==================== design 1
Figure 1. Gate families picked out (design 1).
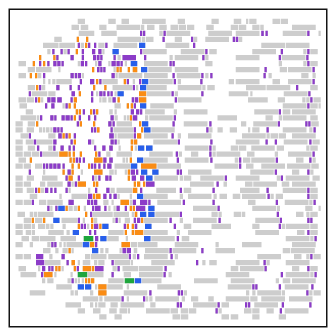

### src/rtl/rv32i_pkg.sv
// Shared RV32I core definitions: datapath width, PC step, reset PC and the
// fetch-stage request state type.
package rv32i_pkg;

  localparam int XLEN = 32;
  localparam logic [XLEN-1:0] PC_STEP      = 32'd4;
  localparam logic [XLEN-1:0] RESET_PC_DEF = 32'h0000_0000;

  // RUN may issue; WAIT keeps the outstanding response; DISCARD drops it
  typedef enum logic [1:0] {
    ST_RUN     = 2'd0,
    ST_WAIT    = 2'd1,
    ST_DISCARD = 2'd2
  } fetch_state_e;

endpackage

### src/rtl/fetch_fifo.sv
// Small {pc,instr} buffer between fetch and decode. DEPTH must be a power of
// two. Flush empties it in one cycle. The head reads as zero when empty.
module fetch_fifo #(
  parameter int DEPTH = 2,
  parameter int W     = 64
) (
  input  logic                     clk,
  input  logic                     rst_n,
  input  logic                     i_push,
  input  logic [W-1:0]             i_din,
  input  logic                     i_pop,
  input  logic                     i_flush,
  output logic [W-1:0]             o_dout,
  output logic [$clog2(DEPTH):0]   o_count,
  output logic                     o_full,
  output logic                     o_empty
);
  localparam int PTR_W = $clog2(DEPTH);

  logic [W-1:0]     r_mem [DEPTH];
  logic [PTR_W-1:0] r_wr;
  logic [PTR_W-1:0] r_rd;
  logic [PTR_W:0]   r_cnt;
  logic             w_push;
  logic             w_pop;

  assign o_full  = (r_cnt == (PTR_W+1)'(DEPTH));
  assign o_empty = (r_cnt == '0);
  assign o_count = r_cnt;
  assign w_push  = i_push && !o_full;
  assign w_pop   = i_pop && !o_empty;

  always_ff @(posedge clk) begin
    if (!rst_n || i_flush) begin
      r_wr  <= '0;
      r_rd  <= '0;
      r_cnt <= '0;
    end else begin
      if (w_push) r_wr <= r_wr + 1'b1;
      if (w_pop)  r_rd <= r_rd + 1'b1;
      case ({w_push, w_pop})
        2'b10:   r_cnt <= r_cnt + 1'b1;
        2'b01:   r_cnt <= r_cnt - 1'b1;
        default: r_cnt <= r_cnt;
      endcase
    end
  end

  // Storage carries no reset; validity is tracked by the count alone
  always_ff @(posedge clk) begin
    if (w_push) r_mem[r_wr] <= i_din;
  end

  assign o_dout = o_empty ? '0 : r_mem[r_rd];

endmodule

### src/rtl/fetch_unit.sv
// RV32I instruction fetch: owns the PC, keeps one imem request in flight and
// buffers results for decode. FETCH_ALIGN_CHECK_EN adds a sticky misalign halt.
module fetch_unit
  import rv32i_pkg::*;
#(
  parameter logic [XLEN-1:0] RESET_PC   = RESET_PC_DEF,
  parameter int              FIFO_DEPTH = 2
) (
  input  logic            clk,
  input  logic            rst_n,
  input  logic            redirect_valid,
  input  logic [XLEN-1:0] redirect_pc,
  output logic            imem_req,
  output logic [XLEN-1:0] imem_addr,
  input  logic            imem_gnt,
  input  logic            imem_rvalid,
  input  logic [XLEN-1:0] imem_rdata,
  output logic            instr_valid,
  input  logic            instr_ready,
  output logic [XLEN-1:0] instr_data,
  output logic [XLEN-1:0] instr_pc
`ifdef FETCH_ALIGN_CHECK_EN
  ,
  output logic            misalign
`endif
);
  localparam int CNT_W = $clog2(FIFO_DEPTH) + 1;

  fetch_state_e    r_state;
  fetch_state_e    w_state_nxt;
  logic [XLEN-1:0] r_fpc;
  logic [XLEN-1:0] w_redir_pc;
  logic            r_live;
  logic            w_halt;
  logic            w_accept;
  logic            w_push;
  logic            w_pop;
  logic            w_full;
  logic            w_empty;
  logic [CNT_W-1:0] w_count;
  logic [2*XLEN-1:0] w_head;

`ifdef FETCH_ALIGN_CHECK_EN
  logic r_misalign;

  always_ff @(posedge clk) begin
    if (!rst_n)
      r_misalign <= 1'b0;
    else if (redirect_valid && (redirect_pc[1:0] != 2'b00))
      r_misalign <= 1'b1;
  end

  assign misalign   = r_misalign;
  assign w_halt     = r_misalign;
  assign w_redir_pc = redirect_pc;
`else
  assign w_halt     = 1'b0;
  assign w_redir_pc = redirect_pc & ~32'h0000_0003;
`endif

  // Request depends on registered state only; r_live keeps it low through reset
  assign imem_req  = r_live && !w_halt && (r_state == ST_RUN) &&
                     (w_count < CNT_W'(FIFO_DEPTH));
  assign imem_addr = r_fpc;
  assign w_accept  = imem_req && imem_gnt;
  assign w_push    = (r_state == ST_WAIT) && imem_rvalid && !redirect_valid && !w_full;
  assign w_pop     = instr_valid && instr_ready && !redirect_valid;

  always_comb begin
    w_state_nxt = r_state;
    case (r_state)
      ST_RUN:
        if (w_accept) w_state_nxt = redirect_valid ? ST_DISCARD : ST_WAIT;
      ST_WAIT:
        if (imem_rvalid)         w_state_nxt = ST_RUN;
        else if (redirect_valid) w_state_nxt = ST_DISCARD;
      ST_DISCARD:
        if (imem_rvalid) w_state_nxt = ST_RUN;
      default:
        w_state_nxt = ST_RUN;
    endcase
  end

  always_ff @(posedge clk) begin
    if (!rst_n) begin
      r_state <= ST_RUN;
      r_fpc   <= RESET_PC;
      r_live  <= 1'b0;
    end else begin
      r_state <= w_state_nxt;
      r_live  <= 1'b1;
      if (redirect_valid)
        r_fpc <= w_redir_pc;
      else if (w_accept)
        r_fpc <= r_fpc + PC_STEP;
    end
  end

  fetch_fifo #(
    .DEPTH (FIFO_DEPTH),
    .W     (2*XLEN)
  ) u_fifo (
    .clk     (clk),
    .rst_n   (rst_n),
    .i_push  (w_push),
    .i_din   ({r_fpc - PC_STEP, imem_rdata}),
    .i_pop   (w_pop),
    .i_flush (redirect_valid),
    .o_dout  (w_head),
    .o_count (w_count),
    .o_full  (w_full),
    .o_empty (w_empty)
  );

  assign instr_valid = !w_empty;
  assign instr_pc    = w_head[2*XLEN-1:XLEN];
  assign instr_data  = w_head[XLEN-1:0];

endmodule

### config.mk
export PLATFORM = sky130hd
export DESIGN_NAME = fetch_unit
export DESIGN_NICKNAME = d
export VERILOG_FILES = /design/src/rtl/rv32i_pkg.sv /design/src/rtl/fetch_fifo.sv /design/src/rtl/fetch_unit.sv
export SDC_FILE = /design/constraint.sdc
export NUM_CORES = 1
export LEC_CHECK = 0
export ABC_AREA = 1
export CORE_MARGIN = 2
export CORE_UTILIZATION = 41
export DETAILED_ROUTE_END_ITERATION = 8
export PLACE_DENSITY = 0.67
export SYNTH_ARGS = -nofsm -noshare
export SYNTH_HDL_FRONTEND = slang
export SYNTH_SLANG_ARGS = --single-unit
### constraint.sdc
create_clock -name clk -period 4 [get_ports clk]
set_input_delay 0.6 -clock clk [delete_from_list [all_inputs] [get_ports clk]]
set_output_delay 0.6 -clock clk [all_outputs]
set_load 0.05 [all_outputs]
==================== design 2
## config.mk

```make
export PLATFORM = sky130hd
export DESIGN_NAME = slow_domain_feeder_flat
export DESIGN_NICKNAME = d
export VERILOG_FILES = /design/src/rtl/slow_domain_feeder_pkg.sv /design/src/rtl/slow_domain_feeder_if.sv /design/src/rtl/slow_domain_feeder_sync_fifo.sv /design/src/rtl/slow_domain_feeder.sv /design/src/flat_wrapper.sv
export SDC_FILE = /design/constraint.sdc
export NUM_CORES = 1
export LEC_CHECK = 0
export CORE_ASPECT_RATIO = 1.75
export CORE_UTILIZATION = 41
export DETAILED_ROUTE_END_ITERATION = 16
export SLEW_MARGIN = 40
export SYNTH_ARGS = -nofsm -noshare
export SYNTH_HDL_FRONTEND = slang
export SYNTH_SLANG_ARGS = --single-unit
```

## constraint.sdc

```tcl
create_clock -name clk -period 3.6 [get_ports clk]
set_clock_uncertainty 0.15 [all_clocks]
set_input_delay 0.72 -clock clk [delete_from_list [all_inputs] [get_ports clk]]
set_output_delay 0.72 -clock clk [all_outputs]
set_load 0.1 [all_outputs]
```

## src/rtl/slow_domain_feeder_pkg.sv

```systemverilog
// rtl/slow_domain_feeder_pkg.sv - shared defaults and FSM state encoding for the slow-domain feeder
package slow_domain_feeder_pkg;

  localparam int DATA_W_DEF = 8;
  localparam int DEPTH_DEF  = 8;

  typedef enum logic [1:0] {
    ST_IDLE    = 2'd0,
    ST_PRESENT = 2'd1,
    ST_DONE    = 2'd2
  } feeder_state_e;

endpackage

```

## src/rtl/slow_domain_feeder_if.sv

```systemverilog
// rtl/slow_domain_feeder_if.sv - fast-side write and slow-side present handshakes of the feeder
interface slow_domain_feeder_if
  import slow_domain_feeder_pkg::*;
#(
  parameter int DATA_W = DATA_W_DEF
) ();

  logic              s_valid;
  logic              s_ready;
  logic [DATA_W-1:0] s_data;
  logic              m_valid;
  logic              m_ready;
  logic [DATA_W-1:0] m_data;

  modport master (
    output s_valid, s_data, m_ready,
    input  s_ready, m_valid, m_data
  );

  modport slave (
    input  s_valid, s_data, m_ready,
    output s_ready, m_valid, m_data
  );

endinterface

```

## src/rtl/slow_domain_feeder_sync_fifo.sv

```systemverilog
// rtl/slow_domain_feeder_sync_fifo.sv - single-clock FIFO with occupancy count and synchronous flush
module slow_domain_feeder_sync_fifo
  import slow_domain_feeder_pkg::*;
#(
  parameter  int DATA_W = DATA_W_DEF,
  parameter  int DEPTH  = DEPTH_DEF,
  localparam int AW     = $clog2(DEPTH)
) (
  input  logic              clk,
  input  logic              rst_n,
  input  logic              flush,
  input  logic              push,
  input  logic [DATA_W-1:0] push_data,
  input  logic              pop,
  output logic [DATA_W-1:0] pop_data,
  output logic [AW:0]       level,
  output logic              full
);

  localparam logic [AW:0] FULL_LVL = (AW+1)'(DEPTH);

  logic [DATA_W-1:0] mem [DEPTH];
  logic [AW-1:0]     wr_ptr;
  logic [AW-1:0]     rd_ptr;
  logic              do_push;
  logic              do_pop;

  // Flush wins over both ports; full/empty come from level so the pointers may wrap freely.
  assign full     = (level == FULL_LVL);
  assign do_push  = push & ~flush & ~full;
  assign do_pop   = pop & ~flush & (level != '0);
  assign pop_data = mem[rd_ptr];

  always_ff @(posedge clk or negedge rst_n) begin
    if (!rst_n) begin
      wr_ptr <= '0;
      rd_ptr <= '0;
      level  <= '0;
    end else if (flush) begin
      wr_ptr <= '0;
      rd_ptr <= '0;
      level  <= '0;
    end else begin
      if (do_push) wr_ptr <= wr_ptr + 1'b1;
      if (do_pop)  rd_ptr <= rd_ptr + 1'b1;
      level <= level + (AW+1)'(do_push) - (AW+1)'(do_pop);
    end
  end

  always_ff @(posedge clk) begin
    if (do_push) mem[wr_ptr] <= push_data;
  end

endmodule

```

## src/rtl/slow_domain_feeder.sv

```systemverilog
// rtl/slow_domain_feeder.sv - buffers fast-domain words and presents one per slow_clk cycle,
// updating the output only right after a slow falling edge so it is stable at every slow rise.
module slow_domain_feeder
  import slow_domain_feeder_pkg::*;
#(
  parameter  int DATA_W = DATA_W_DEF,
  parameter  int DEPTH  = DEPTH_DEF,
  localparam int AW     = $clog2(DEPTH)
) (
  input  logic                 clk,
  input  logic                 rst_n,
  input  logic                 slow_clk,
  input  logic                 flush,
  slow_domain_feeder_if.slave  bus,
  output logic [AW:0]          level,
  output logic [15:0]          delivered
);

  feeder_state_e     state_q, state_d;
  logic              slow_q;
  logic              rdy_lat;
  logic              rise, fall;
  logic              m_valid_q, m_valid_d;
  logic [DATA_W-1:0] m_data_q;
  logic [DATA_W-1:0] fifo_rd;
  logic              fifo_full;
  logic              pop;
  logic              xfer;

  assign rise = slow_clk & ~slow_q;
  assign fall = ~slow_clk & slow_q;

  assign bus.s_ready = ~fifo_full;
  assign bus.m_valid = m_valid_q;
  assign bus.m_data  = m_data_q;

  slow_domain_feeder_sync_fifo #(
    .DATA_W (DATA_W),
    .DEPTH  (DEPTH)
  ) u_fifo (
    .clk       (clk),
    .rst_n     (rst_n),
    .flush     (flush),
    .push      (bus.s_valid),
    .push_data (bus.s_data),
    .pop       (pop),
    .pop_data  (fifo_rd),
    .level     (level),
    .full      (fifo_full)
  );

  // m_ready is only trusted from the low phase, before slow logic reacts to the rise.
  always_ff @(posedge clk or negedge rst_n) begin
    if (!rst_n) begin
      slow_q  <= 1'b0;
      rdy_lat <= 1'b0;
    end else begin
      slow_q <= slow_clk;
      if (!slow_clk) rdy_lat <= bus.m_ready;
    end
  end

  always_comb begin
    state_d   = state_q;
    m_valid_d = m_valid_q;
    pop       = 1'b0;
    xfer      = 1'b0;
    if (flush) begin
      state_d   = ST_IDLE;
      m_valid_d = 1'b0;
    end else begin
      case (state_q)
        ST_IDLE: begin
          if (fall && level != '0) begin
            pop       = 1'b1;
            m_valid_d = 1'b1;
            state_d   = ST_PRESENT;
          end
        end
        ST_PRESENT: begin
          if (rise && rdy_lat) begin
            xfer    = 1'b1;
            state_d = ST_DONE;
          end
        end
        ST_DONE: begin
          if (fall) begin
            if (level != '0) begin
              pop     = 1'b1;
              state_d = ST_PRESENT;
            end else begin
              m_valid_d = 1'b0;
              state_d   = ST_IDLE;
            end
          end
        end
        default: begin
          state_d   = ST_IDLE;
          m_valid_d = 1'b0;
        end
      endcase
    end
  end

  always_ff @(posedge clk or negedge rst_n) begin
    if (!rst_n) begin
      state_q   <= ST_IDLE;
      m_valid_q <= 1'b0;
      m_data_q  <= '0;
      delivered <= '0;
    end else begin
      state_q   <= state_d;
      m_valid_q <= m_valid_d;
      if (pop)  m_data_q  <= fifo_rd;
      if (xfer) delivered <= delivered + 16'd1;
    end
  end

endmodule
```

## src/flat_wrapper.sv

```systemverilog
// flat-port wrapper written by rule: the top's interface ports become plain ports
module slow_domain_feeder_flat import slow_domain_feeder_pkg::*;
#(
  parameter  int DATA_W = DATA_W_DEF,
  parameter  int DEPTH  = DEPTH_DEF,
  localparam int AW     = $clog2(DEPTH)
)
  (clk, rst_n, slow_clk, flush, level, delivered, bus_s_valid, bus_s_data, bus_m_ready, bus_s_ready, bus_m_valid, bus_m_data);
  slow_domain_feeder_if #(.DATA_W(DATA_W)) bus_i ();
  input  logic clk;
  input  logic rst_n;
  input  logic slow_clk;
  input  logic flush;
  output logic [AW:0] level;
  output logic [15:0] delivered;
  input wire logic [$bits(bus_i.s_valid)-1:0] bus_s_valid;
  input wire logic [$bits(bus_i.s_data)-1:0] bus_s_data;
  input wire logic [$bits(bus_i.m_ready)-1:0] bus_m_ready;
  output wire logic [$bits(bus_i.s_ready)-1:0] bus_s_ready;
  output wire logic [$bits(bus_i.m_valid)-1:0] bus_m_valid;
  output wire logic [$bits(bus_i.m_data)-1:0] bus_m_data;
  assign bus_i.s_valid = bus_s_valid;
  assign bus_i.s_data = bus_s_data;
  assign bus_i.m_ready = bus_m_ready;
  assign bus_s_ready = bus_i.s_ready;
  assign bus_m_valid = bus_i.m_valid;
  assign bus_m_data = bus_i.m_data;
  slow_domain_feeder #(.DATA_W(DATA_W), .DEPTH(DEPTH)) u_core (.clk(clk), .rst_n(rst_n), .slow_clk(slow_clk), .flush(flush), .bus(bus_i), .level(level), .delivered(delivered));
endmodule
```

==================== design 3
--- src/rtl/imem_arb_pkg.sv ---
// ----------------------------------------------------------------------------
// imem_arb_pkg -- state encoding and default widths shared by the arbiter
// Revision 1.0
// ----------------------------------------------------------------------------
`default_nettype none

package imem_arb_pkg;

  localparam int C_DEF_ADDR_W    = 5;
  localparam int C_DEF_DATA_W    = 32;
  localparam int C_DEF_MAX_BURST = 4;

  localparam logic [1:0] C_ST_BOOT  = 2'd0;
  localparam logic [1:0] C_ST_RUN   = 2'd1;
  localparam logic [1:0] C_ST_DRAIN = 2'd2;

  typedef enum logic [1:0] {
    BOOT  = C_ST_BOOT,
    RUN   = C_ST_RUN,
    DRAIN = C_ST_DRAIN
  } arb_state_e;

endpackage

`default_nettype wire

--- src/rtl/imem_arb_fsm.sv ---
// ----------------------------------------------------------------------------
// imem_arb_fsm -- boot/drain/run sequencing, loader-vs-fetch grant, burst limit
// Revision 1.0
// ----------------------------------------------------------------------------
`default_nettype none

module imem_arb_fsm
  import imem_arb_pkg::*;
#(
  parameter int MAX_BURST = C_DEF_MAX_BURST
) (
  input  logic       clk,
  input  logic       i_rst,
  input  logic       i_ld_valid,
  input  logic       i_ld_done,
  output logic [1:0] o_state,
  output logic       o_ld_we,
  output logic       o_ld_ready,
  output logic       o_fetch,
  output logic       o_stall
);

  localparam int              C_BW  = $clog2(MAX_BURST + 1);
  localparam logic [C_BW-1:0] C_MAX = C_BW'(MAX_BURST);

  arb_state_e      r_state;
  logic [C_BW-1:0] r_burst;
  logic            w_ld_grant;
  logic            w_fetch;

  always_comb begin
    w_ld_grant = 1'b0;
    w_fetch    = 1'b0;
    case (r_state)
      BOOT: w_ld_grant = i_ld_valid;
      RUN: begin
        w_ld_grant = i_ld_valid && (r_burst < C_MAX);
        w_fetch    = !w_ld_grant;
      end
      default: ;
    endcase
  end

  // Reset is folded in combinationally so no write can slip out while it is high.
  assign o_ld_we    = w_ld_grant && !i_rst;
  assign o_ld_ready = (r_state == BOOT) || ((r_state == RUN) && w_ld_grant);
  assign o_fetch    = w_fetch;
  assign o_stall    = !w_fetch;
  assign o_state    = r_state;

  always_ff @(posedge clk or posedge i_rst) begin
    if (i_rst) begin
      r_state <= BOOT;
      r_burst <= '0;
    end else begin
      case (r_state)
        BOOT:    if (i_ld_done) r_state <= DRAIN;
        DRAIN:   r_state <= RUN;
        RUN:     ;
        default: r_state <= BOOT;
      endcase
      if (w_fetch) begin
        r_burst <= '0;
      end else if ((r_state == RUN) && w_ld_grant) begin
        r_burst <= r_burst + C_BW'(1);
      end
    end
  end

endmodule

`default_nettype wire

--- src/rtl/imem_arbiter.sv ---
// ----------------------------------------------------------------------------
// imem_arbiter -- shares one instruction memory port between a boot loader and
// CPU fetch. Optional stall counter enabled by `define IMEM_ARB_PERF_EN.
// Revision 1.0
// ----------------------------------------------------------------------------
`default_nettype none

module imem_arbiter
  import imem_arb_pkg::*;
#(
  parameter int ADDR_W    = C_DEF_ADDR_W,
  parameter int DATA_W    = C_DEF_DATA_W,
  parameter int MAX_BURST = C_DEF_MAX_BURST
) (
  input  logic              clk,
  input  logic              reset,
  input  logic [ADDR_W-1:0] PC,
  output logic [DATA_W-1:0] Instr,
  output logic              Stall,
  input  logic              LdValid,
  input  logic [ADDR_W-1:0] LdAddr,
  input  logic [DATA_W-1:0] LdData,
  output logic              LdReady,
  input  logic              LdDone,
  output logic [ADDR_W-1:0] MemAddr,
  output logic [DATA_W-1:0] MemWData,
  output logic              MemWE,
  input  logic [DATA_W-1:0] MemRData,
  output logic [ADDR_W:0]   LdCount
`ifdef IMEM_ARB_PERF_EN
  ,
  output logic [15:0]       StallCycles
`endif
);

  localparam logic [ADDR_W:0] C_COUNT_MAX = {1'b1, {ADDR_W{1'b0}}};

  logic [1:0]        w_state;
  logic              w_ld_we;
  logic              w_ld_ready;
  logic              w_fetch;
  logic              w_stall;
  logic [DATA_W-1:0] r_instr;
  logic [ADDR_W:0]   r_ld_count;

  imem_arb_fsm #(
    .MAX_BURST (MAX_BURST)
  ) u_fsm (
    .clk        (clk),
    .i_rst      (reset),
    .i_ld_valid (LdValid),
    .i_ld_done  (LdDone),
    .o_state    (w_state),
    .o_ld_we    (w_ld_we),
    .o_ld_ready (w_ld_ready),
    .o_fetch    (w_fetch),
    .o_stall    (w_stall)
  );

  assign MemAddr  = w_fetch ? PC : LdAddr;
  assign MemWData = LdData;
  assign MemWE    = w_ld_we;
  assign LdReady  = w_ld_ready;
  assign Stall    = w_stall;
  assign LdCount  = r_ld_count;
  assign Instr    = (w_state == C_ST_BOOT) ? '0 :
                    w_fetch                ? MemRData : r_instr;

  always_ff @(posedge clk or posedge reset) begin
    if (reset) begin
      r_instr    <= '0;
      r_ld_count <= '0;
    end else begin
      if (w_fetch) r_instr <= MemRData;
      if (LdValid && w_ld_ready && (r_ld_count != C_COUNT_MAX)) begin
        r_ld_count <= r_ld_count + (ADDR_W+1)'(1);
      end
    end
  end

`ifdef IMEM_ARB_PERF_EN
  logic [15:0] r_stall_cycles;

  always_ff @(posedge clk or posedge reset) begin
    if (reset) begin
      r_stall_cycles <= '0;
    end else if ((w_state == C_ST_RUN) && w_stall && (r_stall_cycles != 16'hFFFF)) begin
      r_stall_cycles <= r_stall_cycles + 16'd1;
    end
  end

  assign StallCycles = r_stall_cycles;
`endif

endmodule

`default_nettype wire
--- config.mk ---
export PLATFORM = sky130hd
export DESIGN_NAME = imem_arbiter
export DESIGN_NICKNAME = d
export VERILOG_FILES = /design/src/rtl/imem_arb_pkg.sv /design/src/rtl/imem_arb_fsm.sv /design/src/rtl/imem_arbiter.sv
export SDC_FILE = /design/constraint.sdc
export NUM_CORES = 1
export LEC_CHECK = 0
export CAP_MARGIN = 0
export CORE_MARGIN = 2
export CORE_UTILIZATION = 39
export DETAILED_ROUTE_END_ITERATION = 6
export PLACE_DENSITY = 0.88
export SLEW_MARGIN = 20
export SYNTH_ARGS = -nofsm -noshare
export SYNTH_HDL_FRONTEND = slang
export SYNTH_HIERARCHICAL = 1
export SYNTH_SLANG_ARGS = --single-unit
--- constraint.sdc ---
create_clock -name clk -period 4.5 [get_ports clk]
set_input_delay 1.35 -clock clk [delete_from_list [all_inputs] [get_ports clk]]
set_output_delay 1.35 -clock clk [all_outputs]
set_load 0.01 [all_outputs]
Figure 2. Cells by drive strength (design 1).
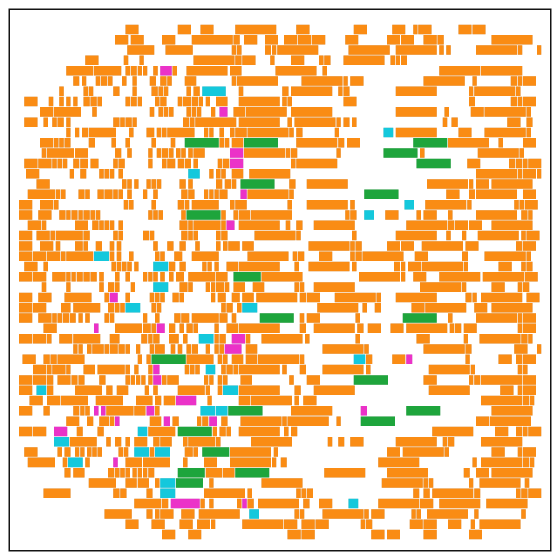
_2 cells: shown in magenta, cells 26, share 2.5%, most used inv_2. _6 and larger: shown in green, cells 21, share 2.0%, most used clkbuf_16. _0 and _1 cells: shown in orange, cells 960, share 93%, most used nand2_1. _3 and _4 cells: shown in cyan, cells 26, share 2.5%, most used nor2_4.

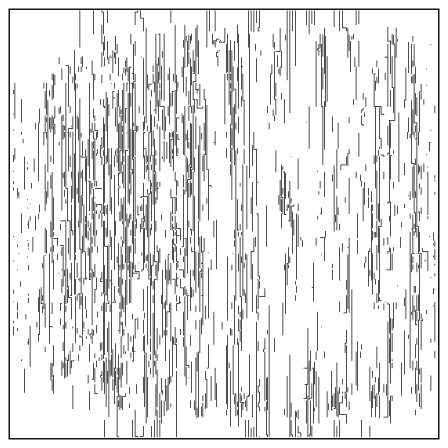
Figure 3: design 1, signal wires on met2.
828 nets have wire on it. The wires run mostly vertical.

Notes on Figure 1 above:
xor and xnor cells: shown in blue, cells 33, most used xor2_1. fa/ha/maj cells: shown in green, cells 3, most used ha_1. nor cells: shown in orange, cells 113, most used nor2_1. nand cells: shown in purple, cells 333, most used nand2_1, where spread over the die.

==> results.yml, design 1 <==
# implementation run metrics
finish:
  finalNonFillerCells: 1267
  num_antenna_cells: 0
  fillCellCount: 1696
  layout_top_cell: "nand2_1"
  drive_gt1_share_pct: 7.07
  final_cell_mix: "nand2_1, clkdlybuf4s50_1, edfxtp_1"
  final_util_pct: 54.3
  comb_area_um2: 2930
outcome:
  status: "finished clean"
clock_tree:
  cts_hold_buf: 0
  h-tree-depth: 4
  cts_buffer_depth: 2
  clk_latency_ns: 0.42
routing:
  routed_wl_mm: 20.0
  wl_per_cell_um: 15.7
  drc_errors: 0
floorplan:
  die_h_um: 142
  rows: 50
  fp.dieW_um: 142
  die_area_um2: 20300
final_timing:
  fin_ws_ns: 0.838
  drv_slew: 0
critical_path:
  crit_type: "register to primary output"
  endpoint: "instr_pc[30]"
  r2r-end: "u_fifo.o_count[1]"
  rr_worst_depth: 10
  regToRegSetupSlack_ns: 1.81
placement:
  place_inst: 1236
  dp_hpwl_mm: 13.7
job:
  drv_cap: 0
  stage_log_warnings: 29
power:
  p_per_area_nw_per_um2: 367
  clockPowerShare_pct: 37.7
  swShare_pct: 25.2
  p_int_mw: 2.80
synthesis:
  synth_cell_types: 42
  area_leaders: "edfxtp_1, nand2_1, dfxtp_1"
  netlist_area_um2: 7860
  synthTopCellsByCount: "nand2_1, edfxtp_1, nor2_1, a21oi_1, inv_1"
  most_common_cell: "nand2_1"
global_routing:
  grt_pass1_vias: 6058
[design 1: power by group through the flow]
stage | Clock (mW) | Sequential, mW | Combinational, mW
after CTS | 1.45 | 1.90 | 0.431
final | 1.41 | 1.90 | 0.429
after global placement | 0 | 1.93 | 0.423
after floorplan | 0 | 1.98 | 0.220
after global routing | 1.54 | 1.90 | 0.466
after detailed placement | 0 | 1.93 | 0.429
[design 1: flip-flops by register name (all words and copies together), names as in the netlist, named ones only]
register,cells
u_fifo.r_mem,124
imem_addr,30
r_state,2
u_fifo.o_count,2
r_live,1
u_fifo.r_rd,1
u_fifo.r_wr,1
[design 1: worst max-delay path: stages (launching register included)]
cell	delay, ns
dfxtp_2	0.34
buf_4	0.55
nand2_1	0.11
a21oi_1	0.26
clkdlybuf4s50_1	0.85
[design 1: routing by layer]
layer	up-vias	share of wire (%)	GRT usage (%)
met5	-	0	0
met4	0	1.9	7.61
met3	23	6.0	4.41
met2	210	47	32.7
met1	2937	45	26.3
li1	3184	-	-
[design 1: cell type report]
class,instances,share of cell area [%]
clock buffer,21,4.32
clock inverter,10,0.639
inverter,71,2.62
multi-input combinational,600,28.7
sequential,162,44.0
tap,234,2.87
timing repair buffer,169,16.8
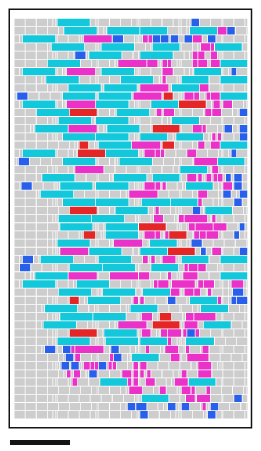
Figure 4: design 2, cell classes on the final placement.
Bar = 20 um. Fill, decap, tap and diode cells in grey.
sequential cells: shown in cyan, cells 103, share of their area 58%. remaining buffers and delay cells: shown in blue, cells 54, share of their area 8.3%. combinational and other logic: shown in magenta, cells 152, share of their area 28%. clock drivers and dummy loads: shown in red, cells 16, share of their area 6.0%.
flop share of the area: 55.9%
Rows: 49

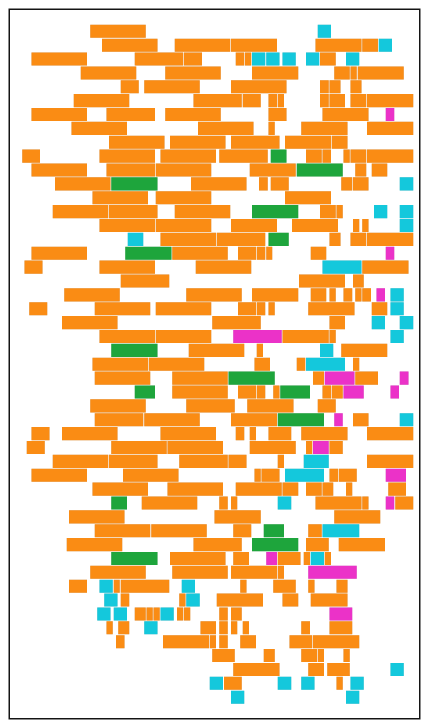
Figure 5: design 2, cells by drive strength.
_0 and _1 cells: shown in orange, cells 254, share 78%, most used edfxtp_1. _3 and _4 cells: shown in cyan, cells 41, share 13%, most used buf_4. _6 and larger: shown in green, cells 15, share 4.6%, most used clkbuf_16. _2 cells: shown in magenta, cells 15, share 4.6%, most used buf_2.

==> results.yml, design 2 <==
# implementation run metrics
synthesis:
  yosysChipArea_um2: 4390
  synthesis.nets: 289
  adder_share_pct: 3.02
floorplan:
  fp.dieW_um: 80.2
  core_area_um2: 10400
  initCoreUtil_pct: 42.3
  die_area_um2: 11100
final_timing:
  hold_viol: 0
  drv_slew: 0
  max_slew_margin_pct: 51.0
routing:
  drc_errors: 0
finish:
  largest_register_ffs: 64
  layout_top_cell: "edfxtp_1"
  final_util_pct: 50.1
  num_antenna_cells: 0
  area_delta_synth_final_pct: 18.3
power:
  pg_comb_mw: 1.04
  vdd_drop_max_mv: 0.439
  clk-power_mw: 0.959
  pwr-share-seq_pct: 42.3
  power_frac_comb_pct: 30.0
clock_tree:
  h-tree-depth: 3
  clock_sinks: 103
  path_clk_slew_ns: 0.07
placement:
  portBuffers: 43
global_routing:
  track_usage_pct: 15.2
critical_path:
  crit_path_end_kind: "register"
  crit_top_cell: "ha_1"
  reg2reg_from: "u_core.u_fifo.level[2]"
  max_stage_delay_ns: 0.53
outcome:
  status: "finished clean"
design 2: final cells by class:
class | count | area, um2
fillers | 891 | 5170
flip-flops and latches | 103 | 2900
multi-input cells | 145 | 1390
repair buffers | 54 | 418
clock buffers | 9 | 225
well taps | 127 | 159
clock inverters | 7 | 76.3
inverters | 7 | 26.3
design 2: cells in the mapped netlist (all sizes together), types with 2 or more instances:
cell    count  share of area (%)
mux2i       9                2.1
and4        2               0.40
inv         7               0.60
xor2        7                1.4
buf         6                1.3
edfxtp     64                 44
or3         2               0.29
dfrtp      39                 22
mux2        2               0.51
nor2       24                2.1
xnor2      14                2.8
nand3       6               0.68
and3        2               0.29
nand2      10               0.86
nor3        4               0.46
nor2b       2               0.29
nand2b      6                1.0
a21oi      12                1.4
nor4        3                1.5
a21o        2               0.34
nand4       3               0.43
clkbuf      4               0.40
ha          9                2.6
mux4       16                9.6
design 2: routing by layer:
layer	share of wire [%]	up-vias	global-route usage, %
met5	0	-	0
met4	2.4	0	6.67
met3	3.5	13	5.07
met2	54	46	25.1
met1	40	1152	17.6
li1	-	1107	-
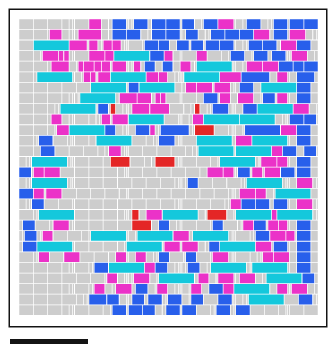
Figure 6: design 3, cell classes on the final placement.
Bar = 20 um. Fill, decap, tap and diode cells in grey.
sequential cells: shown in cyan, cells 43, share of their area 34%. remaining buffers and delay cells: shown in blue, cells 109, share of their area 34%. clock drivers and dummy loads: shown in red, cells 8, share of their area 2.6%. combinational and other logic: shown in magenta, cells 107, share of their area 30%.
Core ar.: 5850 um2
flop share of the area: 32.8%

==> results.yml, design 3 <==
# implementation run metrics
global_routing:
  track_usage_pct: 15.7
  grtUsageMet2_pct: 28.3
  grt_pass1_vias: 1680
  gr-max-usage-layer: "met2"
routing:
  wl_met2_mm: 2.84
  ant_nets: 0
  top_layer_used: "met4"
  firstDrtPassIters: 4
  dr.first_iter.drc_count: 53
min_path:
  hold_path_end: "r_instr[6]"
critical_path:
  endpoint: "Instr[21]"
  crit_type: "input port to primary output"
  crit_family: "buffers and inverters"
final_timing:
  fin_ws_ns: -0.00601
  min_period_ns: 4.51
  max_slew_margin_pct: 55.1
  drv_slew: 0
  setup_viol: 1
  skew_ns: 0.00620
  hold_viol: 0
  period_used_pct: 100
synthesis:
  yosysWarnings: 6
  netlist_instances: 192
  most_common_cell: "dfrtp_1"
  netlist_area_um2: 2320
  edf_count: 0
  ff_type: "dfrtp_1"
clock_tree:
  numCtsBuffers: 5
  cts_hold_buf: 0
  post_cts_buffers: 0
  cts_buffer_depth: 2
  path_clk_slew_ns: 0.07
  h-tree-depth: 2
power:
  vdd_drop_max_mv: 0.245
  clockPowerShare_pct: 10.9
placement:
  dp_hpwl_mm: 3.79
floorplan:
  fp.dieW_um: 81.1
  die_area_um2: 6580
outcome:
  status: "complete, but fails checks"
  failed_checks: "setup timing"
finish:
  num_antenna_cells: 0
design 3: cell type report:
| cell class | count | share of cell area, % |
|---|---|---|
| sequential | 43 | 32.8 |
| timing repair buffer | 109 | 32.8 |
| multi-input combinational | 102 | 28.5 |
| tap | 75 | 2.86 |
| clock buffer | 7 | 2.33 |
| inverter | 5 | 0.572 |
| clock inverter | 1 | 0.153 |
design 3: cell families (layout without fill, tap and decap cells):
group / count (synthesis) / in the layout / synth area share, %
flip-flops: 43 / 43 / 46.4
XOR/XNOR: 5 / 5 / 1.89
buffers and inverters: 47 / 122 / 13.8
adder cells (fa/ha/maj): 3 / 3 / 1.62
AND/OR/NAND/NOR: 18 / 18 / 5.01
AND-OR/OR-AND: 37 / 37 / 12.4
multiplexers: 39 / 39 / 18.9
design 3: state kept, by name, summed over array words and instances, names as in the netlist:
name and cells:
LdCount 6, u_fsm/o_state 2, u_fsm/r_burst 3, r_instr 32
design 3: power groups by stage:
stage | clock (mW) | sequential, mW | combinational (mW)
final | 0.234 | 0.658 | 1.25
after global routing | 0.268 | 0.683 | 1.35
after CTS | 0.243 | 0.658 | 1.19
after detailed placement | 0 | 0.665 | 1.31
after global placement | 0 | 0.653 | 1.28
after floorplan | 0 | 0.662 | 0.719

==================== design 4
Figure 7. Clock nets (design 4).
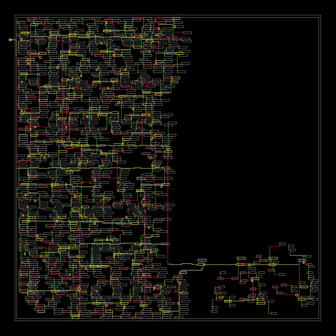

$ cat config.mk
export PLATFORM = sky130hd
export DESIGN_NAME = mips_cpu_harvard_flat
export DESIGN_NICKNAME = d
export VERILOG_FILES = /design/src/rtl/mips_pkg.sv /design/src/rtl/mips_if.sv /design/src/rtl/mips_regfile.sv /design/src/rtl/mips_cpu_harvard.sv /design/src/flat_wrapper.sv
export SDC_FILE = /design/constraint.sdc
export NUM_CORES = 2
export LEC_CHECK = 0
export CORE_MARGIN = 2
export CORE_UTILIZATION = 45
export DETAILED_ROUTE_END_ITERATION = 8
export PLACE_DENSITY = 0.68
export SETUP_SLACK_MARGIN = 0.4
export SLEW_MARGIN = 10
export SYNTH_ARGS = -nofsm -noshare
export SYNTH_HDL_FRONTEND = slang
export SYNTH_HIERARCHICAL = 1
export SYNTH_SLANG_ARGS = --single-unit
$ cat constraint.sdc
create_clock -name clk -period 8.5 [get_ports clk]
set_clock_uncertainty 0.1 [all_clocks]
set_input_delay 1.275 -clock clk [delete_from_list [all_inputs] [get_ports clk]]
set_output_delay 1.275 -clock clk [all_outputs]
set_load 0.03 [all_outputs]
$ cat src/rtl/mips_pkg.sv
// Shared encodings for the single-cycle MIPS-I core: opcodes, R-type functs,
// the ALU operation type and the default reset vector.
package mips_pkg;

  localparam logic [31:0] RESET_VECTOR_DEF = 32'hBFC0_0000;

  localparam logic [5:0] OP_SPECIAL = 6'h00;
  localparam logic [5:0] OP_J       = 6'h02;
  localparam logic [5:0] OP_JAL     = 6'h03;
  localparam logic [5:0] OP_BEQ     = 6'h04;
  localparam logic [5:0] OP_BNE     = 6'h05;
  localparam logic [5:0] OP_ADDIU   = 6'h09;
  localparam logic [5:0] OP_SLTI    = 6'h0A;
  localparam logic [5:0] OP_SLTIU   = 6'h0B;
  localparam logic [5:0] OP_ANDI    = 6'h0C;
  localparam logic [5:0] OP_ORI     = 6'h0D;
  localparam logic [5:0] OP_XORI    = 6'h0E;
  localparam logic [5:0] OP_LUI     = 6'h0F;
  localparam logic [5:0] OP_LW      = 6'h23;
  localparam logic [5:0] OP_SW      = 6'h2B;

  localparam logic [5:0] F_SLL  = 6'h00;
  localparam logic [5:0] F_SRL  = 6'h02;
  localparam logic [5:0] F_SRA  = 6'h03;
  localparam logic [5:0] F_SLLV = 6'h04;
  localparam logic [5:0] F_SRLV = 6'h06;
  localparam logic [5:0] F_SRAV = 6'h07;
  localparam logic [5:0] F_JR   = 6'h08;
  localparam logic [5:0] F_JALR = 6'h09;
  localparam logic [5:0] F_ADDU = 6'h21;
  localparam logic [5:0] F_SUBU = 6'h23;
  localparam logic [5:0] F_AND  = 6'h24;
  localparam logic [5:0] F_OR   = 6'h25;
  localparam logic [5:0] F_XOR  = 6'h26;
  localparam logic [5:0] F_NOR  = 6'h27;
  localparam logic [5:0] F_SLT  = 6'h2A;
  localparam logic [5:0] F_SLTU = 6'h2B;

  typedef enum logic [3:0] {
    ALU_ADD, ALU_SUB, ALU_AND, ALU_OR, ALU_XOR, ALU_NOR,
    ALU_SLT, ALU_SLTU, ALU_SLL, ALU_SRL, ALU_SRA, ALU_LUI
  } alu_op_e;

endpackage

$ cat src/rtl/mips_if.sv
// Harvard bus between the core (cpu side) and external instruction/data memories.
interface mips_if;
  logic [31:0] instr_address;
  logic [31:0] instr_readdata;
  logic [31:0] data_address;
  logic        data_write;
  logic        data_read;
  logic [31:0] data_writedata;
  logic [31:0] data_readdata;

  modport cpu (
    output instr_address, data_address, data_write, data_read, data_writedata,
    input  instr_readdata, data_readdata
  );

  modport mem (
    input  instr_address, data_address, data_write, data_read, data_writedata,
    output instr_readdata, data_readdata
  );
endinterface

$ cat src/rtl/mips_regfile.sv
// 32x32 general-purpose register file: two async reads, one sync write,
// $0 hardwired to zero, plus a tap of $2 for observation.
module mips_regfile (
  input  logic        clk,
  input  logic        rst,
  input  logic        we_i,
  input  logic [4:0]  waddr_i,
  input  logic [31:0] wdata_i,
  input  logic [4:0]  raddr1_i,
  input  logic [4:0]  raddr2_i,
  output logic [31:0] rdata1_o,
  output logic [31:0] rdata2_o,
  output logic [31:0] v0_o
);

  logic [31:0] regs_q [32];

  always_ff @(posedge clk) begin
    if (rst) begin
      for (int i = 0; i < 32; i++) regs_q[i] <= '0;
    end else if (we_i && (waddr_i != 5'd0)) begin
      regs_q[waddr_i] <= wdata_i;
    end
  end

  assign rdata1_o = (raddr1_i == 5'd0) ? '0 : regs_q[raddr1_i];
  assign rdata2_o = (raddr2_i == 5'd0) ? '0 : regs_q[raddr2_i];
  assign v0_o     = regs_q[2];

endmodule

$ cat src/rtl/mips_cpu_harvard.sv
// Single-cycle MIPS-I integer core with separate instruction and data buses.
// Decode, ALU and PC/branch sequencing live here; GPRs are in mips_regfile.
module mips_cpu_harvard
  import mips_pkg::*;
#(
  parameter logic [31:0] RESET_VECTOR = RESET_VECTOR_DEF
) (
  input  logic        clk,
  input  logic        reset,
  input  logic        clk_enable,
  output logic        active,
  output logic [31:0] register_v0,
  mips_if.cpu         bus
);

  logic [31:0] pc_q, pc_d, npc_q, npc_d;
  logic        active_q, active_d;

  logic [31:0] instr;
  logic [5:0]  opcode, funct;
  logic [4:0]  rs, rt, rd, sa;
  logic [31:0] imm_sext, imm_zext, rs_val, rt_val;
  logic [31:0] br_target, j_target, jump_target;

  alu_op_e     alu_op;
  logic [31:0] alu_b, alu_y;
  logic [4:0]  shamt;
  logic        wr_en, link, is_lw, is_sw, taken, commit;
  logic [4:0]  wr_addr;
  logic [31:0] wr_data;

  assign instr    = bus.instr_readdata;
  assign opcode   = instr[31:26];
  assign rs       = instr[25:21];
  assign rt       = instr[20:16];
  assign rd       = instr[15:11];
  assign sa       = instr[10:6];
  assign funct    = instr[5:0];
  assign imm_sext = {{16{instr[15]}}, instr[15:0]};
  assign imm_zext = {16'h0, instr[15:0]};

  assign br_target = pc_q + 32'd4 + (imm_sext << 2);
  assign j_target  = {pc_q[31:28] + 4'(pc_q[27:2] == 26'h3FF_FFFF), instr[25:0], 2'b00};

  always_comb begin
    alu_op      = ALU_ADD;
    alu_b       = imm_sext;
    shamt       = sa;
    wr_en       = 1'b0;
    wr_addr     = rt;
    link        = 1'b0;
    is_lw       = 1'b0;
    is_sw       = 1'b0;
    taken       = 1'b0;
    jump_target = br_target;
    case (opcode)
      OP_SPECIAL: begin
        alu_b   = rt_val;
        wr_addr = rd;
        wr_en   = 1'b1;
        case (funct)
          F_SLL:  alu_op = ALU_SLL;
          F_SRL:  alu_op = ALU_SRL;
          F_SRA:  alu_op = ALU_SRA;
          F_SLLV: begin alu_op = ALU_SLL; shamt = rs_val[4:0]; end
          F_SRLV: begin alu_op = ALU_SRL; shamt = rs_val[4:0]; end
          F_SRAV: begin alu_op = ALU_SRA; shamt = rs_val[4:0]; end
          F_JR:   begin wr_en = 1'b0; taken = 1'b1; jump_target = rs_val; end
          F_JALR: begin link = 1'b1; taken = 1'b1; jump_target = rs_val; end
          F_ADDU: alu_op = ALU_ADD;
          F_SUBU: alu_op = ALU_SUB;
          F_AND:  alu_op = ALU_AND;
          F_OR:   alu_op = ALU_OR;
          F_XOR:  alu_op = ALU_XOR;
          F_NOR:  alu_op = ALU_NOR;
          F_SLT:  alu_op = ALU_SLT;
          F_SLTU: alu_op = ALU_SLTU;
          default: wr_en = 1'b0;
        endcase
      end
      OP_J:     begin taken = 1'b1; jump_target = j_target; end
      OP_JAL:   begin taken = 1'b1; jump_target = j_target; link = 1'b1;
                      wr_en = 1'b1; wr_addr = 5'd31; end
      OP_BEQ:   taken = (rs_val == rt_val);
      OP_BNE:   taken = (rs_val != rt_val);
      OP_ADDIU: wr_en = 1'b1;
      OP_SLTI:  begin alu_op = ALU_SLT;  wr_en = 1'b1; end
      OP_SLTIU: begin alu_op = ALU_SLTU; wr_en = 1'b1; end
      OP_ANDI:  begin alu_op = ALU_AND; alu_b = imm_zext; wr_en = 1'b1; end
      OP_ORI:   begin alu_op = ALU_OR;  alu_b = imm_zext; wr_en = 1'b1; end
      OP_XORI:  begin alu_op = ALU_XOR; alu_b = imm_zext; wr_en = 1'b1; end
      OP_LUI:   begin alu_op = ALU_LUI; alu_b = imm_zext; wr_en = 1'b1; end
      OP_LW:    begin is_lw = 1'b1; wr_en = 1'b1; end
      OP_SW:    is_sw = 1'b1;
      default:  ;
    endcase
  end

  always_comb begin
    case (alu_op)
      ALU_ADD:  alu_y = rs_val + alu_b;
      ALU_SUB:  alu_y = rs_val - alu_b;
      ALU_AND:  alu_y = rs_val & alu_b;
      ALU_OR:   alu_y = rs_val | alu_b;
      ALU_XOR:  alu_y = rs_val ^ alu_b;
      ALU_NOR:  alu_y = ~(rs_val | alu_b);
      ALU_SLT:  alu_y = {31'h0, $signed(rs_val) < $signed(alu_b)};
      ALU_SLTU: alu_y = {31'h0, rs_val < alu_b};
      ALU_SLL:  alu_y = alu_b << shamt;
      ALU_SRL:  alu_y = alu_b >> shamt;
      ALU_SRA:  alu_y = $unsigned($signed(alu_b) >>> shamt);
      ALU_LUI:  alu_y = {alu_b[15:0], 16'h0};
      default:  alu_y = '0;
    endcase
  end

  assign wr_data = link  ? pc_q + 32'd8 :
                   is_lw ? bus.data_readdata : alu_y;
  assign commit  = active_q && clk_enable && !reset;

  mips_regfile u_regfile (
    .clk      (clk),
    .rst      (reset),
    .we_i     (commit && wr_en),
    .waddr_i  (wr_addr),
    .wdata_i  (wr_data),
    .raddr1_i (rs),
    .raddr2_i (rt),
    .rdata1_o (rs_val),
    .rdata2_o (rt_val),
    .v0_o     (register_v0)
  );

  // npc_q holds the delay-slot successor; the jump decision lands one step later.
  assign pc_d     = npc_q;
  assign npc_d    = taken ? jump_target : npc_q + 32'd4;
  assign active_d = (npc_q != 32'd0);

  always_ff @(posedge clk) begin
    if (reset) begin
      pc_q     <= RESET_VECTOR;
      npc_q    <= RESET_VECTOR + 32'd4;
      active_q <= 1'b1;
    end else if (commit) begin
      pc_q     <= pc_d;
      npc_q    <= npc_d;
      active_q <= active_d;
    end
  end

  assign active             = active_q;
  assign bus.instr_address  = pc_q;
  assign bus.data_address   = rs_val + imm_sext;
  assign bus.data_writedata = rt_val;
  assign bus.data_read      = is_lw && active_q && !reset;
  assign bus.data_write     = is_sw && active_q && !reset;

endmodule

$ cat src/flat_wrapper.sv
// flat-port wrapper written by rule: the top's interface ports become plain ports
module mips_cpu_harvard_flat import mips_pkg::*;
#(
  parameter logic [31:0] RESET_VECTOR = RESET_VECTOR_DEF
)
  (clk, reset, clk_enable, active, register_v0, bus_instr_address, bus_data_address, bus_data_write, bus_data_read, bus_data_writedata, bus_instr_readdata, bus_data_readdata);
  mips_if bus_i ();
  input  logic clk;
  input  logic reset;
  input  logic clk_enable;
  output logic active;
  output logic [31:0] register_v0;
  output wire logic [$bits(bus_i.instr_address)-1:0] bus_instr_address;
  output wire logic [$bits(bus_i.data_address)-1:0] bus_data_address;
  output wire logic [$bits(bus_i.data_write)-1:0] bus_data_write;
  output wire logic [$bits(bus_i.data_read)-1:0] bus_data_read;
  output wire logic [$bits(bus_i.data_writedata)-1:0] bus_data_writedata;
  input wire logic [$bits(bus_i.instr_readdata)-1:0] bus_instr_readdata;
  input wire logic [$bits(bus_i.data_readdata)-1:0] bus_data_readdata;
  assign bus_instr_address = bus_i.instr_address;
  assign bus_data_address = bus_i.data_address;
  assign bus_data_write = bus_i.data_write;
  assign bus_data_read = bus_i.data_read;
  assign bus_data_writedata = bus_i.data_writedata;
  assign bus_i.instr_readdata = bus_instr_readdata;
  assign bus_i.data_readdata = bus_data_readdata;
  mips_cpu_harvard #(.RESET_VECTOR(RESET_VECTOR)) u_core (.clk(clk), .reset(reset), .clk_enable(clk_enable), .active(active), .register_v0(register_v0), .bus(bus_i));
endmodule
==================== design 5
File: src/rtl/delay_pkg.sv
// Shared helpers for the delay line: tap width derivation and channel slice offset.
package delay_pkg;

   function automatic int tap_width(input int depth);
      return (depth > 1) ? $clog2(depth) : 1;
   endfunction

   // Bit offset of channel k in a packed multi-channel word.
   function automatic int ch_lsb(input int k, input int w);
      return k * w;
   endfunction

endpackage

File: src/rtl/delay_stage.sv
// One delay-line stage: a single register holding {valid, data}, valid in the MSB.
module delay_stage #(
   parameter int W = 9
) (
   input  logic         clk,
   input  logic         rst,
   input  logic         ce,
   input  logic         clr,
   input  logic [W-1:0] d,
   output logic [W-1:0] q
);

   // NOTE: sequential state uses non-blocking assignments; the later valid-bit clear
   // overrides the shifted-in valid within the same edge.
   always_ff @(posedge clk) begin
      if (rst) begin
         q <= '0;
      end else begin
         if (ce)  q <= d;
         if (clr) q[W-1] <= 1'b0;
      end
   end

endmodule

File: src/rtl/delay_line.sv
// Multi-channel tapped delay line with clock enable and flush.
// Optional macro DELAY_LINE_PRIMED_EN adds a fill counter and the primed output.
module delay_line
   import delay_pkg::*;
#(
   parameter  int DATA_W    = 8,
   parameter  int CH        = 1,
   parameter  int MAX_DEPTH = 8,
   localparam int TAP_W     = tap_width(MAX_DEPTH)
) (
   input  logic                 clk,
   input  logic                 rst,
   input  logic                 ce,
   input  logic                 flush,
   input  logic [TAP_W-1:0]     tap,
   input  logic [CH*DATA_W-1:0] idata,
   input  logic                 ivalid,
   output logic [CH*DATA_W-1:0] odata,
   output logic                 ovalid
`ifdef DELAY_LINE_PRIMED_EN
   ,
   output logic                 primed
`endif
);

   localparam int               SW   = CH * DATA_W + 1;
   localparam logic [TAP_W-1:0] LAST = TAP_W'(MAX_DEPTH - 1);

   logic [SW-1:0]    stage_q [MAX_DEPTH];
   logic [TAP_W-1:0] sel;
   logic [SW-1:0]    sel_q;

   // NOTE: every stage, data included, is reset so no stale sample can reach odata after rst.
   for (genvar i = 0; i < MAX_DEPTH; i++) begin : g_stage
      logic [SW-1:0] d;
      if (i == 0) begin : g_head
         assign d = {ivalid, idata};
      end else begin : g_link
         assign d = stage_q[i-1];
      end
      delay_stage #(.W(SW)) u_stage (
         .clk (clk),
         .rst (rst),
         .ce  (ce),
         .clr (flush),
         .d   (d),
         .q   (stage_q[i])
      );
   end

   // Taps beyond the last stage (non-power-of-2 depth) read the last stage.
   // NOTE: the select has a value on every path, so no latch is inferred.
   always_comb begin
      sel   = (tap >= LAST) ? LAST : tap;
      sel_q = stage_q[sel];
   end

   assign ovalid = sel_q[SW-1];

   for (genvar k = 0; k < CH; k++) begin : g_ch
      assign odata[ch_lsb(k, DATA_W) +: DATA_W] = sel_q[ch_lsb(k, DATA_W) +: DATA_W];
   end

`ifdef DELAY_LINE_PRIMED_EN
   localparam int FILL_W = $clog2(MAX_DEPTH + 1);

   logic [FILL_W-1:0] fill_q;
   logic [FILL_W-1:0] need;

   always_ff @(posedge clk) begin
      if (rst || flush) begin
         fill_q <= '0;
      end else if (ce && ivalid && (fill_q != FILL_W'(MAX_DEPTH))) begin
         fill_q <= fill_q + FILL_W'(1);
      end
   end

   assign need   = FILL_W'(sel) + FILL_W'(1);
   assign primed = (fill_q >= need);
`endif

endmodule

File: config.mk
export PLATFORM = sky130hd
export DESIGN_NAME = delay_line
export DESIGN_NICKNAME = d
export VERILOG_FILES = /design/src/rtl/delay_pkg.sv /design/src/rtl/delay_stage.sv /design/src/rtl/delay_line.sv
export SDC_FILE = /design/constraint.sdc
export NUM_CORES = 1
export LEC_CHECK = 0
export CAP_MARGIN = 20
export CORE_MARGIN = 5
export CORE_UTILIZATION = 52
export DETAILED_ROUTE_END_ITERATION = 7
export PLACE_DENSITY = 0.85
export RECOVER_POWER = 100
export SETUP_SLACK_MARGIN = 0.3
export SLEW_MARGIN = 15
export SYNTH_ARGS = -nofsm -noshare
export SYNTH_HDL_FRONTEND = slang
export SYNTH_SLANG_ARGS = --single-unit
File: constraint.sdc
create_clock -name clk -period 1.15 [get_ports clk]
set_input_delay 0.115 -clock clk [delete_from_list [all_inputs] [get_ports clk]]
set_output_delay 0.115 -clock clk [all_outputs]
set_load 0.02 [all_outputs]
Figure 8. Cells by drive strength (design 4).
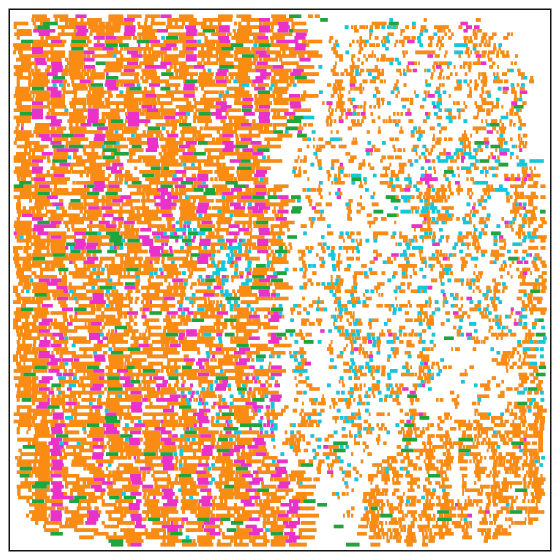
_0 and _1 cells: shown in orange, cells 5235, share 75%, most used edfxtp_1. _3 and _4 cells: shown in cyan, cells 793, share 11%, most used buf_4. _6 and larger: shown in green, cells 234, share 3.4%, most used clkbuf_16. _2 cells: shown in magenta, cells 702, share 10%, most used mux4_2.

## Picture notes: Figure 7
Clock Power: 5.31 mW
clock buffer count: 137
clk latency late pin: 0.79 ns

==> results.yml, design 4 <==
# implementation run metrics
outcome:
  status: "finished clean"
routing:
  ant_nets: 0
  drc_errors: 0
  vias_per_cell: 6.88
  dr_total_vias: 62900
power:
  p_switching_mw: 5.77
  pwr-share-seq_pct: 37.1
  vdd_drop_max_mv: 0.186
  pg_comb_mw: 5.17
  p_per_area_nw_per_um2: 192
final_timing:
  tns_ns: 0
  tightestPinTransition_ns: 1.32
  rsz0062_at_grt: "true"
finish:
  register_area_um2: 32100
  n_sequential_cell: 1089
  nets: 7134
  signal_buffers: 1001
  drive_gt1_share_pct: 24.8
  comb_area_um2: 38500
  layout.nonclk_buf_share_pct: 10.4
global_routing:
  grtUsageMet2_pct: 65.2
synthesis:
  post-synth-top-area-cell: "edfxtp_1"
  adder_share_pct: 3.48
  synthDominantCellAreaShare_pct: 42.3
  ys_sh_aoi_pct: 12.9
  netlist_instances: 6279
  synthTopCellsByCount: "edfxtp_1, and2_1, mux4_2, clkbuf_1, nand2_1"
  ff_type: "edfxtp_1"
  yosysCellCount: 6279
floorplan:
  core_area_um2: 160000
  ios: 198
  die_h_um: 406
min_path:
  hp-class: "register to register"
  hold_path_startpoint: "u_core/npc_q[0]"
placement:
  routabilityCongestion: 1.11
clock_tree:
  numCtsBuffers: 116
  cts_resized: 14
critical_path:
  critPathLaunchType: "input port"
job:
  stage_log_warnings: 100
## design 4: worst max-delay path, delay by kind of cell
family / cells / cell delay [ns]
AND/OR/NAND/NOR: 1 / 0.19
XOR/XNOR: 1 / 0.14
adder cells (fa/ha/maj): 1 / 0.39
AND-OR/OR-AND: 10 / 2.93
buffers and inverters: 3 / 0.87
multiplexers: 1 / 0.69
## design 4: stage by stage
| stage | cell area, um2 | util, % |
|---|---|---|
| after detailed placement | 82600 | 51.5 |
| after CTS | 86600 | 54.0 |
| final | 86700 | 54.1 |
| after global placement | 82600 | 51.5 |
| after global routing | 86700 | 54.0 |
| after floorplan | 72800 | - |
## design 4: worst max path at each step
stage	start	endpoint	cells after the start
6_report	bus_instr_readdata[21]	bus_data_address[31]	17
5_1_grt	bus_instr_readdata[21]	bus_data_address[31]	19
4_1_cts	bus_instr_readdata[22]	bus_data_address[31]	18
3_5_place_dp	bus_instr_readdata[25]	bus_data_address[30]	20
3_3_place_gp	bus_instr_readdata[25]	bus_data_address[30]	20
2_1_floorplan	bus_instr_readdata[22]	bus_data_address[31]	20
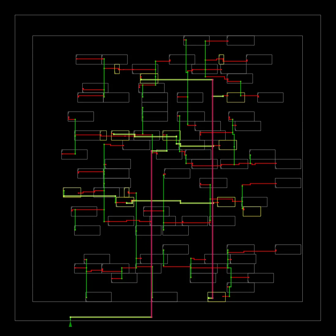
Figure 9: design 5, clock nets.
Clock Skew: 0.00900 ns
clock buffer count: 13

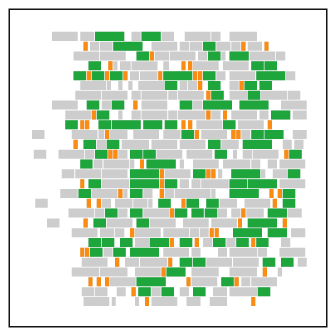
Figure 10: design 5, gate families picked out.
mux cells: shown in green, cells 99, most used mux2i_1. nor cells: shown in orange, cells 72, most used nor2_1.
Comb/total area: 37.4%
dominant logic cell type in the layout: nor2_1
Final Instance Count excl. Fillers: 435

==> results.yml, design 5 <==
# implementation run metrics
outcome:
  status: "complete, but fails checks"
  failed_checks: "setup timing"
global_routing:
  grt_max_degree: 65
placement:
  dpl_worst_slack_ns: -1.16
  place_area_um2: 3930
critical_path:
  crit_path_end_kind: "primary output"
  max_stage_delay_ns: 0.48
  crit_start: "g_stage[6].u_stage.q[6]"
  path_buffers: 1
  critPathRequiredTime_ns: 1.03
  crit_slowest_cell: "mux4_2"
  crit_path_max_fanout: 2
  crit_family: "multiplexers"
finish:
  largestRegisters: "g_stage.u_stage.q (72)"
  regMostFlops: "g_stage.u_stage.q"
  nets: 373
  drive_gt1_share_pct: 35.6
  num_antenna_cells: 0
synthesis:
  adder_share_pct: 0
  xor_share_pct: 0
  ys_sh_aoi_pct: 0
  yosysChipArea_um2: 3130
floorplan:
  core_area_um2: 5890
  ios: 25
  die_h_um: 87.5
routing:
  vias_per_cell: 5.23
  drc_errors: 0
clock_tree:
  path_clk_slew_ns: 0.07
  cts_tree: "built"
  cts_buffer_depth: 2
min_path:
  hp-class: "input port to register"
  hold-path-cell-count: 3
power:
  vdd_drop_max_mv: 0.806
job:
  drv_cap: 0
final_timing:
  hold_ws_ns: 0.206
  setup_viol: 9
  fin_ws_ns: -0.527
[design 5: layout make-up]
cell class	instances	area [um2]
Clock buffer	13	149
Multi-Input combinational cell	172	1540
Clock inverter	1	5.00
Sequential cell	72	1460
Fill cell	417	1760
Timing Repair Buffer	102	878
Tap cell	75	93.8
[design 5: power breakdown]
part	internal (mW)	leakage (nW)	switching, mW
registers	2.53	0.589	0.0216
logic	0.266	1.20	0.237
clock network	0.818	0.0794	0.848
[design 5: per-layer routing]
layer / up-vias / GRT usage (%) / part of all wire, %
met5: - / 0 / 0
met4: 0 / 10.6 / 2.0
met3: 11 / 3.10 / 3.9
met2: 46 / 38.4 / 53
met1: 1114 / 24.3 / 41
li1: 1105 / - / -
[design 5: what timing repair did]
action | 4_1_cts | 5_1_grt
gates resized | 85 | 12
hold endpoints to repair | 0 | 0
buffers inserted | 5 | 2
hold buffers | 0 | 0
pin swaps | 2 | 5
endpoints found under the setup margin | 9 | 16
gates cloned | 1 | 0
[design 5: layout by cell type (no fill, tap or decap), drive strengths merged, types with 9 or more instances in the layout]
cell type      synthesis  final
dfxtp                 72     72
buf                   16     50
mux2                   9      9
clkbuf                 5     52
mux4                  18     18
mux2i                 72     72
nor2                  72     72
clkdlybuf4s50          0     10

==================== design 6
Figure 11. Cell classes on the final placement (design 6).
Bar = 20 um. Fill, decap, tap and diode cells in grey.
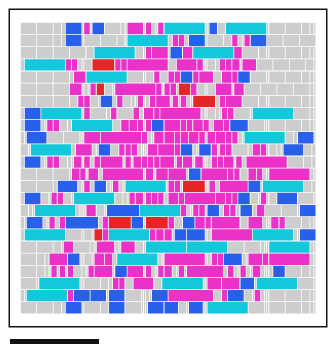

**config.mk**
```make
export PLATFORM = sky130hd
export DESIGN_NAME = booth_prod_accumulator
export DESIGN_NICKNAME = d
export VERILOG_FILES = /design/src/rtl/booth_prod_accumulator.sv
export SDC_FILE = /design/constraint.sdc
export NUM_CORES = 1
export LEC_CHECK = 0
export ABC_AREA = 1
export ABC_CLOCK_PERIOD_IN_PS = 1570
export CAP_MARGIN = 15
export CORE_MARGIN = 2
export CORE_UTILIZATION = 40
export CTS_CLUSTER_DIAMETER = 200
export CTS_CLUSTER_SIZE = 25
export DETAILED_ROUTE_END_ITERATION = 6
export GPL_ROUTABILITY_DRIVEN = 0
export HOLD_SLACK_MARGIN = 0.03
export PLACE_DENSITY = 0.65
export SLEW_MARGIN = 40
export SYNTH_ARGS = -nofsm -noshare
export SYNTH_HDL_FRONTEND = slang
export SYNTH_SLANG_ARGS = --single-unit
export TNS_END_PERCENT = 100
```
**constraint.sdc**
```tcl
create_clock -name clk -period 1.57 [get_ports clk]
set_input_delay 0.314 -clock clk [delete_from_list [all_inputs] [get_ports clk]]
set_output_delay 0.314 -clock clk [all_outputs]
set_load 0.005 [all_outputs]
```
**src/rtl/booth_prod_accumulator.sv**
```systemverilog
// Sums GROUP_N signed Booth products into a group result on a valid/ready register.
// Define BOOTH_ACC_SAT_EN for saturating adds and the sticky sat_flag output.
module booth_prod_accumulator #(
  parameter int PROD_W  = 8,
  parameter int GROUP_N = 4,
  parameter int ACC_W   = 12
) (
  input  logic                       clk,
  input  logic                       rst,
  input  logic                       clr,
  input  logic                       prod_valid,
  input  logic [PROD_W-1:0]          prod,
  output logic [ACC_W-1:0]           acc_out,
  output logic                       out_valid,
  input  logic                       out_ready,
`ifdef BOOTH_ACC_SAT_EN
  output logic                       sat_flag,
`endif
  output logic [$clog2(GROUP_N)-1:0] fill_cnt,
  output logic                       drop_err
);

  localparam int CNT_W = $clog2(GROUP_N);

  typedef enum logic {EMPTY, FILL} state_t;

  state_t           state;
  logic [ACC_W-1:0] acc;
  logic [ACC_W-1:0] ext;
  logic [ACC_W-1:0] sum;
  logic             last;
  logic             done;

  assign ext  = {{(ACC_W-PROD_W){prod[PROD_W-1]}}, prod};
  assign last = (state == FILL) && (fill_cnt == CNT_W'(GROUP_N-1));
  assign done = prod_valid && !clr && last;

`ifdef BOOTH_ACC_SAT_EN
  logic [ACC_W:0] wide;
  logic           ovf;

  // Overflow when the extra sign bit disagrees with the result sign.
  always_comb begin
    wide = {acc[ACC_W-1], acc} + {ext[ACC_W-1], ext};
    ovf  = wide[ACC_W] ^ wide[ACC_W-1];
    sum  = wide[ACC_W-1:0];
    if (ovf)
      sum = {wide[ACC_W], {(ACC_W-1){~wide[ACC_W]}}};
  end

  always_ff @(posedge clk or posedge rst) begin
    if (rst)
      sat_flag <= 1'b0;
    else if (clr)
      sat_flag <= 1'b0;
    else if (prod_valid && ovf)
      sat_flag <= 1'b1;
  end
`else
  assign sum = acc + ext;
`endif

  always_ff @(posedge clk or posedge rst) begin
    if (rst) begin
      state     <= EMPTY;
      acc       <= '0;
      fill_cnt  <= '0;
      acc_out   <= '0;
      out_valid <= 1'b0;
      drop_err  <= 1'b0;
    end else begin
      if (clr) begin
        state    <= EMPTY;
        acc      <= '0;
        fill_cnt <= '0;
        drop_err <= 1'b0;
      end else if (prod_valid) begin
        unique case (state)
          EMPTY: begin
            state    <= FILL;
            acc      <= sum;
            fill_cnt <= CNT_W'(1);
          end
          FILL: begin
            if (last) begin
              state    <= EMPTY;
              acc      <= '0;
              fill_cnt <= '0;
            end else begin
              acc      <= sum;
              fill_cnt <= fill_cnt + CNT_W'(1);
            end
          end
          default: state <= EMPTY;
        endcase
        // A finished group with a stalled result cannot be held.
        if (done && out_valid && !out_ready)
          drop_err <= 1'b1;
      end

      if (done && (!out_valid || out_ready)) begin
        acc_out   <= sum;
        out_valid <= 1'b1;
      end else if (out_valid && out_ready) begin
        out_valid <= 1'b0;
      end
    end
  end

endmodule
```
==================== design 7
File: src/rtl/lookup_rule_param.sv
// lookup_rule_param
//   Parametrised rule/action table between the ID-classification stage and
//   the action-execution stage. A count/rule ID is looked up in a
//   2^ADDR_W-entry table of {valid, action} words; valid entries return their
//   action with a hit flag, invalid entries return the programmable default
//   action. Table contents, the default action and a 32-bit lookup counter
//   are accessed over the localbus.
//
// Ports
//   clk, reset            clock, asynchronous active-low reset
//   countid_valid/countid lookup request strobe and table index
//   action_valid/action/action_hit  lookup result, two cycles after request
//   localbus_cs_n, localbus_rd_wr, localbus_data, localbus_ale  bus inputs
//   localbus_ack_n, localbus_data_out                           bus outputs
module lookup_rule_param #(
    parameter int ADDR_W   = 6,
    parameter int ACTION_W = 16,
    parameter int SEL_BIT  = 18
) (
    input  logic                clk,
    input  logic                reset,
    input  logic                countid_valid,
    input  logic [ADDR_W-1:0]   countid,
    output logic                action_valid,
    output logic [ACTION_W-1:0] action,
    output logic                action_hit,
    input  logic                localbus_cs_n,
    input  logic                localbus_rd_wr,
    input  logic [31:0]         localbus_data,
    input  logic                localbus_ale,
    output logic                localbus_ack_n,
    output logic [31:0]         localbus_data_out
);

    localparam int DEPTH = 1 << ADDR_W;

    typedef enum logic [2:0] {
        IDLE, WR, RD, RD_W1, RD_W2, RD_OUT, WAIT_BACK
    } bus_state_t;

    logic [ACTION_W-1:0] act_mem [DEPTH];
    logic [DEPTH-1:0]    vld_mem;
    logic [ACTION_W-1:0] default_action;
    logic [31:0]         lookup_cnt;

    bus_state_t          state;
    logic [ADDR_W:0]     addr_q;
    logic [ADDR_W-1:0]   tbl_idx;
    logic                sel_tbl, sel_def, sel_cnt;
    logic                bus_wr, bus_rd;
    logic [31:0]         rd_mux;
    logic [31:0]         rd_buf;

    logic                vld_p0, ent_vld_p0;
    logic [ACTION_W-1:0] ent_act_p0;
    logic                vld_p1, hit_p1;
    logic [ACTION_W-1:0] act_p1;

    // Bus word bits outside the latched address / write fields are don't-care.
    logic unused_data;
    assign unused_data = ^localbus_data;

    assign tbl_idx = addr_q[ADDR_W-1:0];
    assign sel_tbl = !addr_q[ADDR_W];
    assign sel_def = addr_q[ADDR_W] && (addr_q[1:0] == 2'd0);
    assign sel_cnt = addr_q[ADDR_W] && (addr_q[1:0] == 2'd1);
    assign bus_wr  = (state == WR) && !localbus_cs_n;
    assign bus_rd  = (state == RD) && !localbus_cs_n;

    // Action storage carries no reset; only the valid bits gate its use.
    always_ff @(posedge clk) begin
        if (bus_wr && sel_tbl)
            act_mem[tbl_idx] <= localbus_data[ACTION_W-1:0];
    end

    always_ff @(posedge clk or negedge reset) begin
        if (!reset) begin
            vld_mem        <= '0;
            default_action <= '0;
            lookup_cnt     <= '0;
        end else begin
            if (bus_wr && sel_tbl)
                vld_mem[tbl_idx] <= localbus_data[31];
            if (bus_wr && sel_def)
                default_action <= localbus_data[ACTION_W-1:0];
            // A counter clear beats a coincident lookup.
            if (bus_wr && sel_cnt)
                lookup_cnt <= '0;
            else if (countid_valid)
                lookup_cnt <= lookup_cnt + 32'd1;
        end
    end

    // ---- stage p0: table read (sees pre-write contents on a same-cycle write)
    always_ff @(posedge clk or negedge reset) begin
        if (!reset)
            vld_p0 <= 1'b0;
        else
            vld_p0 <= countid_valid;
    end

    always_ff @(posedge clk) begin
        ent_vld_p0 <= vld_mem[countid];
        ent_act_p0 <= act_mem[countid];
    end

    // ---- stage p1: registered result, held while no result is presented
    always_ff @(posedge clk or negedge reset) begin
        if (!reset) begin
            vld_p1 <= 1'b0;
            act_p1 <= '0;
            hit_p1 <= 1'b0;
        end else begin
            vld_p1 <= vld_p0;
            if (vld_p0) begin
                act_p1 <= ent_vld_p0 ? ent_act_p0 : default_action;
                hit_p1 <= ent_vld_p0;
            end
        end
    end

    assign action_valid = vld_p1;
    assign action       = act_p1;
    assign action_hit   = hit_p1;

    always_comb begin
        rd_mux = '0;
        if (sel_tbl) begin
            rd_mux[31]           = vld_mem[tbl_idx];
            rd_mux[ACTION_W-1:0] = act_mem[tbl_idx];
        end else if (sel_def) begin
            rd_mux[ACTION_W-1:0] = default_action;
        end else if (sel_cnt) begin
            rd_mux = lookup_cnt;
        end
    end

    // Read data is captured when the read is issued, then presented after
    // the two wait states.
    always_ff @(posedge clk) begin
        if (bus_rd)
            rd_buf <= rd_mux;
    end

    always_ff @(posedge clk or negedge reset) begin
        if (!reset) begin
            state             <= IDLE;
            addr_q            <= '0;
            localbus_ack_n    <= 1'b1;
            localbus_data_out <= '0;
        end else begin
            case (state)
                IDLE: begin
                    if (localbus_ale && localbus_data[SEL_BIT]) begin
                        addr_q <= localbus_data[ADDR_W:0];
                        state  <= localbus_rd_wr ? RD : WR;
                    end
                end
                WR: begin
                    if (!localbus_cs_n) begin
                        localbus_ack_n <= 1'b0;
                        state          <= WAIT_BACK;
                    end
                end
                RD: begin
                    if (!localbus_cs_n)
                        state <= RD_W1;
                end
                RD_W1: state <= RD_W2;
                RD_W2: state <= RD_OUT;
                RD_OUT: begin
                    localbus_data_out <= rd_buf;
                    localbus_ack_n    <= 1'b0;
                    state             <= WAIT_BACK;
                end
                WAIT_BACK: begin
                    if (localbus_cs_n) begin
                        localbus_ack_n <= 1'b1;
                        state          <= IDLE;
                    end
                end
                default: state <= IDLE;
            endcase
        end
    end

endmodule

File: config.mk
export PLATFORM = sky130hd
export DESIGN_NAME = lookup_rule_param
export DESIGN_NICKNAME = d
export VERILOG_FILES = /design/src/rtl/lookup_rule_param.sv
export SDC_FILE = /design/constraint.sdc
export NUM_CORES = 2
export LEC_CHECK = 0
export CAP_MARGIN = 30
export CORE_MARGIN = 3
export CORE_UTILIZATION = 40
export DETAILED_ROUTE_END_ITERATION = 10
export GPL_TIMING_DRIVEN = 0
export PLACE_DENSITY = 0.65
export SKIP_CTS_REPAIR_TIMING = 1
export SLEW_MARGIN = 20
export SYNTH_ARGS = -nofsm -noshare
export SYNTH_HDL_FRONTEND = slang
export SYNTH_SLANG_ARGS = --single-unit
File: constraint.sdc
create_clock -name clk -period 4.1 [get_ports clk]
set_input_delay 0.41 -clock clk [delete_from_list [all_inputs] [get_ports clk]]
set_output_delay 0.41 -clock clk [all_outputs]
set_load 0.02 [all_outputs]

==> notes/layouts.md <==
Pictures saved along the way, in no particular order.

Cells by drive strength.
image #1
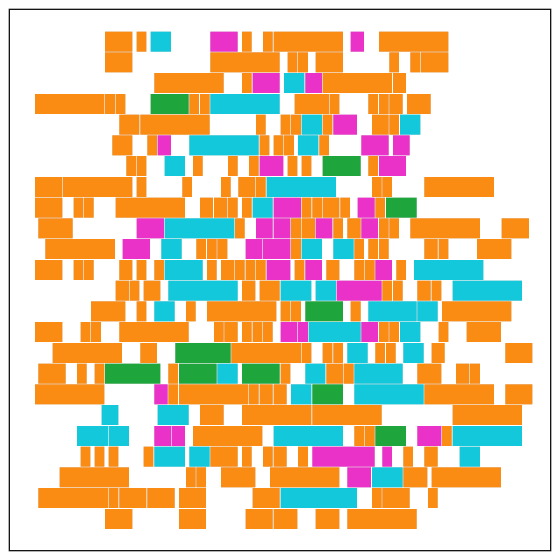
image #2
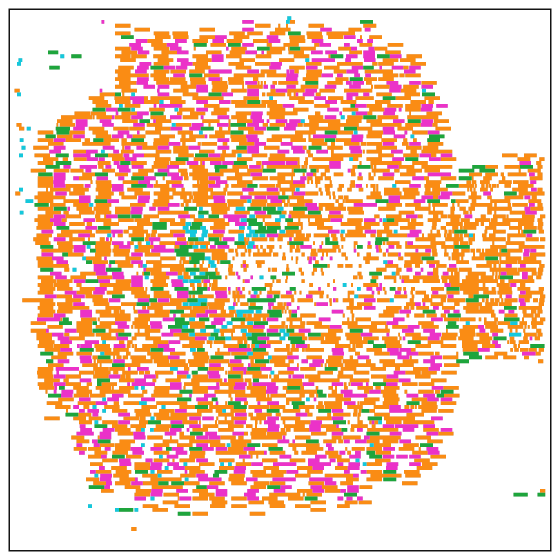
design 6: image #1
design 7: image #2
The one with the most cells is image #2.

Figure 12. Cell classes on the final placement (design 7).
Bar = 100 um. Fill, decap, tap and diode cells in grey.
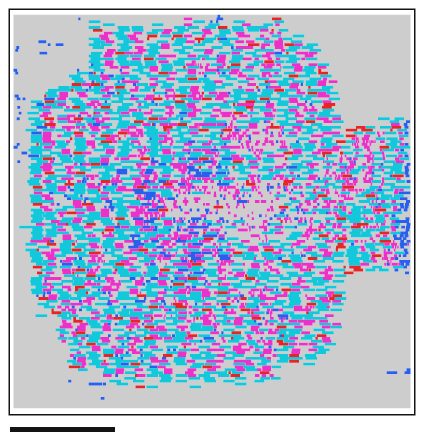
combinational and other logic: shown in magenta, cells 1606, share of their area 31%. sequential cells: shown in cyan, cells 1247, share of their area 55%. clock drivers and dummy loads: shown in red, cells 244, share of their area 6.7%. remaining buffers and delay cells: shown in blue, cells 451, share of their area 6.9%.
Core ar.: 142000 um2
final instance area: 68200 um2
flop share of the area: 53.4%
Rows: 138

==> results.yml, design 7 <==
# implementation run metrics
synthesis:
  ys_sh_aoi_pct: 3.44
  synthesis.nets: 3133
  yosysCellCount: 3088
  xor_share_pct: 0.411
  netlist_area_um2: 57500
  area_leaders: "edfxtp_1, mux4_2, dfrtp_1"
  edf_count: 1056
  yosysWarnings: 0
  most_common_cell: "edfxtp_1"
power:
  vdd_drop_max_mv: 0.400
  swShare_pct: 38.5
  p_per_area_nw_per_um2: 629
global_routing:
  grt_pass1_wl_mm: 311
critical_path:
  crit_path_max_fanout: 10
  endpoint: "rd_buf[4]"
  crit_type: "register to register"
  critPathLaunchType: "register"
routing:
  firstDrtPassIters: 8
  wl_per_cell_um: 43.3
min_path:
  hold-path-cell-count: 1
  hp-class: "input port to register"
  hold_path_end: "act_mem[51][15]"
  hold_path_startpoint: "localbus_data[15]"
placement:
  routabilityCongestion: 1.06
  place_area_um2: 63100
final_timing:
  rsz0062_at_grt: "true"
  setup_viol: 115
  fin_ws_ns: -0.340
  min_period_ns: 4.44
finish:
  signal_buffers: 451
  final_cell_mix: "edfxtp_1, mux4_2, mux2i_1"
  num_antenna_cells: 7
  comb_area_um2: 20500
  fillCellCount: 11700
  n_sequential_cell: 1247
job:
  stage_log_warnings: 42
  drv_cap: 0
outcome:
  failed_checks: "setup timing"
  status: "complete, but fails checks"
clock_tree:
  path_clk_slew_ns: 0.07
  cts_tree: "built"
floorplan:
  ios: 95
  taps: 1890
  die_area_um2: 148000
## design 7: per-layer routing
| metal | GRT usage [%] | up-vias | share of wire, % |
|---|---|---|---|
| met1 | 40.5 | 19600 | 34 |
| met5 | 0.397 | - | 0.057 |
| met4 | 20.3 | 12 | 8.0 |
| met3 | 14.0 | 816 | 16 |
| li1 | - | 13700 | - |
| met2 | 43.6 | 3428 | 42 |
## design 7: critical path, stage by stage, from the launching register on
cell and delay (ns):
dfrtp_1 0.36, buf_2 0.37, clkbuf_4 0.52, buf_4 0.48, clkbuf_4 0.50, buf_1 0.38, buf_6 0.25, nor2_1 0.08
nor4_1 0.61, o21ai_0 0.45
## design 7: power by group through the flow
stage,combinational [mW],clock [mW],sequential [mW]
final,15.9,12.3,14.7
after detailed placement,14.7,0,15.0
after CTS,14.8,12.3,14.7
after floorplan,6.84,0,15.1
after global routing,15.5,12.9,14.8
after global placement,14.2,0,15.0
## design 7: flip-flops by register name (all words and copies together), names as in the netlist
name,count
state,3
act_mem,1024
vld_p0,1
localbus_data_out,32
default_action,16
rd_buf,32
action_hit,1
action_valid,1
vld_mem,64
ent_vld_p0,1
lookup_cnt,32
addr_q,7
action,16
localbus_ack_n,1
ent_act_p0,16
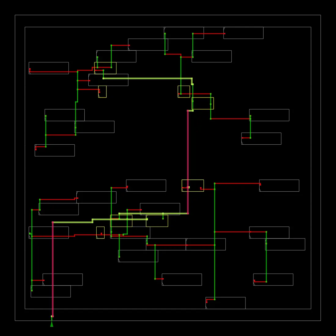
Figure 13: design 6, clock nets.
number of sequential cells: 29
CTS buffer count: 5
clk latency late pin: 0.29 ns
Clock Power: 0.620 mW
Clock Skew: 0.0119 ns

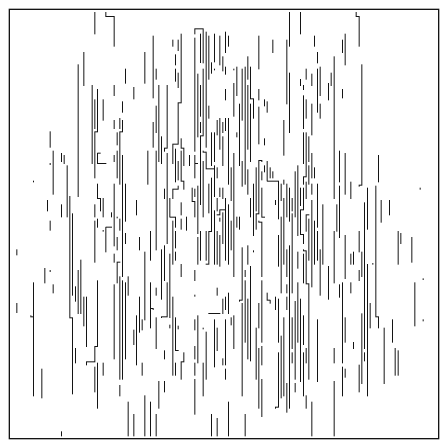
Figure 14: design 6, signal wires on met2.
The layer holds 48% of the routed length. The layer carries 2170 um of wire. 271 nets have wire on it.

About Figure 11:
clock drivers and dummy loads: shown in red, cells 8, share of their area 3.2%. sequential cells: shown in cyan, cells 29, share of their area 27%. remaining buffers and delay cells: shown in blue, cells 54, share of their area 19%. combinational and other logic: shown in magenta, cells 206, share of their area 50%.

==> results.yml, design 6 <==
# implementation run metrics
critical_path:
  rr_worst_depth: 9
  cp_cell_sequence: "ha_4 -> inv_2 -> fa_2 -> o21bai_4 -> nand2_2 -> nand2_1 -> nand2_1 -> nand3_1 -> nand2_1"
  max_stage_delay_ns: 0.39
  critPathLaunchType: "register"
  regToRegSetupSlack_ns: 0.02
  crit_start: "acc[0]"
  r2r-end: "acc[8]"
  cp.depth: 9
  crit_slowest_cell: "dfrtp_1"
  crit_path_max_fanout: 3
synthesis:
  ys_seq_share_pct: 40.7
  synth_flop_count: 29
  area_leaders: "dfrtp_1, nand2_1, ha_1"
  most_common_cell: "nand2_1"
  synth-async-reset-ratio_pct: 100
  ff_type: "dfrtp_1"
  synthTopCellsByCount: "nand2_1, inv_1, dfrtp_1, nand3_1"
finish:
  dominant_cells: "combinational gates"
  nNonClkInverters: 38
  comb_area_um2: 1190
  area_delta_synth_final_pct: 52.6
  drive_gt1_share_pct: 29.3
  nClkBuffers: 5
  multi_input_comb_cells: 168
  layout.nonclk_buf_share_pct: 18.8
  comb_area_share_pct: 43.6
  nets: 322
floorplan:
  fp.dieW_um: 70.8
  taps: 52
  die_h_um: 70.8
  core_area_um2: 4320
power:
  cellLeakagePower_nw: 1.40
  vdd_drop_max_mv: 0.489
outcome:
  status: "finished clean"
global_routing:
  grt_pass1_vias: 1555
  grt_antenna_before_repair: 0
  grt_pass1_wl_mm: 7.05
placement:
  place_area_um2: 2300
routing:
  dr.first_iter.drc_count: 97
final_timing:
  tns_ns: 0
design 6: registers in the layout, summed over array words and instances (netlist names):
signal,count
acc,12
acc_out,12
fill_cnt,2
drop_err,1
out_valid,1
state,1
design 6: kinds of logic after synthesis:
family / synth area share, %
flops: 40.7
compound gates: 6.80
simple gates: 32.0
xor+xnor: 1.96
buf+inv: 9.05
fa+ha+maj: 9.54
design 6: through the flow:
stage	worst slack (ns)	hold WS (ns)	power [mW]
floorplan	0.0139	0.392	1.21
global placement	-0.479	0.463	1.44
detailed placement	-0.533	0.465	1.45
CTS	-0.0974	0.407	2.17
global route	-0.0727	0.423	2.42
finish	0.0177	0.393	2.29
design 6: metal layers:
layer  up-vias  part of all wire, %  track usage [%]
li1        866                    -                -
met1       823                   46             24.7
met2        45                   48             28.5
met3         7                  5.0             3.99
met4         0                  1.4             5.03
met5         -                    0                0
design 6: where the power goes:
part / switching, mW / internal (mW) / total [mW] / leakage (nW)
clock: 0.315 / 0.306 / 0.620 / 0.0439
sequential: 0.0455 / 0.800 / 0.846 / 0.393
combinational: 0.419 / 0.405 / 0.824 / 0.968

==================== design 8
Figure 15. Cell classes on the final placement (design 8).
Bar = 50 um. Fill, decap, tap and diode cells in grey.
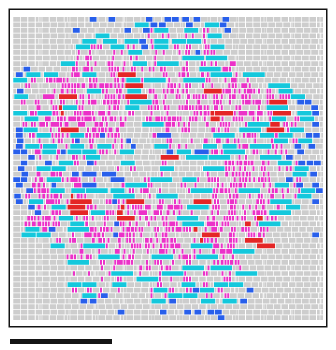

===== src/rtl/spike_window_accumulator.sv =====
// spike_window_accumulator
//   Counts 1-bit spike events per channel over a counting window and latches
//   the per-channel totals into a result register. The window is closed either
//   after WINDOW_LEN enabled cycles (internal mode) or by win_strobe (external
//   mode). The result leaves through a valid/ready handshake. It carries
//   per-channel saturation flags and a sticky overrun flag.
//
// Ports
//   clk         clock, rising edge
//   reset       synchronous, active-high; clears all state and any pending result
//   en          count enable; spikes ignored and internal window held when 0
//   ext_mode    0 = internal WINDOW_LEN window, 1 = window closed by win_strobe
//   win_strobe  external window close (ext_mode=1 only, independent of en)
//   spike_in    one spike bit per channel
//   out_ready   consumer accepts the result
//   out_valid   result register holds an unconsumed result
//   out_count   channel c count at [c*ACC_DATA_WIDTH +: ACC_DATA_WIDTH]
//   out_sat     channel count saturated in this result
//   overrun     sticky: an unconsumed result was overwritten
module spike_window_accumulator #(
    parameter int NUM_CH         = 4,
    parameter int ACC_DATA_WIDTH = 16,
    parameter int WINDOW_LEN     = 256
) (
    input  logic                             clk,
    input  logic                             reset,
    input  logic                             en,
    input  logic                             ext_mode,
    input  logic                             win_strobe,
    input  logic [NUM_CH-1:0]                spike_in,
    input  logic                             out_ready,
    output logic                             out_valid,
    output logic [NUM_CH*ACC_DATA_WIDTH-1:0] out_count,
    output logic [NUM_CH-1:0]                out_sat,
    output logic                             overrun
);

    localparam int W     = ACC_DATA_WIDTH;
    localparam int CNT_W = $clog2(WINDOW_LEN);
    localparam logic [CNT_W-1:0] WIN_LAST = CNT_W'(WINDOW_LEN - 1);

    // Saturating increment: an all-ones count holds instead of wrapping.
    function automatic logic [W-1:0] sat_inc(input logic [W-1:0] a, input logic inc);
        if (inc && (a != '1)) begin
            return a + W'(1);
        end
        return a;
    endfunction

    // A spike arriving at an already-full count marks the channel saturated.
    function automatic logic sat_hit(input logic [W-1:0] a, input logic inc);
        return inc && (a == '1);
    endfunction

    logic [W-1:0]      acc_p0 [NUM_CH];
    logic [NUM_CH-1:0] sat_p0;
    logic [CNT_W-1:0]  win_cnt;

    logic [W-1:0]      acc_sum_p0 [NUM_CH];
    logic [NUM_CH-1:0] sat_sum_p0;
    logic              close_p0;

    // Stage 0: accumulator state plus this cycle's spike, and the close decision.
    // The closing cycle's spike is folded into the sum so it lands in the
    // closing window's result.
    always_comb begin
        for (int c = 0; c < NUM_CH; c++) begin
            acc_sum_p0[c] = sat_inc(acc_p0[c], en & spike_in[c]);
            sat_sum_p0[c] = sat_p0[c] | sat_hit(acc_p0[c], en & spike_in[c]);
        end
        if (ext_mode) begin
            close_p0 = win_strobe;
        end else begin
            close_p0 = en && (win_cnt == WIN_LAST);
        end
    end

    always_ff @(posedge clk) begin
        if (reset) begin
            for (int c = 0; c < NUM_CH; c++) begin
                acc_p0[c] <= '0;
            end
            sat_p0 <= '0;
        end else if (close_p0) begin
            for (int c = 0; c < NUM_CH; c++) begin
                acc_p0[c] <= '0;
            end
            sat_p0 <= '0;
        end else begin
            for (int c = 0; c < NUM_CH; c++) begin
                acc_p0[c] <= acc_sum_p0[c];
            end
            sat_p0 <= sat_sum_p0;
        end
    end

    // Window counter is parked at 0 in external mode so switching back to
    // internal mode always starts a full window.
    always_ff @(posedge clk) begin
        if (reset || ext_mode) begin
            win_cnt <= '0;
        end else if (en) begin
            if (win_cnt == WIN_LAST) begin
                win_cnt <= '0;
            end else begin
                win_cnt <= win_cnt + CNT_W'(1);
            end
        end
    end

    // Stage 1: result register with valid/ready handshake. A close always
    // loads; overrun only when the pending result was neither consumed nor
    // being consumed on this edge.
    always_ff @(posedge clk) begin
        if (reset) begin
            out_valid <= 1'b0;
            out_count <= '0;
            out_sat   <= '0;
            overrun   <= 1'b0;
        end else if (close_p0) begin
            out_valid <= 1'b1;
            for (int c = 0; c < NUM_CH; c++) begin
                out_count[c*W +: W] <= acc_sum_p0[c];
            end
            out_sat <= sat_sum_p0;
            if (out_valid && !out_ready) begin
                overrun <= 1'b1;
            end
        end else if (out_valid && out_ready) begin
            out_valid <= 1'b0;
        end
    end

endmodule


===== config.mk =====
export PLATFORM = sky130hd
export DESIGN_NAME = spike_window_accumulator
export DESIGN_NICKNAME = d
export VERILOG_FILES = /design/src/rtl/spike_window_accumulator.sv
export SDC_FILE = /design/constraint.sdc
export NUM_CORES = 1
export LEC_CHECK = 0
export ABC_AREA = 1
export CORE_UTILIZATION = 32
export DETAILED_ROUTE_END_ITERATION = 10
export SYNTH_ARGS = -nofsm -noshare
export SYNTH_HDL_FRONTEND = slang
export SYNTH_SLANG_ARGS = --single-unit

===== constraint.sdc =====
create_clock -name clk -period 2.55 [get_ports clk]
set_input_delay 0.6375 -clock clk [delete_from_list [all_inputs] [get_ports clk]]
set_output_delay 0.6375 -clock clk [all_outputs]
set_load 0.01 [all_outputs]

==================== design 9
==> config.mk <==
export PLATFORM = sky130hd
export DESIGN_NAME = game_sequencer
export DESIGN_NICKNAME = d
export VERILOG_FILES = /design/src/rtl/paddle_pkg.sv /design/src/rtl/frame_tick_gen.sv /design/src/rtl/game_sequencer.sv
export SDC_FILE = /design/constraint.sdc
export NUM_CORES = 1
export LEC_CHECK = 0
export CAP_MARGIN = 20
export CORE_MARGIN = 1.5
export CORE_UTILIZATION = 47
export DETAILED_ROUTE_END_ITERATION = 7
export PLACE_DENSITY_LB_ADDON = 0.3
export SETUP_SLACK_MARGIN = 0.3
export SLEW_MARGIN = 15
export SYNTH_ARGS = -nofsm -noshare
export SYNTH_HDL_FRONTEND = slang
export SYNTH_SLANG_ARGS = --single-unit
==> constraint.sdc <==
create_clock -name clck -period 4.06 [get_ports clck]
set_clock_uncertainty 0.2 [all_clocks]
set_input_delay 0.609 -clock clck [delete_from_list [all_inputs] [get_ports clck]]
set_output_delay 0.609 -clock clck [all_outputs]
set_load 0.01 [all_outputs]
==> src/rtl/paddle_pkg.sv <==
// Shared constants and state encoding for the paddle game blocks.
package paddle_pkg;

    localparam int SCREEN_WIDTH  = 640;
    localparam int SCREEN_HEIGHT = 480;
    localparam int BALL_SIZE     = 10;
    localparam int PADDLE_Y      = 440;
    localparam int PADDLE_W      = 50;

    typedef enum logic [2:0] {
        IDLE,
        SERVE,
        PLAY,
        LOST,
        OVER
    } game_state_t;

endpackage

==> src/rtl/frame_tick_gen.sv <==
// One-cycle pulse on the first clock where the VGA counters sit at the origin,
// independent of how many clocks each pixel lasts.
module frame_tick_gen
    import paddle_pkg::*;
(
    input  logic       clck,
    input  logic       reset,
    input  logic [9:0] vgax,
    input  logic [8:0] vgay,
    output logic       tick
);

    logic at_origin;
    logic origin_q;

    assign at_origin = (vgax == 10'd0) && (vgay == 9'd0);

    always_ff @(posedge clck) begin
        if (reset) begin
            origin_q <= 1'b0;
        end else begin
            origin_q <= at_origin;
        end
    end

    assign tick = at_origin && !origin_q;

endmodule

==> src/rtl/game_sequencer.sv <==
// Paddle game controller: serve timing, per-frame ball update strobe,
// miss detection, lives and saturating score.
module game_sequencer
    import paddle_pkg::*;
#(
    parameter int unsigned MISS_Y       = 470,
    parameter int unsigned SERVE_FRAMES = 60,
    parameter int unsigned START_LIVES  = 3,
    parameter int unsigned SCORE_W      = 8
) (
    input  logic               clck,
    input  logic               reset,
    input  logic [9:0]         vgax,
    input  logic [8:0]         vgay,
    input  logic               start_btn,
    input  logic               paddle_hit,
    input  logic [9:0]         ball_y,
    output logic               ball_rst,
    output logic               update,
    output logic [2:0]         lives,
    output logic [SCORE_W-1:0] score,
    output logic               game_over
);

    localparam int CNT_W = $clog2(SERVE_FRAMES + 1);
    localparam logic [CNT_W-1:0]   SERVE_LAST = CNT_W'(SERVE_FRAMES - 1);
    localparam logic [9:0]         MISS_Y_V   = 10'(MISS_Y);
    localparam logic [2:0]         LIVES_INIT = 3'(START_LIVES);
    localparam logic [SCORE_W-1:0] SCORE_MAX  = {SCORE_W{1'b1}};

    function automatic logic [SCORE_W-1:0] sat_inc(input logic [SCORE_W-1:0] v);
        return (v == SCORE_MAX) ? v : v + 1'b1;
    endfunction

    game_state_t        state_q;
    logic               start_prev_q;
    logic [CNT_W-1:0]   serve_cnt_q;
    logic [2:0]         lives_q;
    logic [SCORE_W-1:0] score_q;
    logic               update_q;
    logic               ball_rst_q;
    logic               game_over_q;

    logic               tick;
    logic               start_press_d;
    logic               miss_d;
    logic [SCORE_W-1:0] score_inc_d;
    logic [2:0]         lives_dec_d;

    frame_tick_gen u_frame_tick (
        .clck  (clck),
        .reset (reset),
        .vgax  (vgax),
        .vgay  (vgay),
        .tick  (tick)
    );

    assign start_press_d = start_btn && !start_prev_q;
    assign miss_d        = tick && (ball_y >= MISS_Y_V);
    assign score_inc_d   = sat_inc(score_q);
    assign lives_dec_d   = lives_q - 3'd1;

    // Outputs are registered decodes of the current state, so they lag state entry by one cycle.
    always_ff @(posedge clck) begin
        if (reset) begin
            state_q      <= IDLE;
            start_prev_q <= 1'b1;
            serve_cnt_q  <= '0;
            lives_q      <= LIVES_INIT;
            score_q      <= '0;
            update_q     <= 1'b0;
            ball_rst_q   <= 1'b1;
            game_over_q  <= 1'b0;
        end else begin
            start_prev_q <= start_btn;
            update_q     <= tick && (state_q == PLAY);
            ball_rst_q   <= (state_q != PLAY);
            game_over_q  <= (state_q == OVER);
            unique case (state_q)
                IDLE, OVER: begin
                    if (start_press_d) begin
                        state_q     <= SERVE;
                        lives_q     <= LIVES_INIT;
                        score_q     <= '0;
                        serve_cnt_q <= '0;
                    end
                end
                SERVE: begin
                    if (tick) begin
                        serve_cnt_q <= serve_cnt_q + 1'b1;
                        if (serve_cnt_q == SERVE_LAST) begin
                            state_q <= PLAY;
                        end
                    end
                end
                PLAY: begin
                    if (paddle_hit) begin
                        score_q <= score_inc_d;
                    end
                    if (miss_d) begin
                        state_q <= LOST;
                    end
                end
                LOST: begin
                    lives_q <= lives_dec_d;
                    if (lives_q == 3'd1) begin
                        state_q <= OVER;
                    end else begin
                        state_q     <= SERVE;
                        serve_cnt_q <= '0;
                    end
                end
                default: state_q <= IDLE;
            endcase
        end
    end

    assign ball_rst  = ball_rst_q;
    assign update    = update_q;
    assign lives     = lives_q;
    assign score     = score_q;
    assign game_over = game_over_q;

endmodule

==================== design 10
==> config.mk <==
export PLATFORM = sky130hd
export DESIGN_NAME = cmos_frame_capture
export DESIGN_NICKNAME = d
export VERILOG_FILES = /design/src/rtl/cmos_frame_capture.sv
export SDC_FILE = /design/constraint.sdc
export NUM_CORES = 1
export LEC_CHECK = 0
export CAP_MARGIN = 30
export CORE_MARGIN = 4
export CORE_UTILIZATION = 40
export CTS_CLUSTER_DIAMETER = 80
export DETAILED_ROUTE_END_ITERATION = 7
export SLEW_MARGIN = 20
export SYNTH_ARGS = -nofsm -noshare
export SYNTH_HDL_FRONTEND = slang
export SYNTH_SLANG_ARGS = --single-unit
==> constraint.sdc <==
create_clock -name clk_i -period 2.8 [get_ports clk_i]
set_input_delay 0.56 -clock clk_i [delete_from_list [all_inputs] [get_ports clk_i]]
set_output_delay 0.56 -clock clk_i [all_outputs]
set_load 0.01 [all_outputs]
==> src/rtl/cmos_frame_capture.sv <==
// cmos_frame_capture: assembles 2-byte camera pixels into RGB words, decimates, and writes them to
// VRAM with linear addressing, optionally ping-ponging between two frame regions.
// Ports:
//   clk_i, reset_ni       clock, async active-low reset
//   enable_i, mode_i      capture enable, pixel format (0/3 RGB565, 1 YUV422 grey, 2 RGB444)
//   byte_valid_i, vsync_i, href_i, data_i   synchronised camera byte stream
//   wr_en_o, wr_addr_o, wr_data_o           VRAM write port ({R,G,B})
//   display_sel_o, frame_done_o, error_o    buffer for display, clean-frame pulse, geometry error
module cmos_frame_capture #(
  parameter int unsigned ACTIVE_COLUMNS = 640,
  parameter int unsigned ACTIVE_ROWS    = 480,
  parameter int unsigned DECIMATION     = 2,
  parameter int unsigned CHANNEL_BITS   = 4,
  parameter int unsigned DOUBLE_BUFFER  = 1,
  localparam int unsigned FRAME_WORDS   = ACTIVE_COLUMNS * ACTIVE_ROWS / (DECIMATION * DECIMATION),
  localparam int unsigned ADDR_WIDTH    = $clog2((DOUBLE_BUFFER + 1) * FRAME_WORDS)
) (
  input  logic                        clk_i,
  input  logic                        reset_ni,
  input  logic                        enable_i,
  input  logic [1:0]                  mode_i,
  input  logic                        byte_valid_i,
  input  logic                        vsync_i,
  input  logic                        href_i,
  input  logic [7:0]                  data_i,
  output logic                        wr_en_o,
  output logic [ADDR_WIDTH-1:0]       wr_addr_o,
  output logic [3*CHANNEL_BITS-1:0]   wr_data_o,
  output logic                        display_sel_o,
  output logic                        frame_done_o,
  output logic                        error_o
);

  localparam int unsigned LINE_BYTES = 2 * ACTIVE_COLUMNS;
  localparam int unsigned BCW        = $clog2(LINE_BYTES + 2);
  localparam int unsigned ROWW       = $clog2(ACTIVE_ROWS + 2);
  localparam int unsigned WW         = (FRAME_WORDS > 1) ? $clog2(FRAME_WORDS) : 1;
  localparam int unsigned DW         = 3 * CHANNEL_BITS;

  typedef enum logic [1:0] {ST_IDLE, ST_WAIT_VS, ST_CAPTURE} state_t;

  state_t                state_q, state_d;
  logic [1:0]            mode_q, mode_d;
  logic                  vsync_q, vsync_d;
  logic                  href_q, href_d;
  logic                  phase_q, phase_d;
  logic [7:0]            byte0_q, byte0_d;
  logic [BCW-1:0]        byte_cnt_q, byte_cnt_d;
  logic [ROWW-1:0]       row_q, row_d;
  logic [WW-1:0]         word_q, word_d;
  logic                  wbuf_q, wbuf_d;
  logic                  wr_en_q, wr_en_d;
  logic [ADDR_WIDTH-1:0] wr_addr_q, wr_addr_d;
  logic [DW-1:0]         wr_data_q, wr_data_d;
  logic                  display_sel_q, display_sel_d;
  logic                  frame_done_q, frame_done_d;
  logic                  error_q, error_d;

  logic                  vs_fall, vs_rise, href_fall, keep;
  logic [3:0]            r4, g4, b4;
  int unsigned           x_pos, y_pos;

  // Channel extraction from the stored first byte and the current second byte
  always_comb begin
    r4 = byte0_q[7:4];
    g4 = {byte0_q[2:0], data_i[7]};
    b4 = data_i[4:1];
    case (mode_q)
      2'd1: begin
        r4 = byte0_q[7:4];
        g4 = byte0_q[7:4];
        b4 = byte0_q[7:4];
      end
      2'd2: begin
        r4 = byte0_q[3:0];
        g4 = data_i[7:4];
        b4 = data_i[3:0];
      end
      default: ;
    endcase
  end

  // Next-state and output logic
  always_comb begin
    state_d       = state_q;
    mode_d        = mode_q;
    vsync_d       = vsync_i;
    href_d        = byte_valid_i ? href_i : href_q;
    phase_d       = phase_q;
    byte0_d       = byte0_q;
    byte_cnt_d    = byte_cnt_q;
    row_d         = row_q;
    word_d        = word_q;
    wbuf_d        = wbuf_q;
    wr_en_d       = 1'b0;
    wr_addr_d     = wr_addr_q;
    wr_data_d     = wr_data_q;
    display_sel_d = display_sel_q;
    frame_done_d  = 1'b0;
    error_d       = error_q;

    vs_fall   = vsync_q & ~vsync_i;
    vs_rise   = ~vsync_q & vsync_i;
    href_fall = byte_valid_i & href_q & ~href_i;
    // Pixel x equals completed byte pairs; byte_cnt saturates past the line so x stays out of range
    x_pos     = 32'(byte_cnt_q >> 1);
    y_pos     = 32'(row_q);
    keep      = (x_pos < ACTIVE_COLUMNS) && (y_pos < ACTIVE_ROWS) &&
                ((x_pos % DECIMATION) == 32'd0) && ((y_pos % DECIMATION) == 32'd0);

    case (state_q)
      ST_IDLE: begin
        if (enable_i) state_d = ST_WAIT_VS;
      end
      ST_WAIT_VS: begin
        if (!enable_i) begin
          state_d = ST_IDLE;
        end else if (vs_fall) begin
          state_d    = ST_CAPTURE;
          mode_d     = mode_i;
          href_d     = 1'b0;
          phase_d    = 1'b0;
          byte_cnt_d = '0;
          row_d      = '0;
          word_d     = '0;
          error_d    = 1'b0;
        end
      end
      ST_CAPTURE: begin
        if (href_fall) begin
          phase_d    = 1'b0;
          byte_cnt_d = '0;
          if (row_q != ROWW'(ACTIVE_ROWS + 1)) row_d = row_q + ROWW'(1);
          if (byte_cnt_q != BCW'(LINE_BYTES)) error_d = 1'b1;
        end else if (byte_valid_i && href_i && !vs_rise) begin
          if (byte_cnt_q != BCW'(LINE_BYTES + 1)) byte_cnt_d = byte_cnt_q + BCW'(1);
          if (!phase_q) begin
            byte0_d = data_i;
            phase_d = 1'b1;
          end else begin
            phase_d = 1'b0;
            if (keep) begin
              wr_en_d   = 1'b1;
              wr_addr_d = (wbuf_q ? ADDR_WIDTH'(FRAME_WORDS) : '0) + ADDR_WIDTH'(word_q);
              wr_data_d = {r4[3 -: CHANNEL_BITS], g4[3 -: CHANNEL_BITS], b4[3 -: CHANNEL_BITS]};
              if (word_q != WW'(FRAME_WORDS - 1)) word_d = word_q + WW'(1);
            end
          end
        end
        // Frame check sees the row count and error already updated by a coincident href fall
        if (vs_rise) begin
          state_d = enable_i ? ST_WAIT_VS : ST_IDLE;
          if (row_d != ROWW'(ACTIVE_ROWS)) error_d = 1'b1;
          if (!error_d) begin
            frame_done_d = 1'b1;
            if (DOUBLE_BUFFER != 0) begin
              display_sel_d = wbuf_q;
              wbuf_d        = ~wbuf_q;
            end
          end
        end
      end
      default: state_d = ST_IDLE;
    endcase
  end

  // State registers
  always_ff @(posedge clk_i or negedge reset_ni) begin
    if (!reset_ni) begin
      state_q       <= ST_IDLE;
      mode_q        <= 2'd0;
      vsync_q       <= 1'b0;
      href_q        <= 1'b0;
      phase_q       <= 1'b0;
      byte0_q       <= 8'd0;
      byte_cnt_q    <= '0;
      row_q         <= '0;
      word_q        <= '0;
      wbuf_q        <= 1'b0;
      wr_en_q       <= 1'b0;
      wr_addr_q     <= '0;
      wr_data_q     <= '0;
      display_sel_q <= 1'b0;
      frame_done_q  <= 1'b0;
      error_q       <= 1'b0;
    end else begin
      state_q       <= state_d;
      mode_q        <= mode_d;
      vsync_q       <= vsync_d;
      href_q        <= href_d;
      phase_q       <= phase_d;
      byte0_q       <= byte0_d;
      byte_cnt_q    <= byte_cnt_d;
      row_q         <= row_d;
      word_q        <= word_d;
      wbuf_q        <= wbuf_d;
      wr_en_q       <= wr_en_d;
      wr_addr_q     <= wr_addr_d;
      wr_data_q     <= wr_data_d;
      display_sel_q <= display_sel_d;
      frame_done_q  <= frame_done_d;
      error_q       <= error_d;
    end
  end

  assign wr_en_o       = wr_en_q;
  assign wr_addr_o     = wr_addr_q;
  assign wr_data_o     = wr_data_q;
  assign display_sel_o = display_sel_q;
  assign frame_done_o  = frame_done_q;
  assign error_o       = error_q;

endmodule
Figure 16. Signal wires on met2 (design 10).
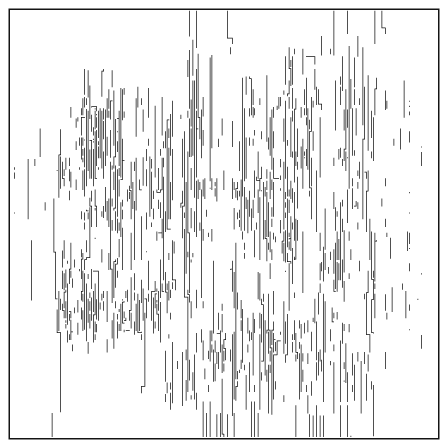
The wires run mostly vertical. 450 nets have wire on it. The longest straight run is 38.1 um. The layer carries 4840 um of wire. The layer holds 48% of the routed length.

==> results.yml, design 10 <==
# implementation run metrics
outcome:
  status: "finished clean"
global_routing:
  gr-max-usage-layer: "met2"
  grtUsageMet2_pct: 26.0
  overflow: 0
synthesis:
  synth_cell_types: 54
  synthDominantCellAreaShare_pct: 47.9
  ys_seq_share_pct: 47.9
  xor_share_pct: 3.66
routing:
  wl_per_cell_um: 14.8
  routed_wl_mm: 10.2
power:
  pg_comb_mw: 0.351
  pg_seq_mw: 1.36
floorplan:
  initCoreUtil_pct: 41.4
  fp.dieW_um: 115
finish:
  stdcell_area_um2: 5540
  comb_area_um2: 2210
critical_path:
  crit_type: "input port to register"
  endpoint: "display_sel_o"
final_timing:
  tns_ns: 0
design 10: through the flow:
stage,total power [mW],hold slack (ns),utilization (%)
CTS,3.06,0.259,50.4
floorplan,1.59,0.264,-
global route,3.16,0.290,50.4
finish,3.02,0.237,50.4
global placement,1.73,0.449,47.4
detailed placement,1.74,0.456,47.4
design 10: layout by cell type (no fill, tap or decap), types with 5 or more instances in the layout:
master           Yosys  routed
dfrtp_1             87      87
nand2_1             86      86
o21ai_0             59      59
clkdlybuf4s50_1      0      48
nor2_1              39      39
a21oi_1             22      22
nand3_1             20      20
inv_1               13      13
buf_4                0      13
nand4_1             12      12
ha_1                12      12
xor2_1              11      11
clkbuf_16            0       9
nor3_1               8       8
xnor2_1              8       8
a22oi_1              8       8
mux2_2               8       8
and3_1               7       7
and4_1               5       5
a31oi_1              5       5
design 10: layout make-up:
class | count | area share, %
Timing Repair Buffer | 62 | 10.8
Clock inverter | 6 | 1.63
Clock buffer | 10 | 4.31
Inverter | 13 | 0.881
Tap cell | 140 | 3.16
Multi-Input combinational cell | 371 | 39.9
Sequential cell | 87 | 39.3
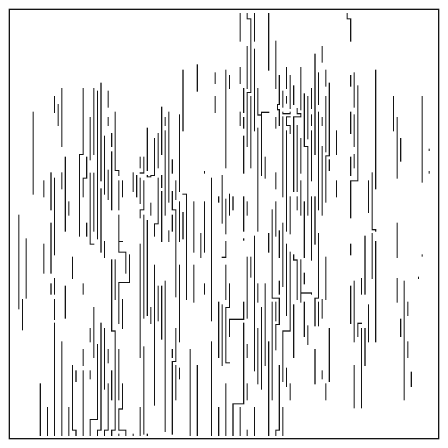
Figure 17: design 9, signal wires on met2.
The wires run mostly vertical. 198 nets have wire on it. The layer carries 1650 um of wire.
total wire length: 3.05 mm
DR vias: 1250
met2 Track Usage GR: 41.9%

==> results.yml, design 9 <==
# implementation run metrics
outcome:
  status: "finished clean"
global_routing:
  grt_pass1_wl_mm: 4.74
  grt_max_degree: 16
critical_path:
  crit_type: "input port to register"
  rr_worst_depth: 5
  regToRegSetupSlack_ns: 1.97
  crit_path_end_kind: "register"
clock_tree:
  cts_hold_buf: 0
  cts_resized: 0
  root_buffer: "clkbuf_4"
  clock_sinks: 25
  path_clk_slew_ns: 0.15
  post_cts_buffers: 0
finish:
  seq_area_share_pct: 28.3
  fillCellCount: 209
  nets: 233
  layout.nonclk_buf_share_pct: 25.5
  comb_area_share_pct: 41.7
  nNonClkInverters: 3
routing:
  drc_errors: 0
  met3_length_um: 67
  top_layer_used: "met4"
  vias_per_cell: 5.56
power:
  clockPowerShare_pct: 27.9
  p_int_mw: 0.316
  pg_seq_mw: 0.248
final_timing:
  period_used_pct: 59.0
  setup_viol: 0
  hold_ws_ns: 0.298
  drv_slew: 0
  tightestPinTransition_ns: 0.798
synthesis:
  synthDominantCellAreaShare_pct: 39.1
  synthesis.nets: 188
  edf_count: 0
floorplan:
  core_area_um2: 2520
design 9: worst max-delay path: cells and delay by family:
family          cells  cell delay [ns]
compound gates      2             0.34
simple gates        3             1.05
buf+inv             1             0.42
design 9: worst max path at each step:
stage,cells past startpoint,endpoint,from
after detailed placement,6,serve_cnt_q[5],start_btn
after CTS,6,serve_cnt_q[1],vgax[6]
after floorplan,5,state_q[1],vgay[0]
after global routing,6,serve_cnt_q[2],vgax[1]
after global placement,6,serve_cnt_q[2],start_btn
final,6,serve_cnt_q[1],vgax[6]
design 9: kinds of logic (layout without fill, tap and decap cells):
| kind of cell | Yosys count | in the layout | synth area share [%] |
|---|---|---|---|
| XOR/XNOR | 7 | 7 | 4.79 |
| flip-flops | 25 | 25 | 39.1 |
| adder cells (fa/ha/maj) | 4 | 4 | 3.91 |
| buffers and inverters | 8 | 52 | 3.42 |
| AND-OR/OR-AND | 32 | 32 | 16.1 |
| AND/OR/NAND/NOR | 75 | 75 | 32.6 |
design 9: sequential cells by signal (all words and copies together) (netlist names):
register and flops:
score 8, serve_cnt_q 6, lives 3, state_q 3, ball_rst 1, game_over 1
start_prev_q 1, u_frame_tick.origin_q 1, update 1
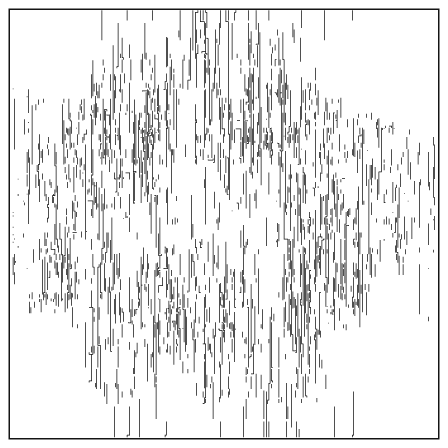
Figure 18: design 8, signal wires on met2.
The layer carries 7690 um of wire. The longest straight run is 42.3 um. 954 nets have wire on it.
met2 Track Usage GR: 24.5%
total wire length: 17.3 mm
DR vias: 6644

About Figure 15:
clock drivers and dummy loads: shown in red, cells 32, share of their area 6.6%. remaining buffers and delay cells: shown in blue, cells 95, share of their area 11%. combinational and other logic: shown in magenta, cells 923, share of their area 45%. sequential cells: shown in cyan, cells 146, share of their area 38%.
Core ar.: 22800 um2
Core Util, Final: 41.3%

==> results.yml, design 8 <==
# implementation run metrics
clock_tree:
  h-tree-depth: 4
  clk_latency_ns: 0.42
outcome:
  status: "finished clean"
finish:
  nets: 1198
  multi_input_comb_cells: 814
  nClkBuffers: 21
critical_path:
  rr_worst_depth: 8
  crit_family: "buffers and inverters"
  crit_path_end_kind: "register"
final_timing:
  tns_ns: 0
  period_used_pct: 79.5
  fmax_ghz: 0.493
  min_period_ns: 2.03
routing:
  dr.first_iter.drc_count: 294
synthesis:
  avgSynthCellArea_um2: 7.17
floorplan:
  ios: 80
  rows: 55
global_routing:
  grt_max_degree: 37
==> design 8: where the power goes <==
group	switching, mW	total [mW]	internal (mW)
logic	0.314	0.533	0.219
registers	0.0823	2.59	2.50
clock network	1.01	2.57	1.56
==> design 8: layer usage <==
metal | vias up | share of wire (%) | track usage (%)
met5 | - | 0 | 0
met3 | 15 | 4.7 | 3.75
li1 | 3507 | - | -
met2 | 112 | 44 | 24.5
met1 | 3010 | 50 | 19.7
met4 | 0 | 1.2 | 4.30
==> design 8: logic make-up after synthesis <==
family	after synthesis	synth area share, %
buffers and inverters	139	8.84
AND/OR/NAND/NOR	656	36.1
flip-flops	146	45.1
AND-OR/OR-AND	87	6.95
adder cells (fa/ha/maj)	5	0.829
other	1	0.0497
XOR/XNOR	18	2.09
==> design 8: flip-flops by register name, indices dropped and copies added (netlist names) <==
| name | flops |
|---|---|
| win_cnt | 8 |
| acc_p0 | 64 |
| sat_p0 | 4 |
| out_count | 64 |
| out_valid | 1 |
| out_sat | 4 |
| overrun | 1 |

==> layout pictures side by side <==
Clock nets.
shot_01.png
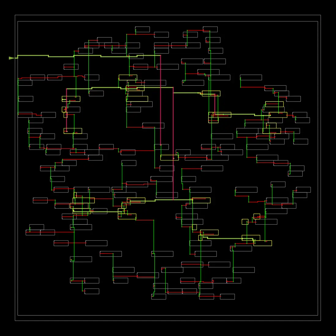
shot_02.png
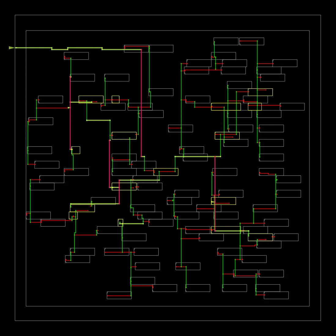
shot_03.png
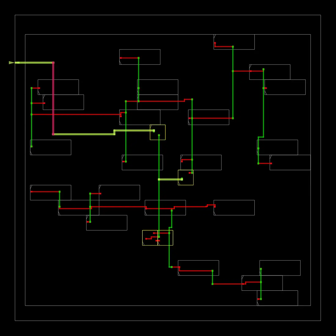
Of these, most clock buffers: shot_01.png
Of these, most sequential cells: shot_01.png
shot_01.png is design 8.
shot_03.png is design 9.
shot_02.png is design 10.


==================== design 11
Figure 19. Signal wires on met2 (design 11).
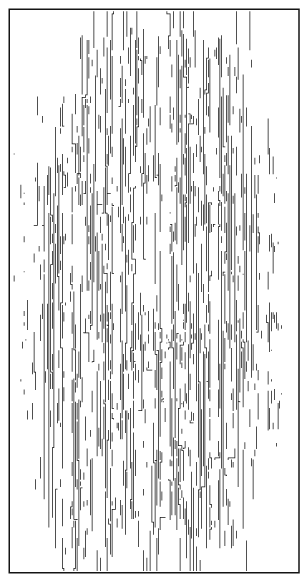
Figure 20. Gate families picked out (design 11).
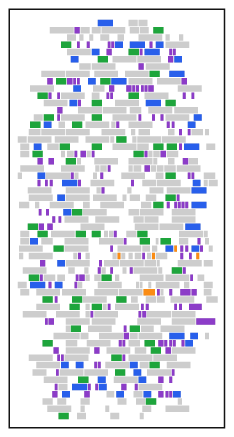
==> config.mk <==
export PLATFORM = sky130hd
export DESIGN_NAME = pipe_prefix_adder
export DESIGN_NICKNAME = d
export VERILOG_FILES = /design/src/rtl/pipe_prefix_adder.sv
export SDC_FILE = /design/constraint.sdc
export NUM_CORES = 1
export LEC_CHECK = 0
export CAP_MARGIN = 20
export CORE_ASPECT_RATIO = 2
export CORE_MARGIN = 2
export CORE_UTILIZATION = 45
export CTS_CLUSTER_DIAMETER = 80
export CTS_CLUSTER_SIZE = 16
export DETAILED_ROUTE_END_ITERATION = 7
export GPL_TIMING_DRIVEN = 0
export PLACE_DENSITY = 0.66
export SYNTH_ARGS = -nofsm -noshare
export SYNTH_HDL_FRONTEND = slang
export SYNTH_SLANG_ARGS = --single-unit
==> constraint.sdc <==
create_clock -name clk -period 1.8 [get_ports clk]
set_input_delay 0.45 -clock clk [delete_from_list [all_inputs] [get_ports clk]]
set_output_delay 0.45 -clock clk [all_outputs]
set_load 0.02 [all_outputs]
==> src/rtl/pipe_prefix_adder.sv <==
// Pipelined Brent-Kung add/subtract unit with valid/ready flow control.
// Prefix levels are spread over STAGES register banks; banks collapse bubbles.
module pipe_prefix_adder #(
  parameter int WIDTH  = 16,
  parameter int STAGES = 2
) (
  input  logic             clk,
  input  logic             rst_n,
  input  logic             in_valid,
  output logic             in_ready,
  input  logic [WIDTH-1:0] a,
  input  logic [WIDTH-1:0] b,
  input  logic             cin,
  input  logic             sub,
  output logic             out_valid,
  input  logic             out_ready,
  output logic [WIDTH-1:0] sum,
  output logic             co,
  output logic             ovf
);

  localparam int N = $clog2(WIDTH);
  localparam int L = 2*N - 1;

  typedef struct packed {
    logic [WIDTH-1:0] a;
    logic [WIDTH-1:0] bp;
    logic [WIDTH-1:0] g;
    logic [WIDTH-1:0] p;
    logic             c0;
  } st_t;

  // Levels 0..N-1 are the up-sweep, N..2N-2 the down-sweep.
  function automatic int lvl_dist(input int lvl);
    return (lvl < N) ? (1 << lvl) : (1 << (2*N - 2 - lvl));
  endfunction

  function automatic logic [WIDTH-1:0] lvl_mask(input int lvl);
    logic [WIDTH-1:0] m;
    int s;
    m = '0;
    s = lvl_dist(lvl);
    for (int i = 0; i < WIDTH; i++) begin
      if (lvl < N) begin
        if (((i + 1) % (2*s)) == 0)
          m[i] = 1'b1;
      end else begin
        if ((i + 1 - s) >= 2*s && ((i + 1 - s) % (2*s)) == 0)
          m[i] = 1'b1;
      end
    end
    return m;
  endfunction

  st_t               w_pre;
  st_t               w_nx  [STAGES];
  st_t               r_st  [STAGES];
  logic [STAGES-1:0] r_v;
  logic [STAGES-1:0] w_en;
  logic [STAGES-1:0] w_vin;

  // Carry-in is folded into bit 0 generate so prefix G[i] is the carry out of bit i.
  always_comb begin
    w_pre.a  = a;
    w_pre.bp = sub ? ~b : b;
    w_pre.c0 = sub | cin;
    w_pre.p  = a ^ w_pre.bp;
    w_pre.g  = (a & w_pre.bp)
             | {{(WIDTH-1){1'b0}}, w_pre.p[0] & w_pre.c0};
  end

  for (genvar k = 0; k < STAGES; k++) begin : g_stage
    localparam int LO = (k * L) / STAGES;
    localparam int HI = ((k + 1) * L) / STAGES;
    st_t w_src;
    if (k == 0) begin : g_first
      assign w_src = w_pre;
    end else begin : g_mid
      assign w_src = r_st[k-1];
    end
    always_comb begin
      st_t t;
      logic [WIDTH-1:0] m;
      int s;
      t = w_src;
      for (int j = LO; j < HI; j++) begin
        m   = lvl_mask(j);
        s   = lvl_dist(j);
        t.g = t.g | (m & t.p & (t.g << s));
        t.p = t.p & (~m | (t.p << s));
      end
      w_nx[k] = t;
    end
    assign w_en[k] = out_ready | ~(&r_v[STAGES-1:k]);
  end

  if (STAGES == 1) begin : g_vin1
    assign w_vin = in_valid;
  end else begin : g_vinn
    assign w_vin = {r_v[STAGES-2:0], in_valid};
  end

  always_ff @(posedge clk or negedge rst_n) begin
    if (!rst_n) begin
      r_v <= '0;
      for (int k = 0; k < STAGES; k++)
        r_st[k] <= '0;
    end else begin
      for (int k = 0; k < STAGES; k++) begin
        if (w_en[k]) begin
          r_v[k] <= w_vin[k];
          if (w_vin[k])
            r_st[k] <= w_nx[k];
        end
      end
    end
  end

  st_t              w_last;
  logic [WIDTH-1:0] w_c;

  assign w_last    = r_st[STAGES-1];
  assign w_c       = {w_last.g[WIDTH-2:0], w_last.c0};
  assign sum       = w_last.a ^ w_last.bp ^ w_c;
  assign co        = w_last.g[WIDTH-1];
  assign ovf       = (w_last.a[WIDTH-1] == w_last.bp[WIDTH-1])
                   && (sum[WIDTH-1] != w_last.a[WIDTH-1]);
  assign out_valid = r_v[STAGES-1];
  assign in_ready  = rst_n & w_en[0];

endmodule

==> results.yml <==
# implementation run metrics
outcome:
  status: "finished clean"
global_routing:
  overflow: 0
  track_usage_pct: 20.0
  grtUsageMet1_pct: 24.2
critical_path:
  regToRegSetupSlack_ns: 0.22
  cp_cell_sequence: "buf_6 -> buf_8 -> xor2_2 -> ha_1 -> a21oi_2 -> a21oi_1 -> a211oi_2 -> o31ai_1"
  crit_family: "AND-OR/OR-AND gates"
  critPathRequiredTime_ns: 2.03
clock_tree:
  cts_tree: "built"
  root_buffer: "clkbuf_16"
  cts_resized: 98
  cts_hold_buf: 0
  cts_buffer_depth: 2
floorplan:
  die_area_um2: 12400
  core_area_um2: 11300
synthesis:
  ys_sh_aoi_pct: 5.17
finish:
  n_sequential_cell: 112
  layout.nonclk_buf_share_pct: 11.1
  final_cell_mix: "dfrtp_1, nand2_1, mux2_2"
  dominant_cells: "flip-flops and latches"
  area_delta_synth_final_pct: 22.0
final_timing:
  hold_ws_ns: 0.0586
  drv_slew: 0
  rsz0062_at_grt: "true"
routing:
  dr_total_vias: 3413
  top_layer_used: "met4"
About Figure 19:
505 nets have wire on it. The wires run mostly vertical. The longest straight run is 87.0 um. The layer carries 6480 um of wire. The layer holds 56% of the routed length.

About Figure 20:
nor cells: shown in orange, cells 5, most used nor2_1. nand cells: shown in purple, cells 145, most used nand2_1, where spread over the die. xor and xnor cells: shown in blue, cells 48, most used xnor2_1, where spread over the die. mux cells: shown in green, cells 54, most used mux2_2.
dominant logic cell type in the layout: dfrtp_1
Final Instance Count excl. Fillers: 668
Comb/total area: 37.1%

state kept, by name, indices dropped and copies added, names as in the netlist:
| name | cells |
|---|---|
| g_stage.$9.t | 33 |
| co | 1 |
| r_v | 2 |
| g_stage.w_src | 28 |
| r_st | 48 |
Yosys cell counts (2+ instances only):
cell type,number,area share [%]
a21oi_1,17,1.6
buf_8,3,0.87
mux2_1,4,0.87
nand4_1,2,0.24
nand2_1,108,7.8
nand2_2,30,3.6
o21ai_0,20,1.9
dfrtp_1,112,54
a21o_1,4,0.58
ha_1,16,3.9
buf_2,3,0.29
xor2_1,16,2.7
mux2_2,49,11
inv_1,2,0.14
nor2_1,4,0.29
clkbuf_1,4,0.29
xnor2_1,32,5.4
buf_6,9,2.0
power breakdown:
| group | internal (mW) | switching, mW |
|---|---|---|
| Sequential | 3.05 | 0.394 |
| Clock | 0.980 | 0.925 |
| Combinational | 1.12 | 1.25 |
worst max-delay path by stage:
stage / slack, ns / endpoint
2_1_floorplan: 0.003 / g_stage[1].w_src[24]
3_3_place_gp: -4.24 / in_ready
3_5_place_dp: -0.55 / in_ready
4_1_cts: -0.04 / in_ready
5_1_grt: -0.03 / g_stage[1].w_src[24]
6_report: 0.03 / g_stage[1].w_src[24]


==> screenshots <==
Cells by drive strength.
picture 1
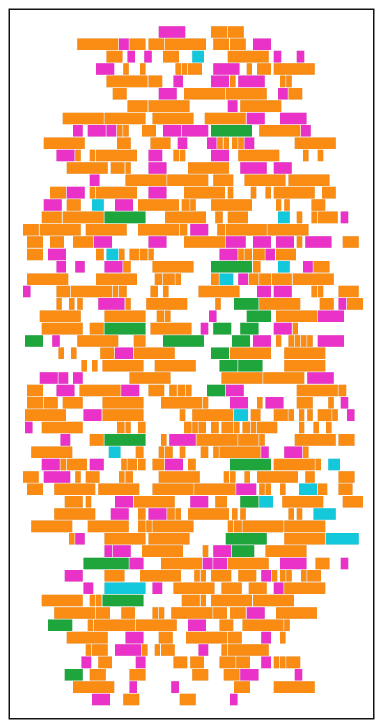
picture 2
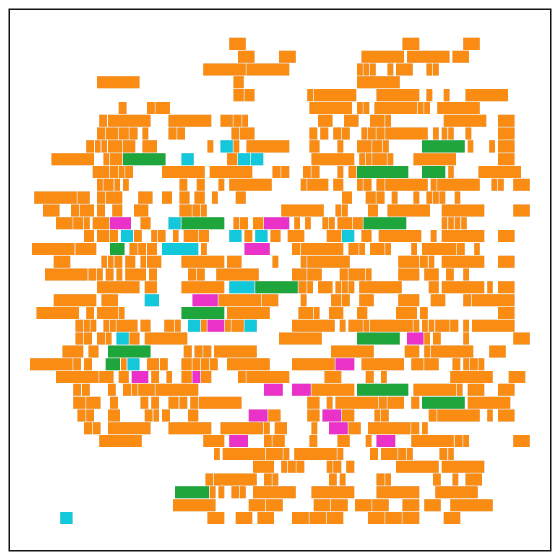
picture 3
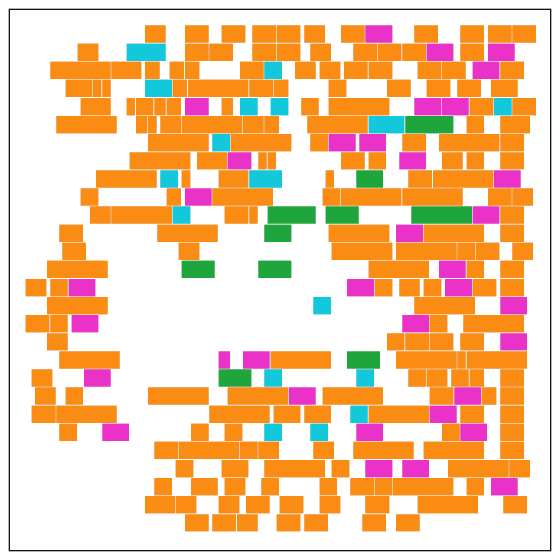
picture 4
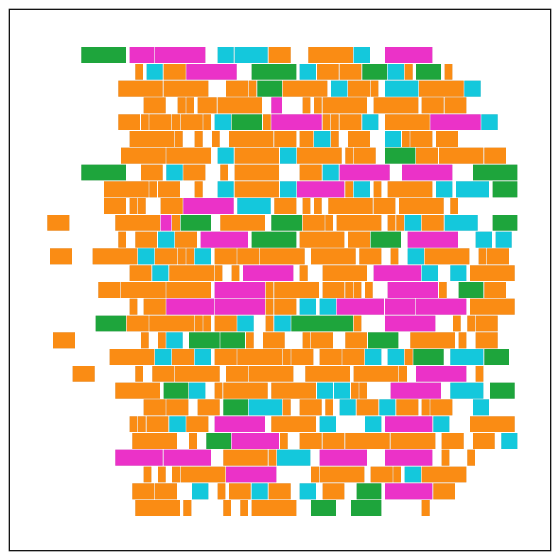
picture 5
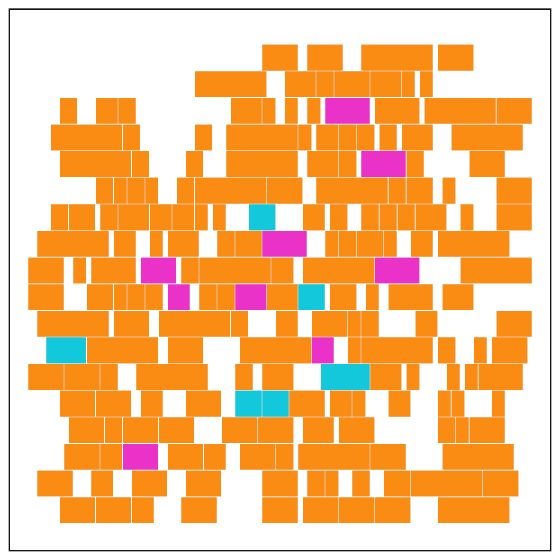
picture 6
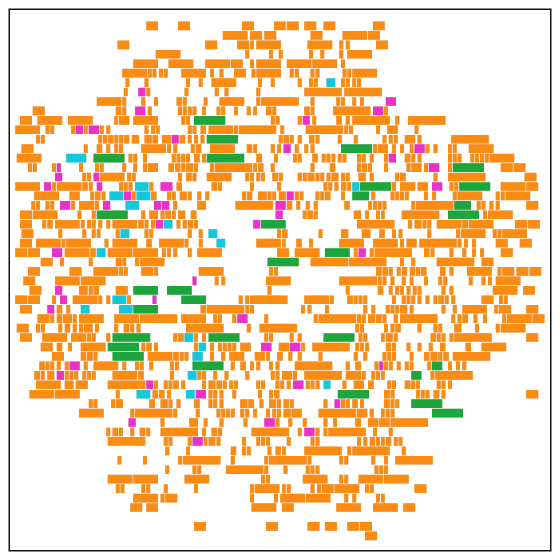
- fewest cells: picture 5
- most cells: picture 6
picture 6 -> design 8
picture 3 -> design 3
picture 1 -> design 11
picture 2 -> design 10
picture 4 -> design 5
picture 5 -> design 9


==> notes/layouts.md <==
Pictures saved along the way, in no particular order.

Clock nets.
(a)
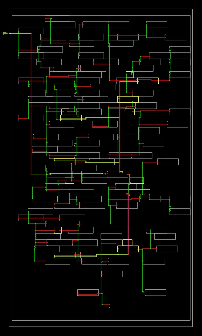
(b)
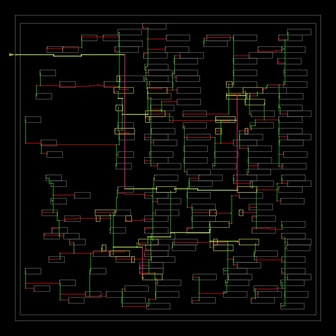
(c)
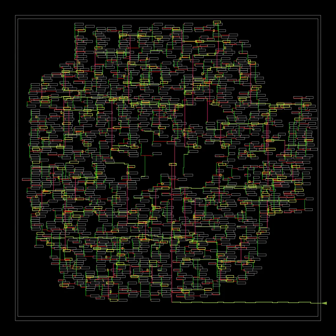
(d)
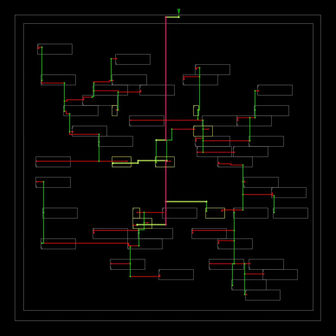
(e)
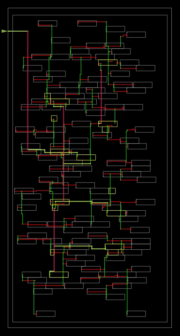
(a) is design 2.
(b) is design 1.
(c) is design 7.
(e) is design 11.
(d) is design 3.

Power and IR drop assume default switching activity.
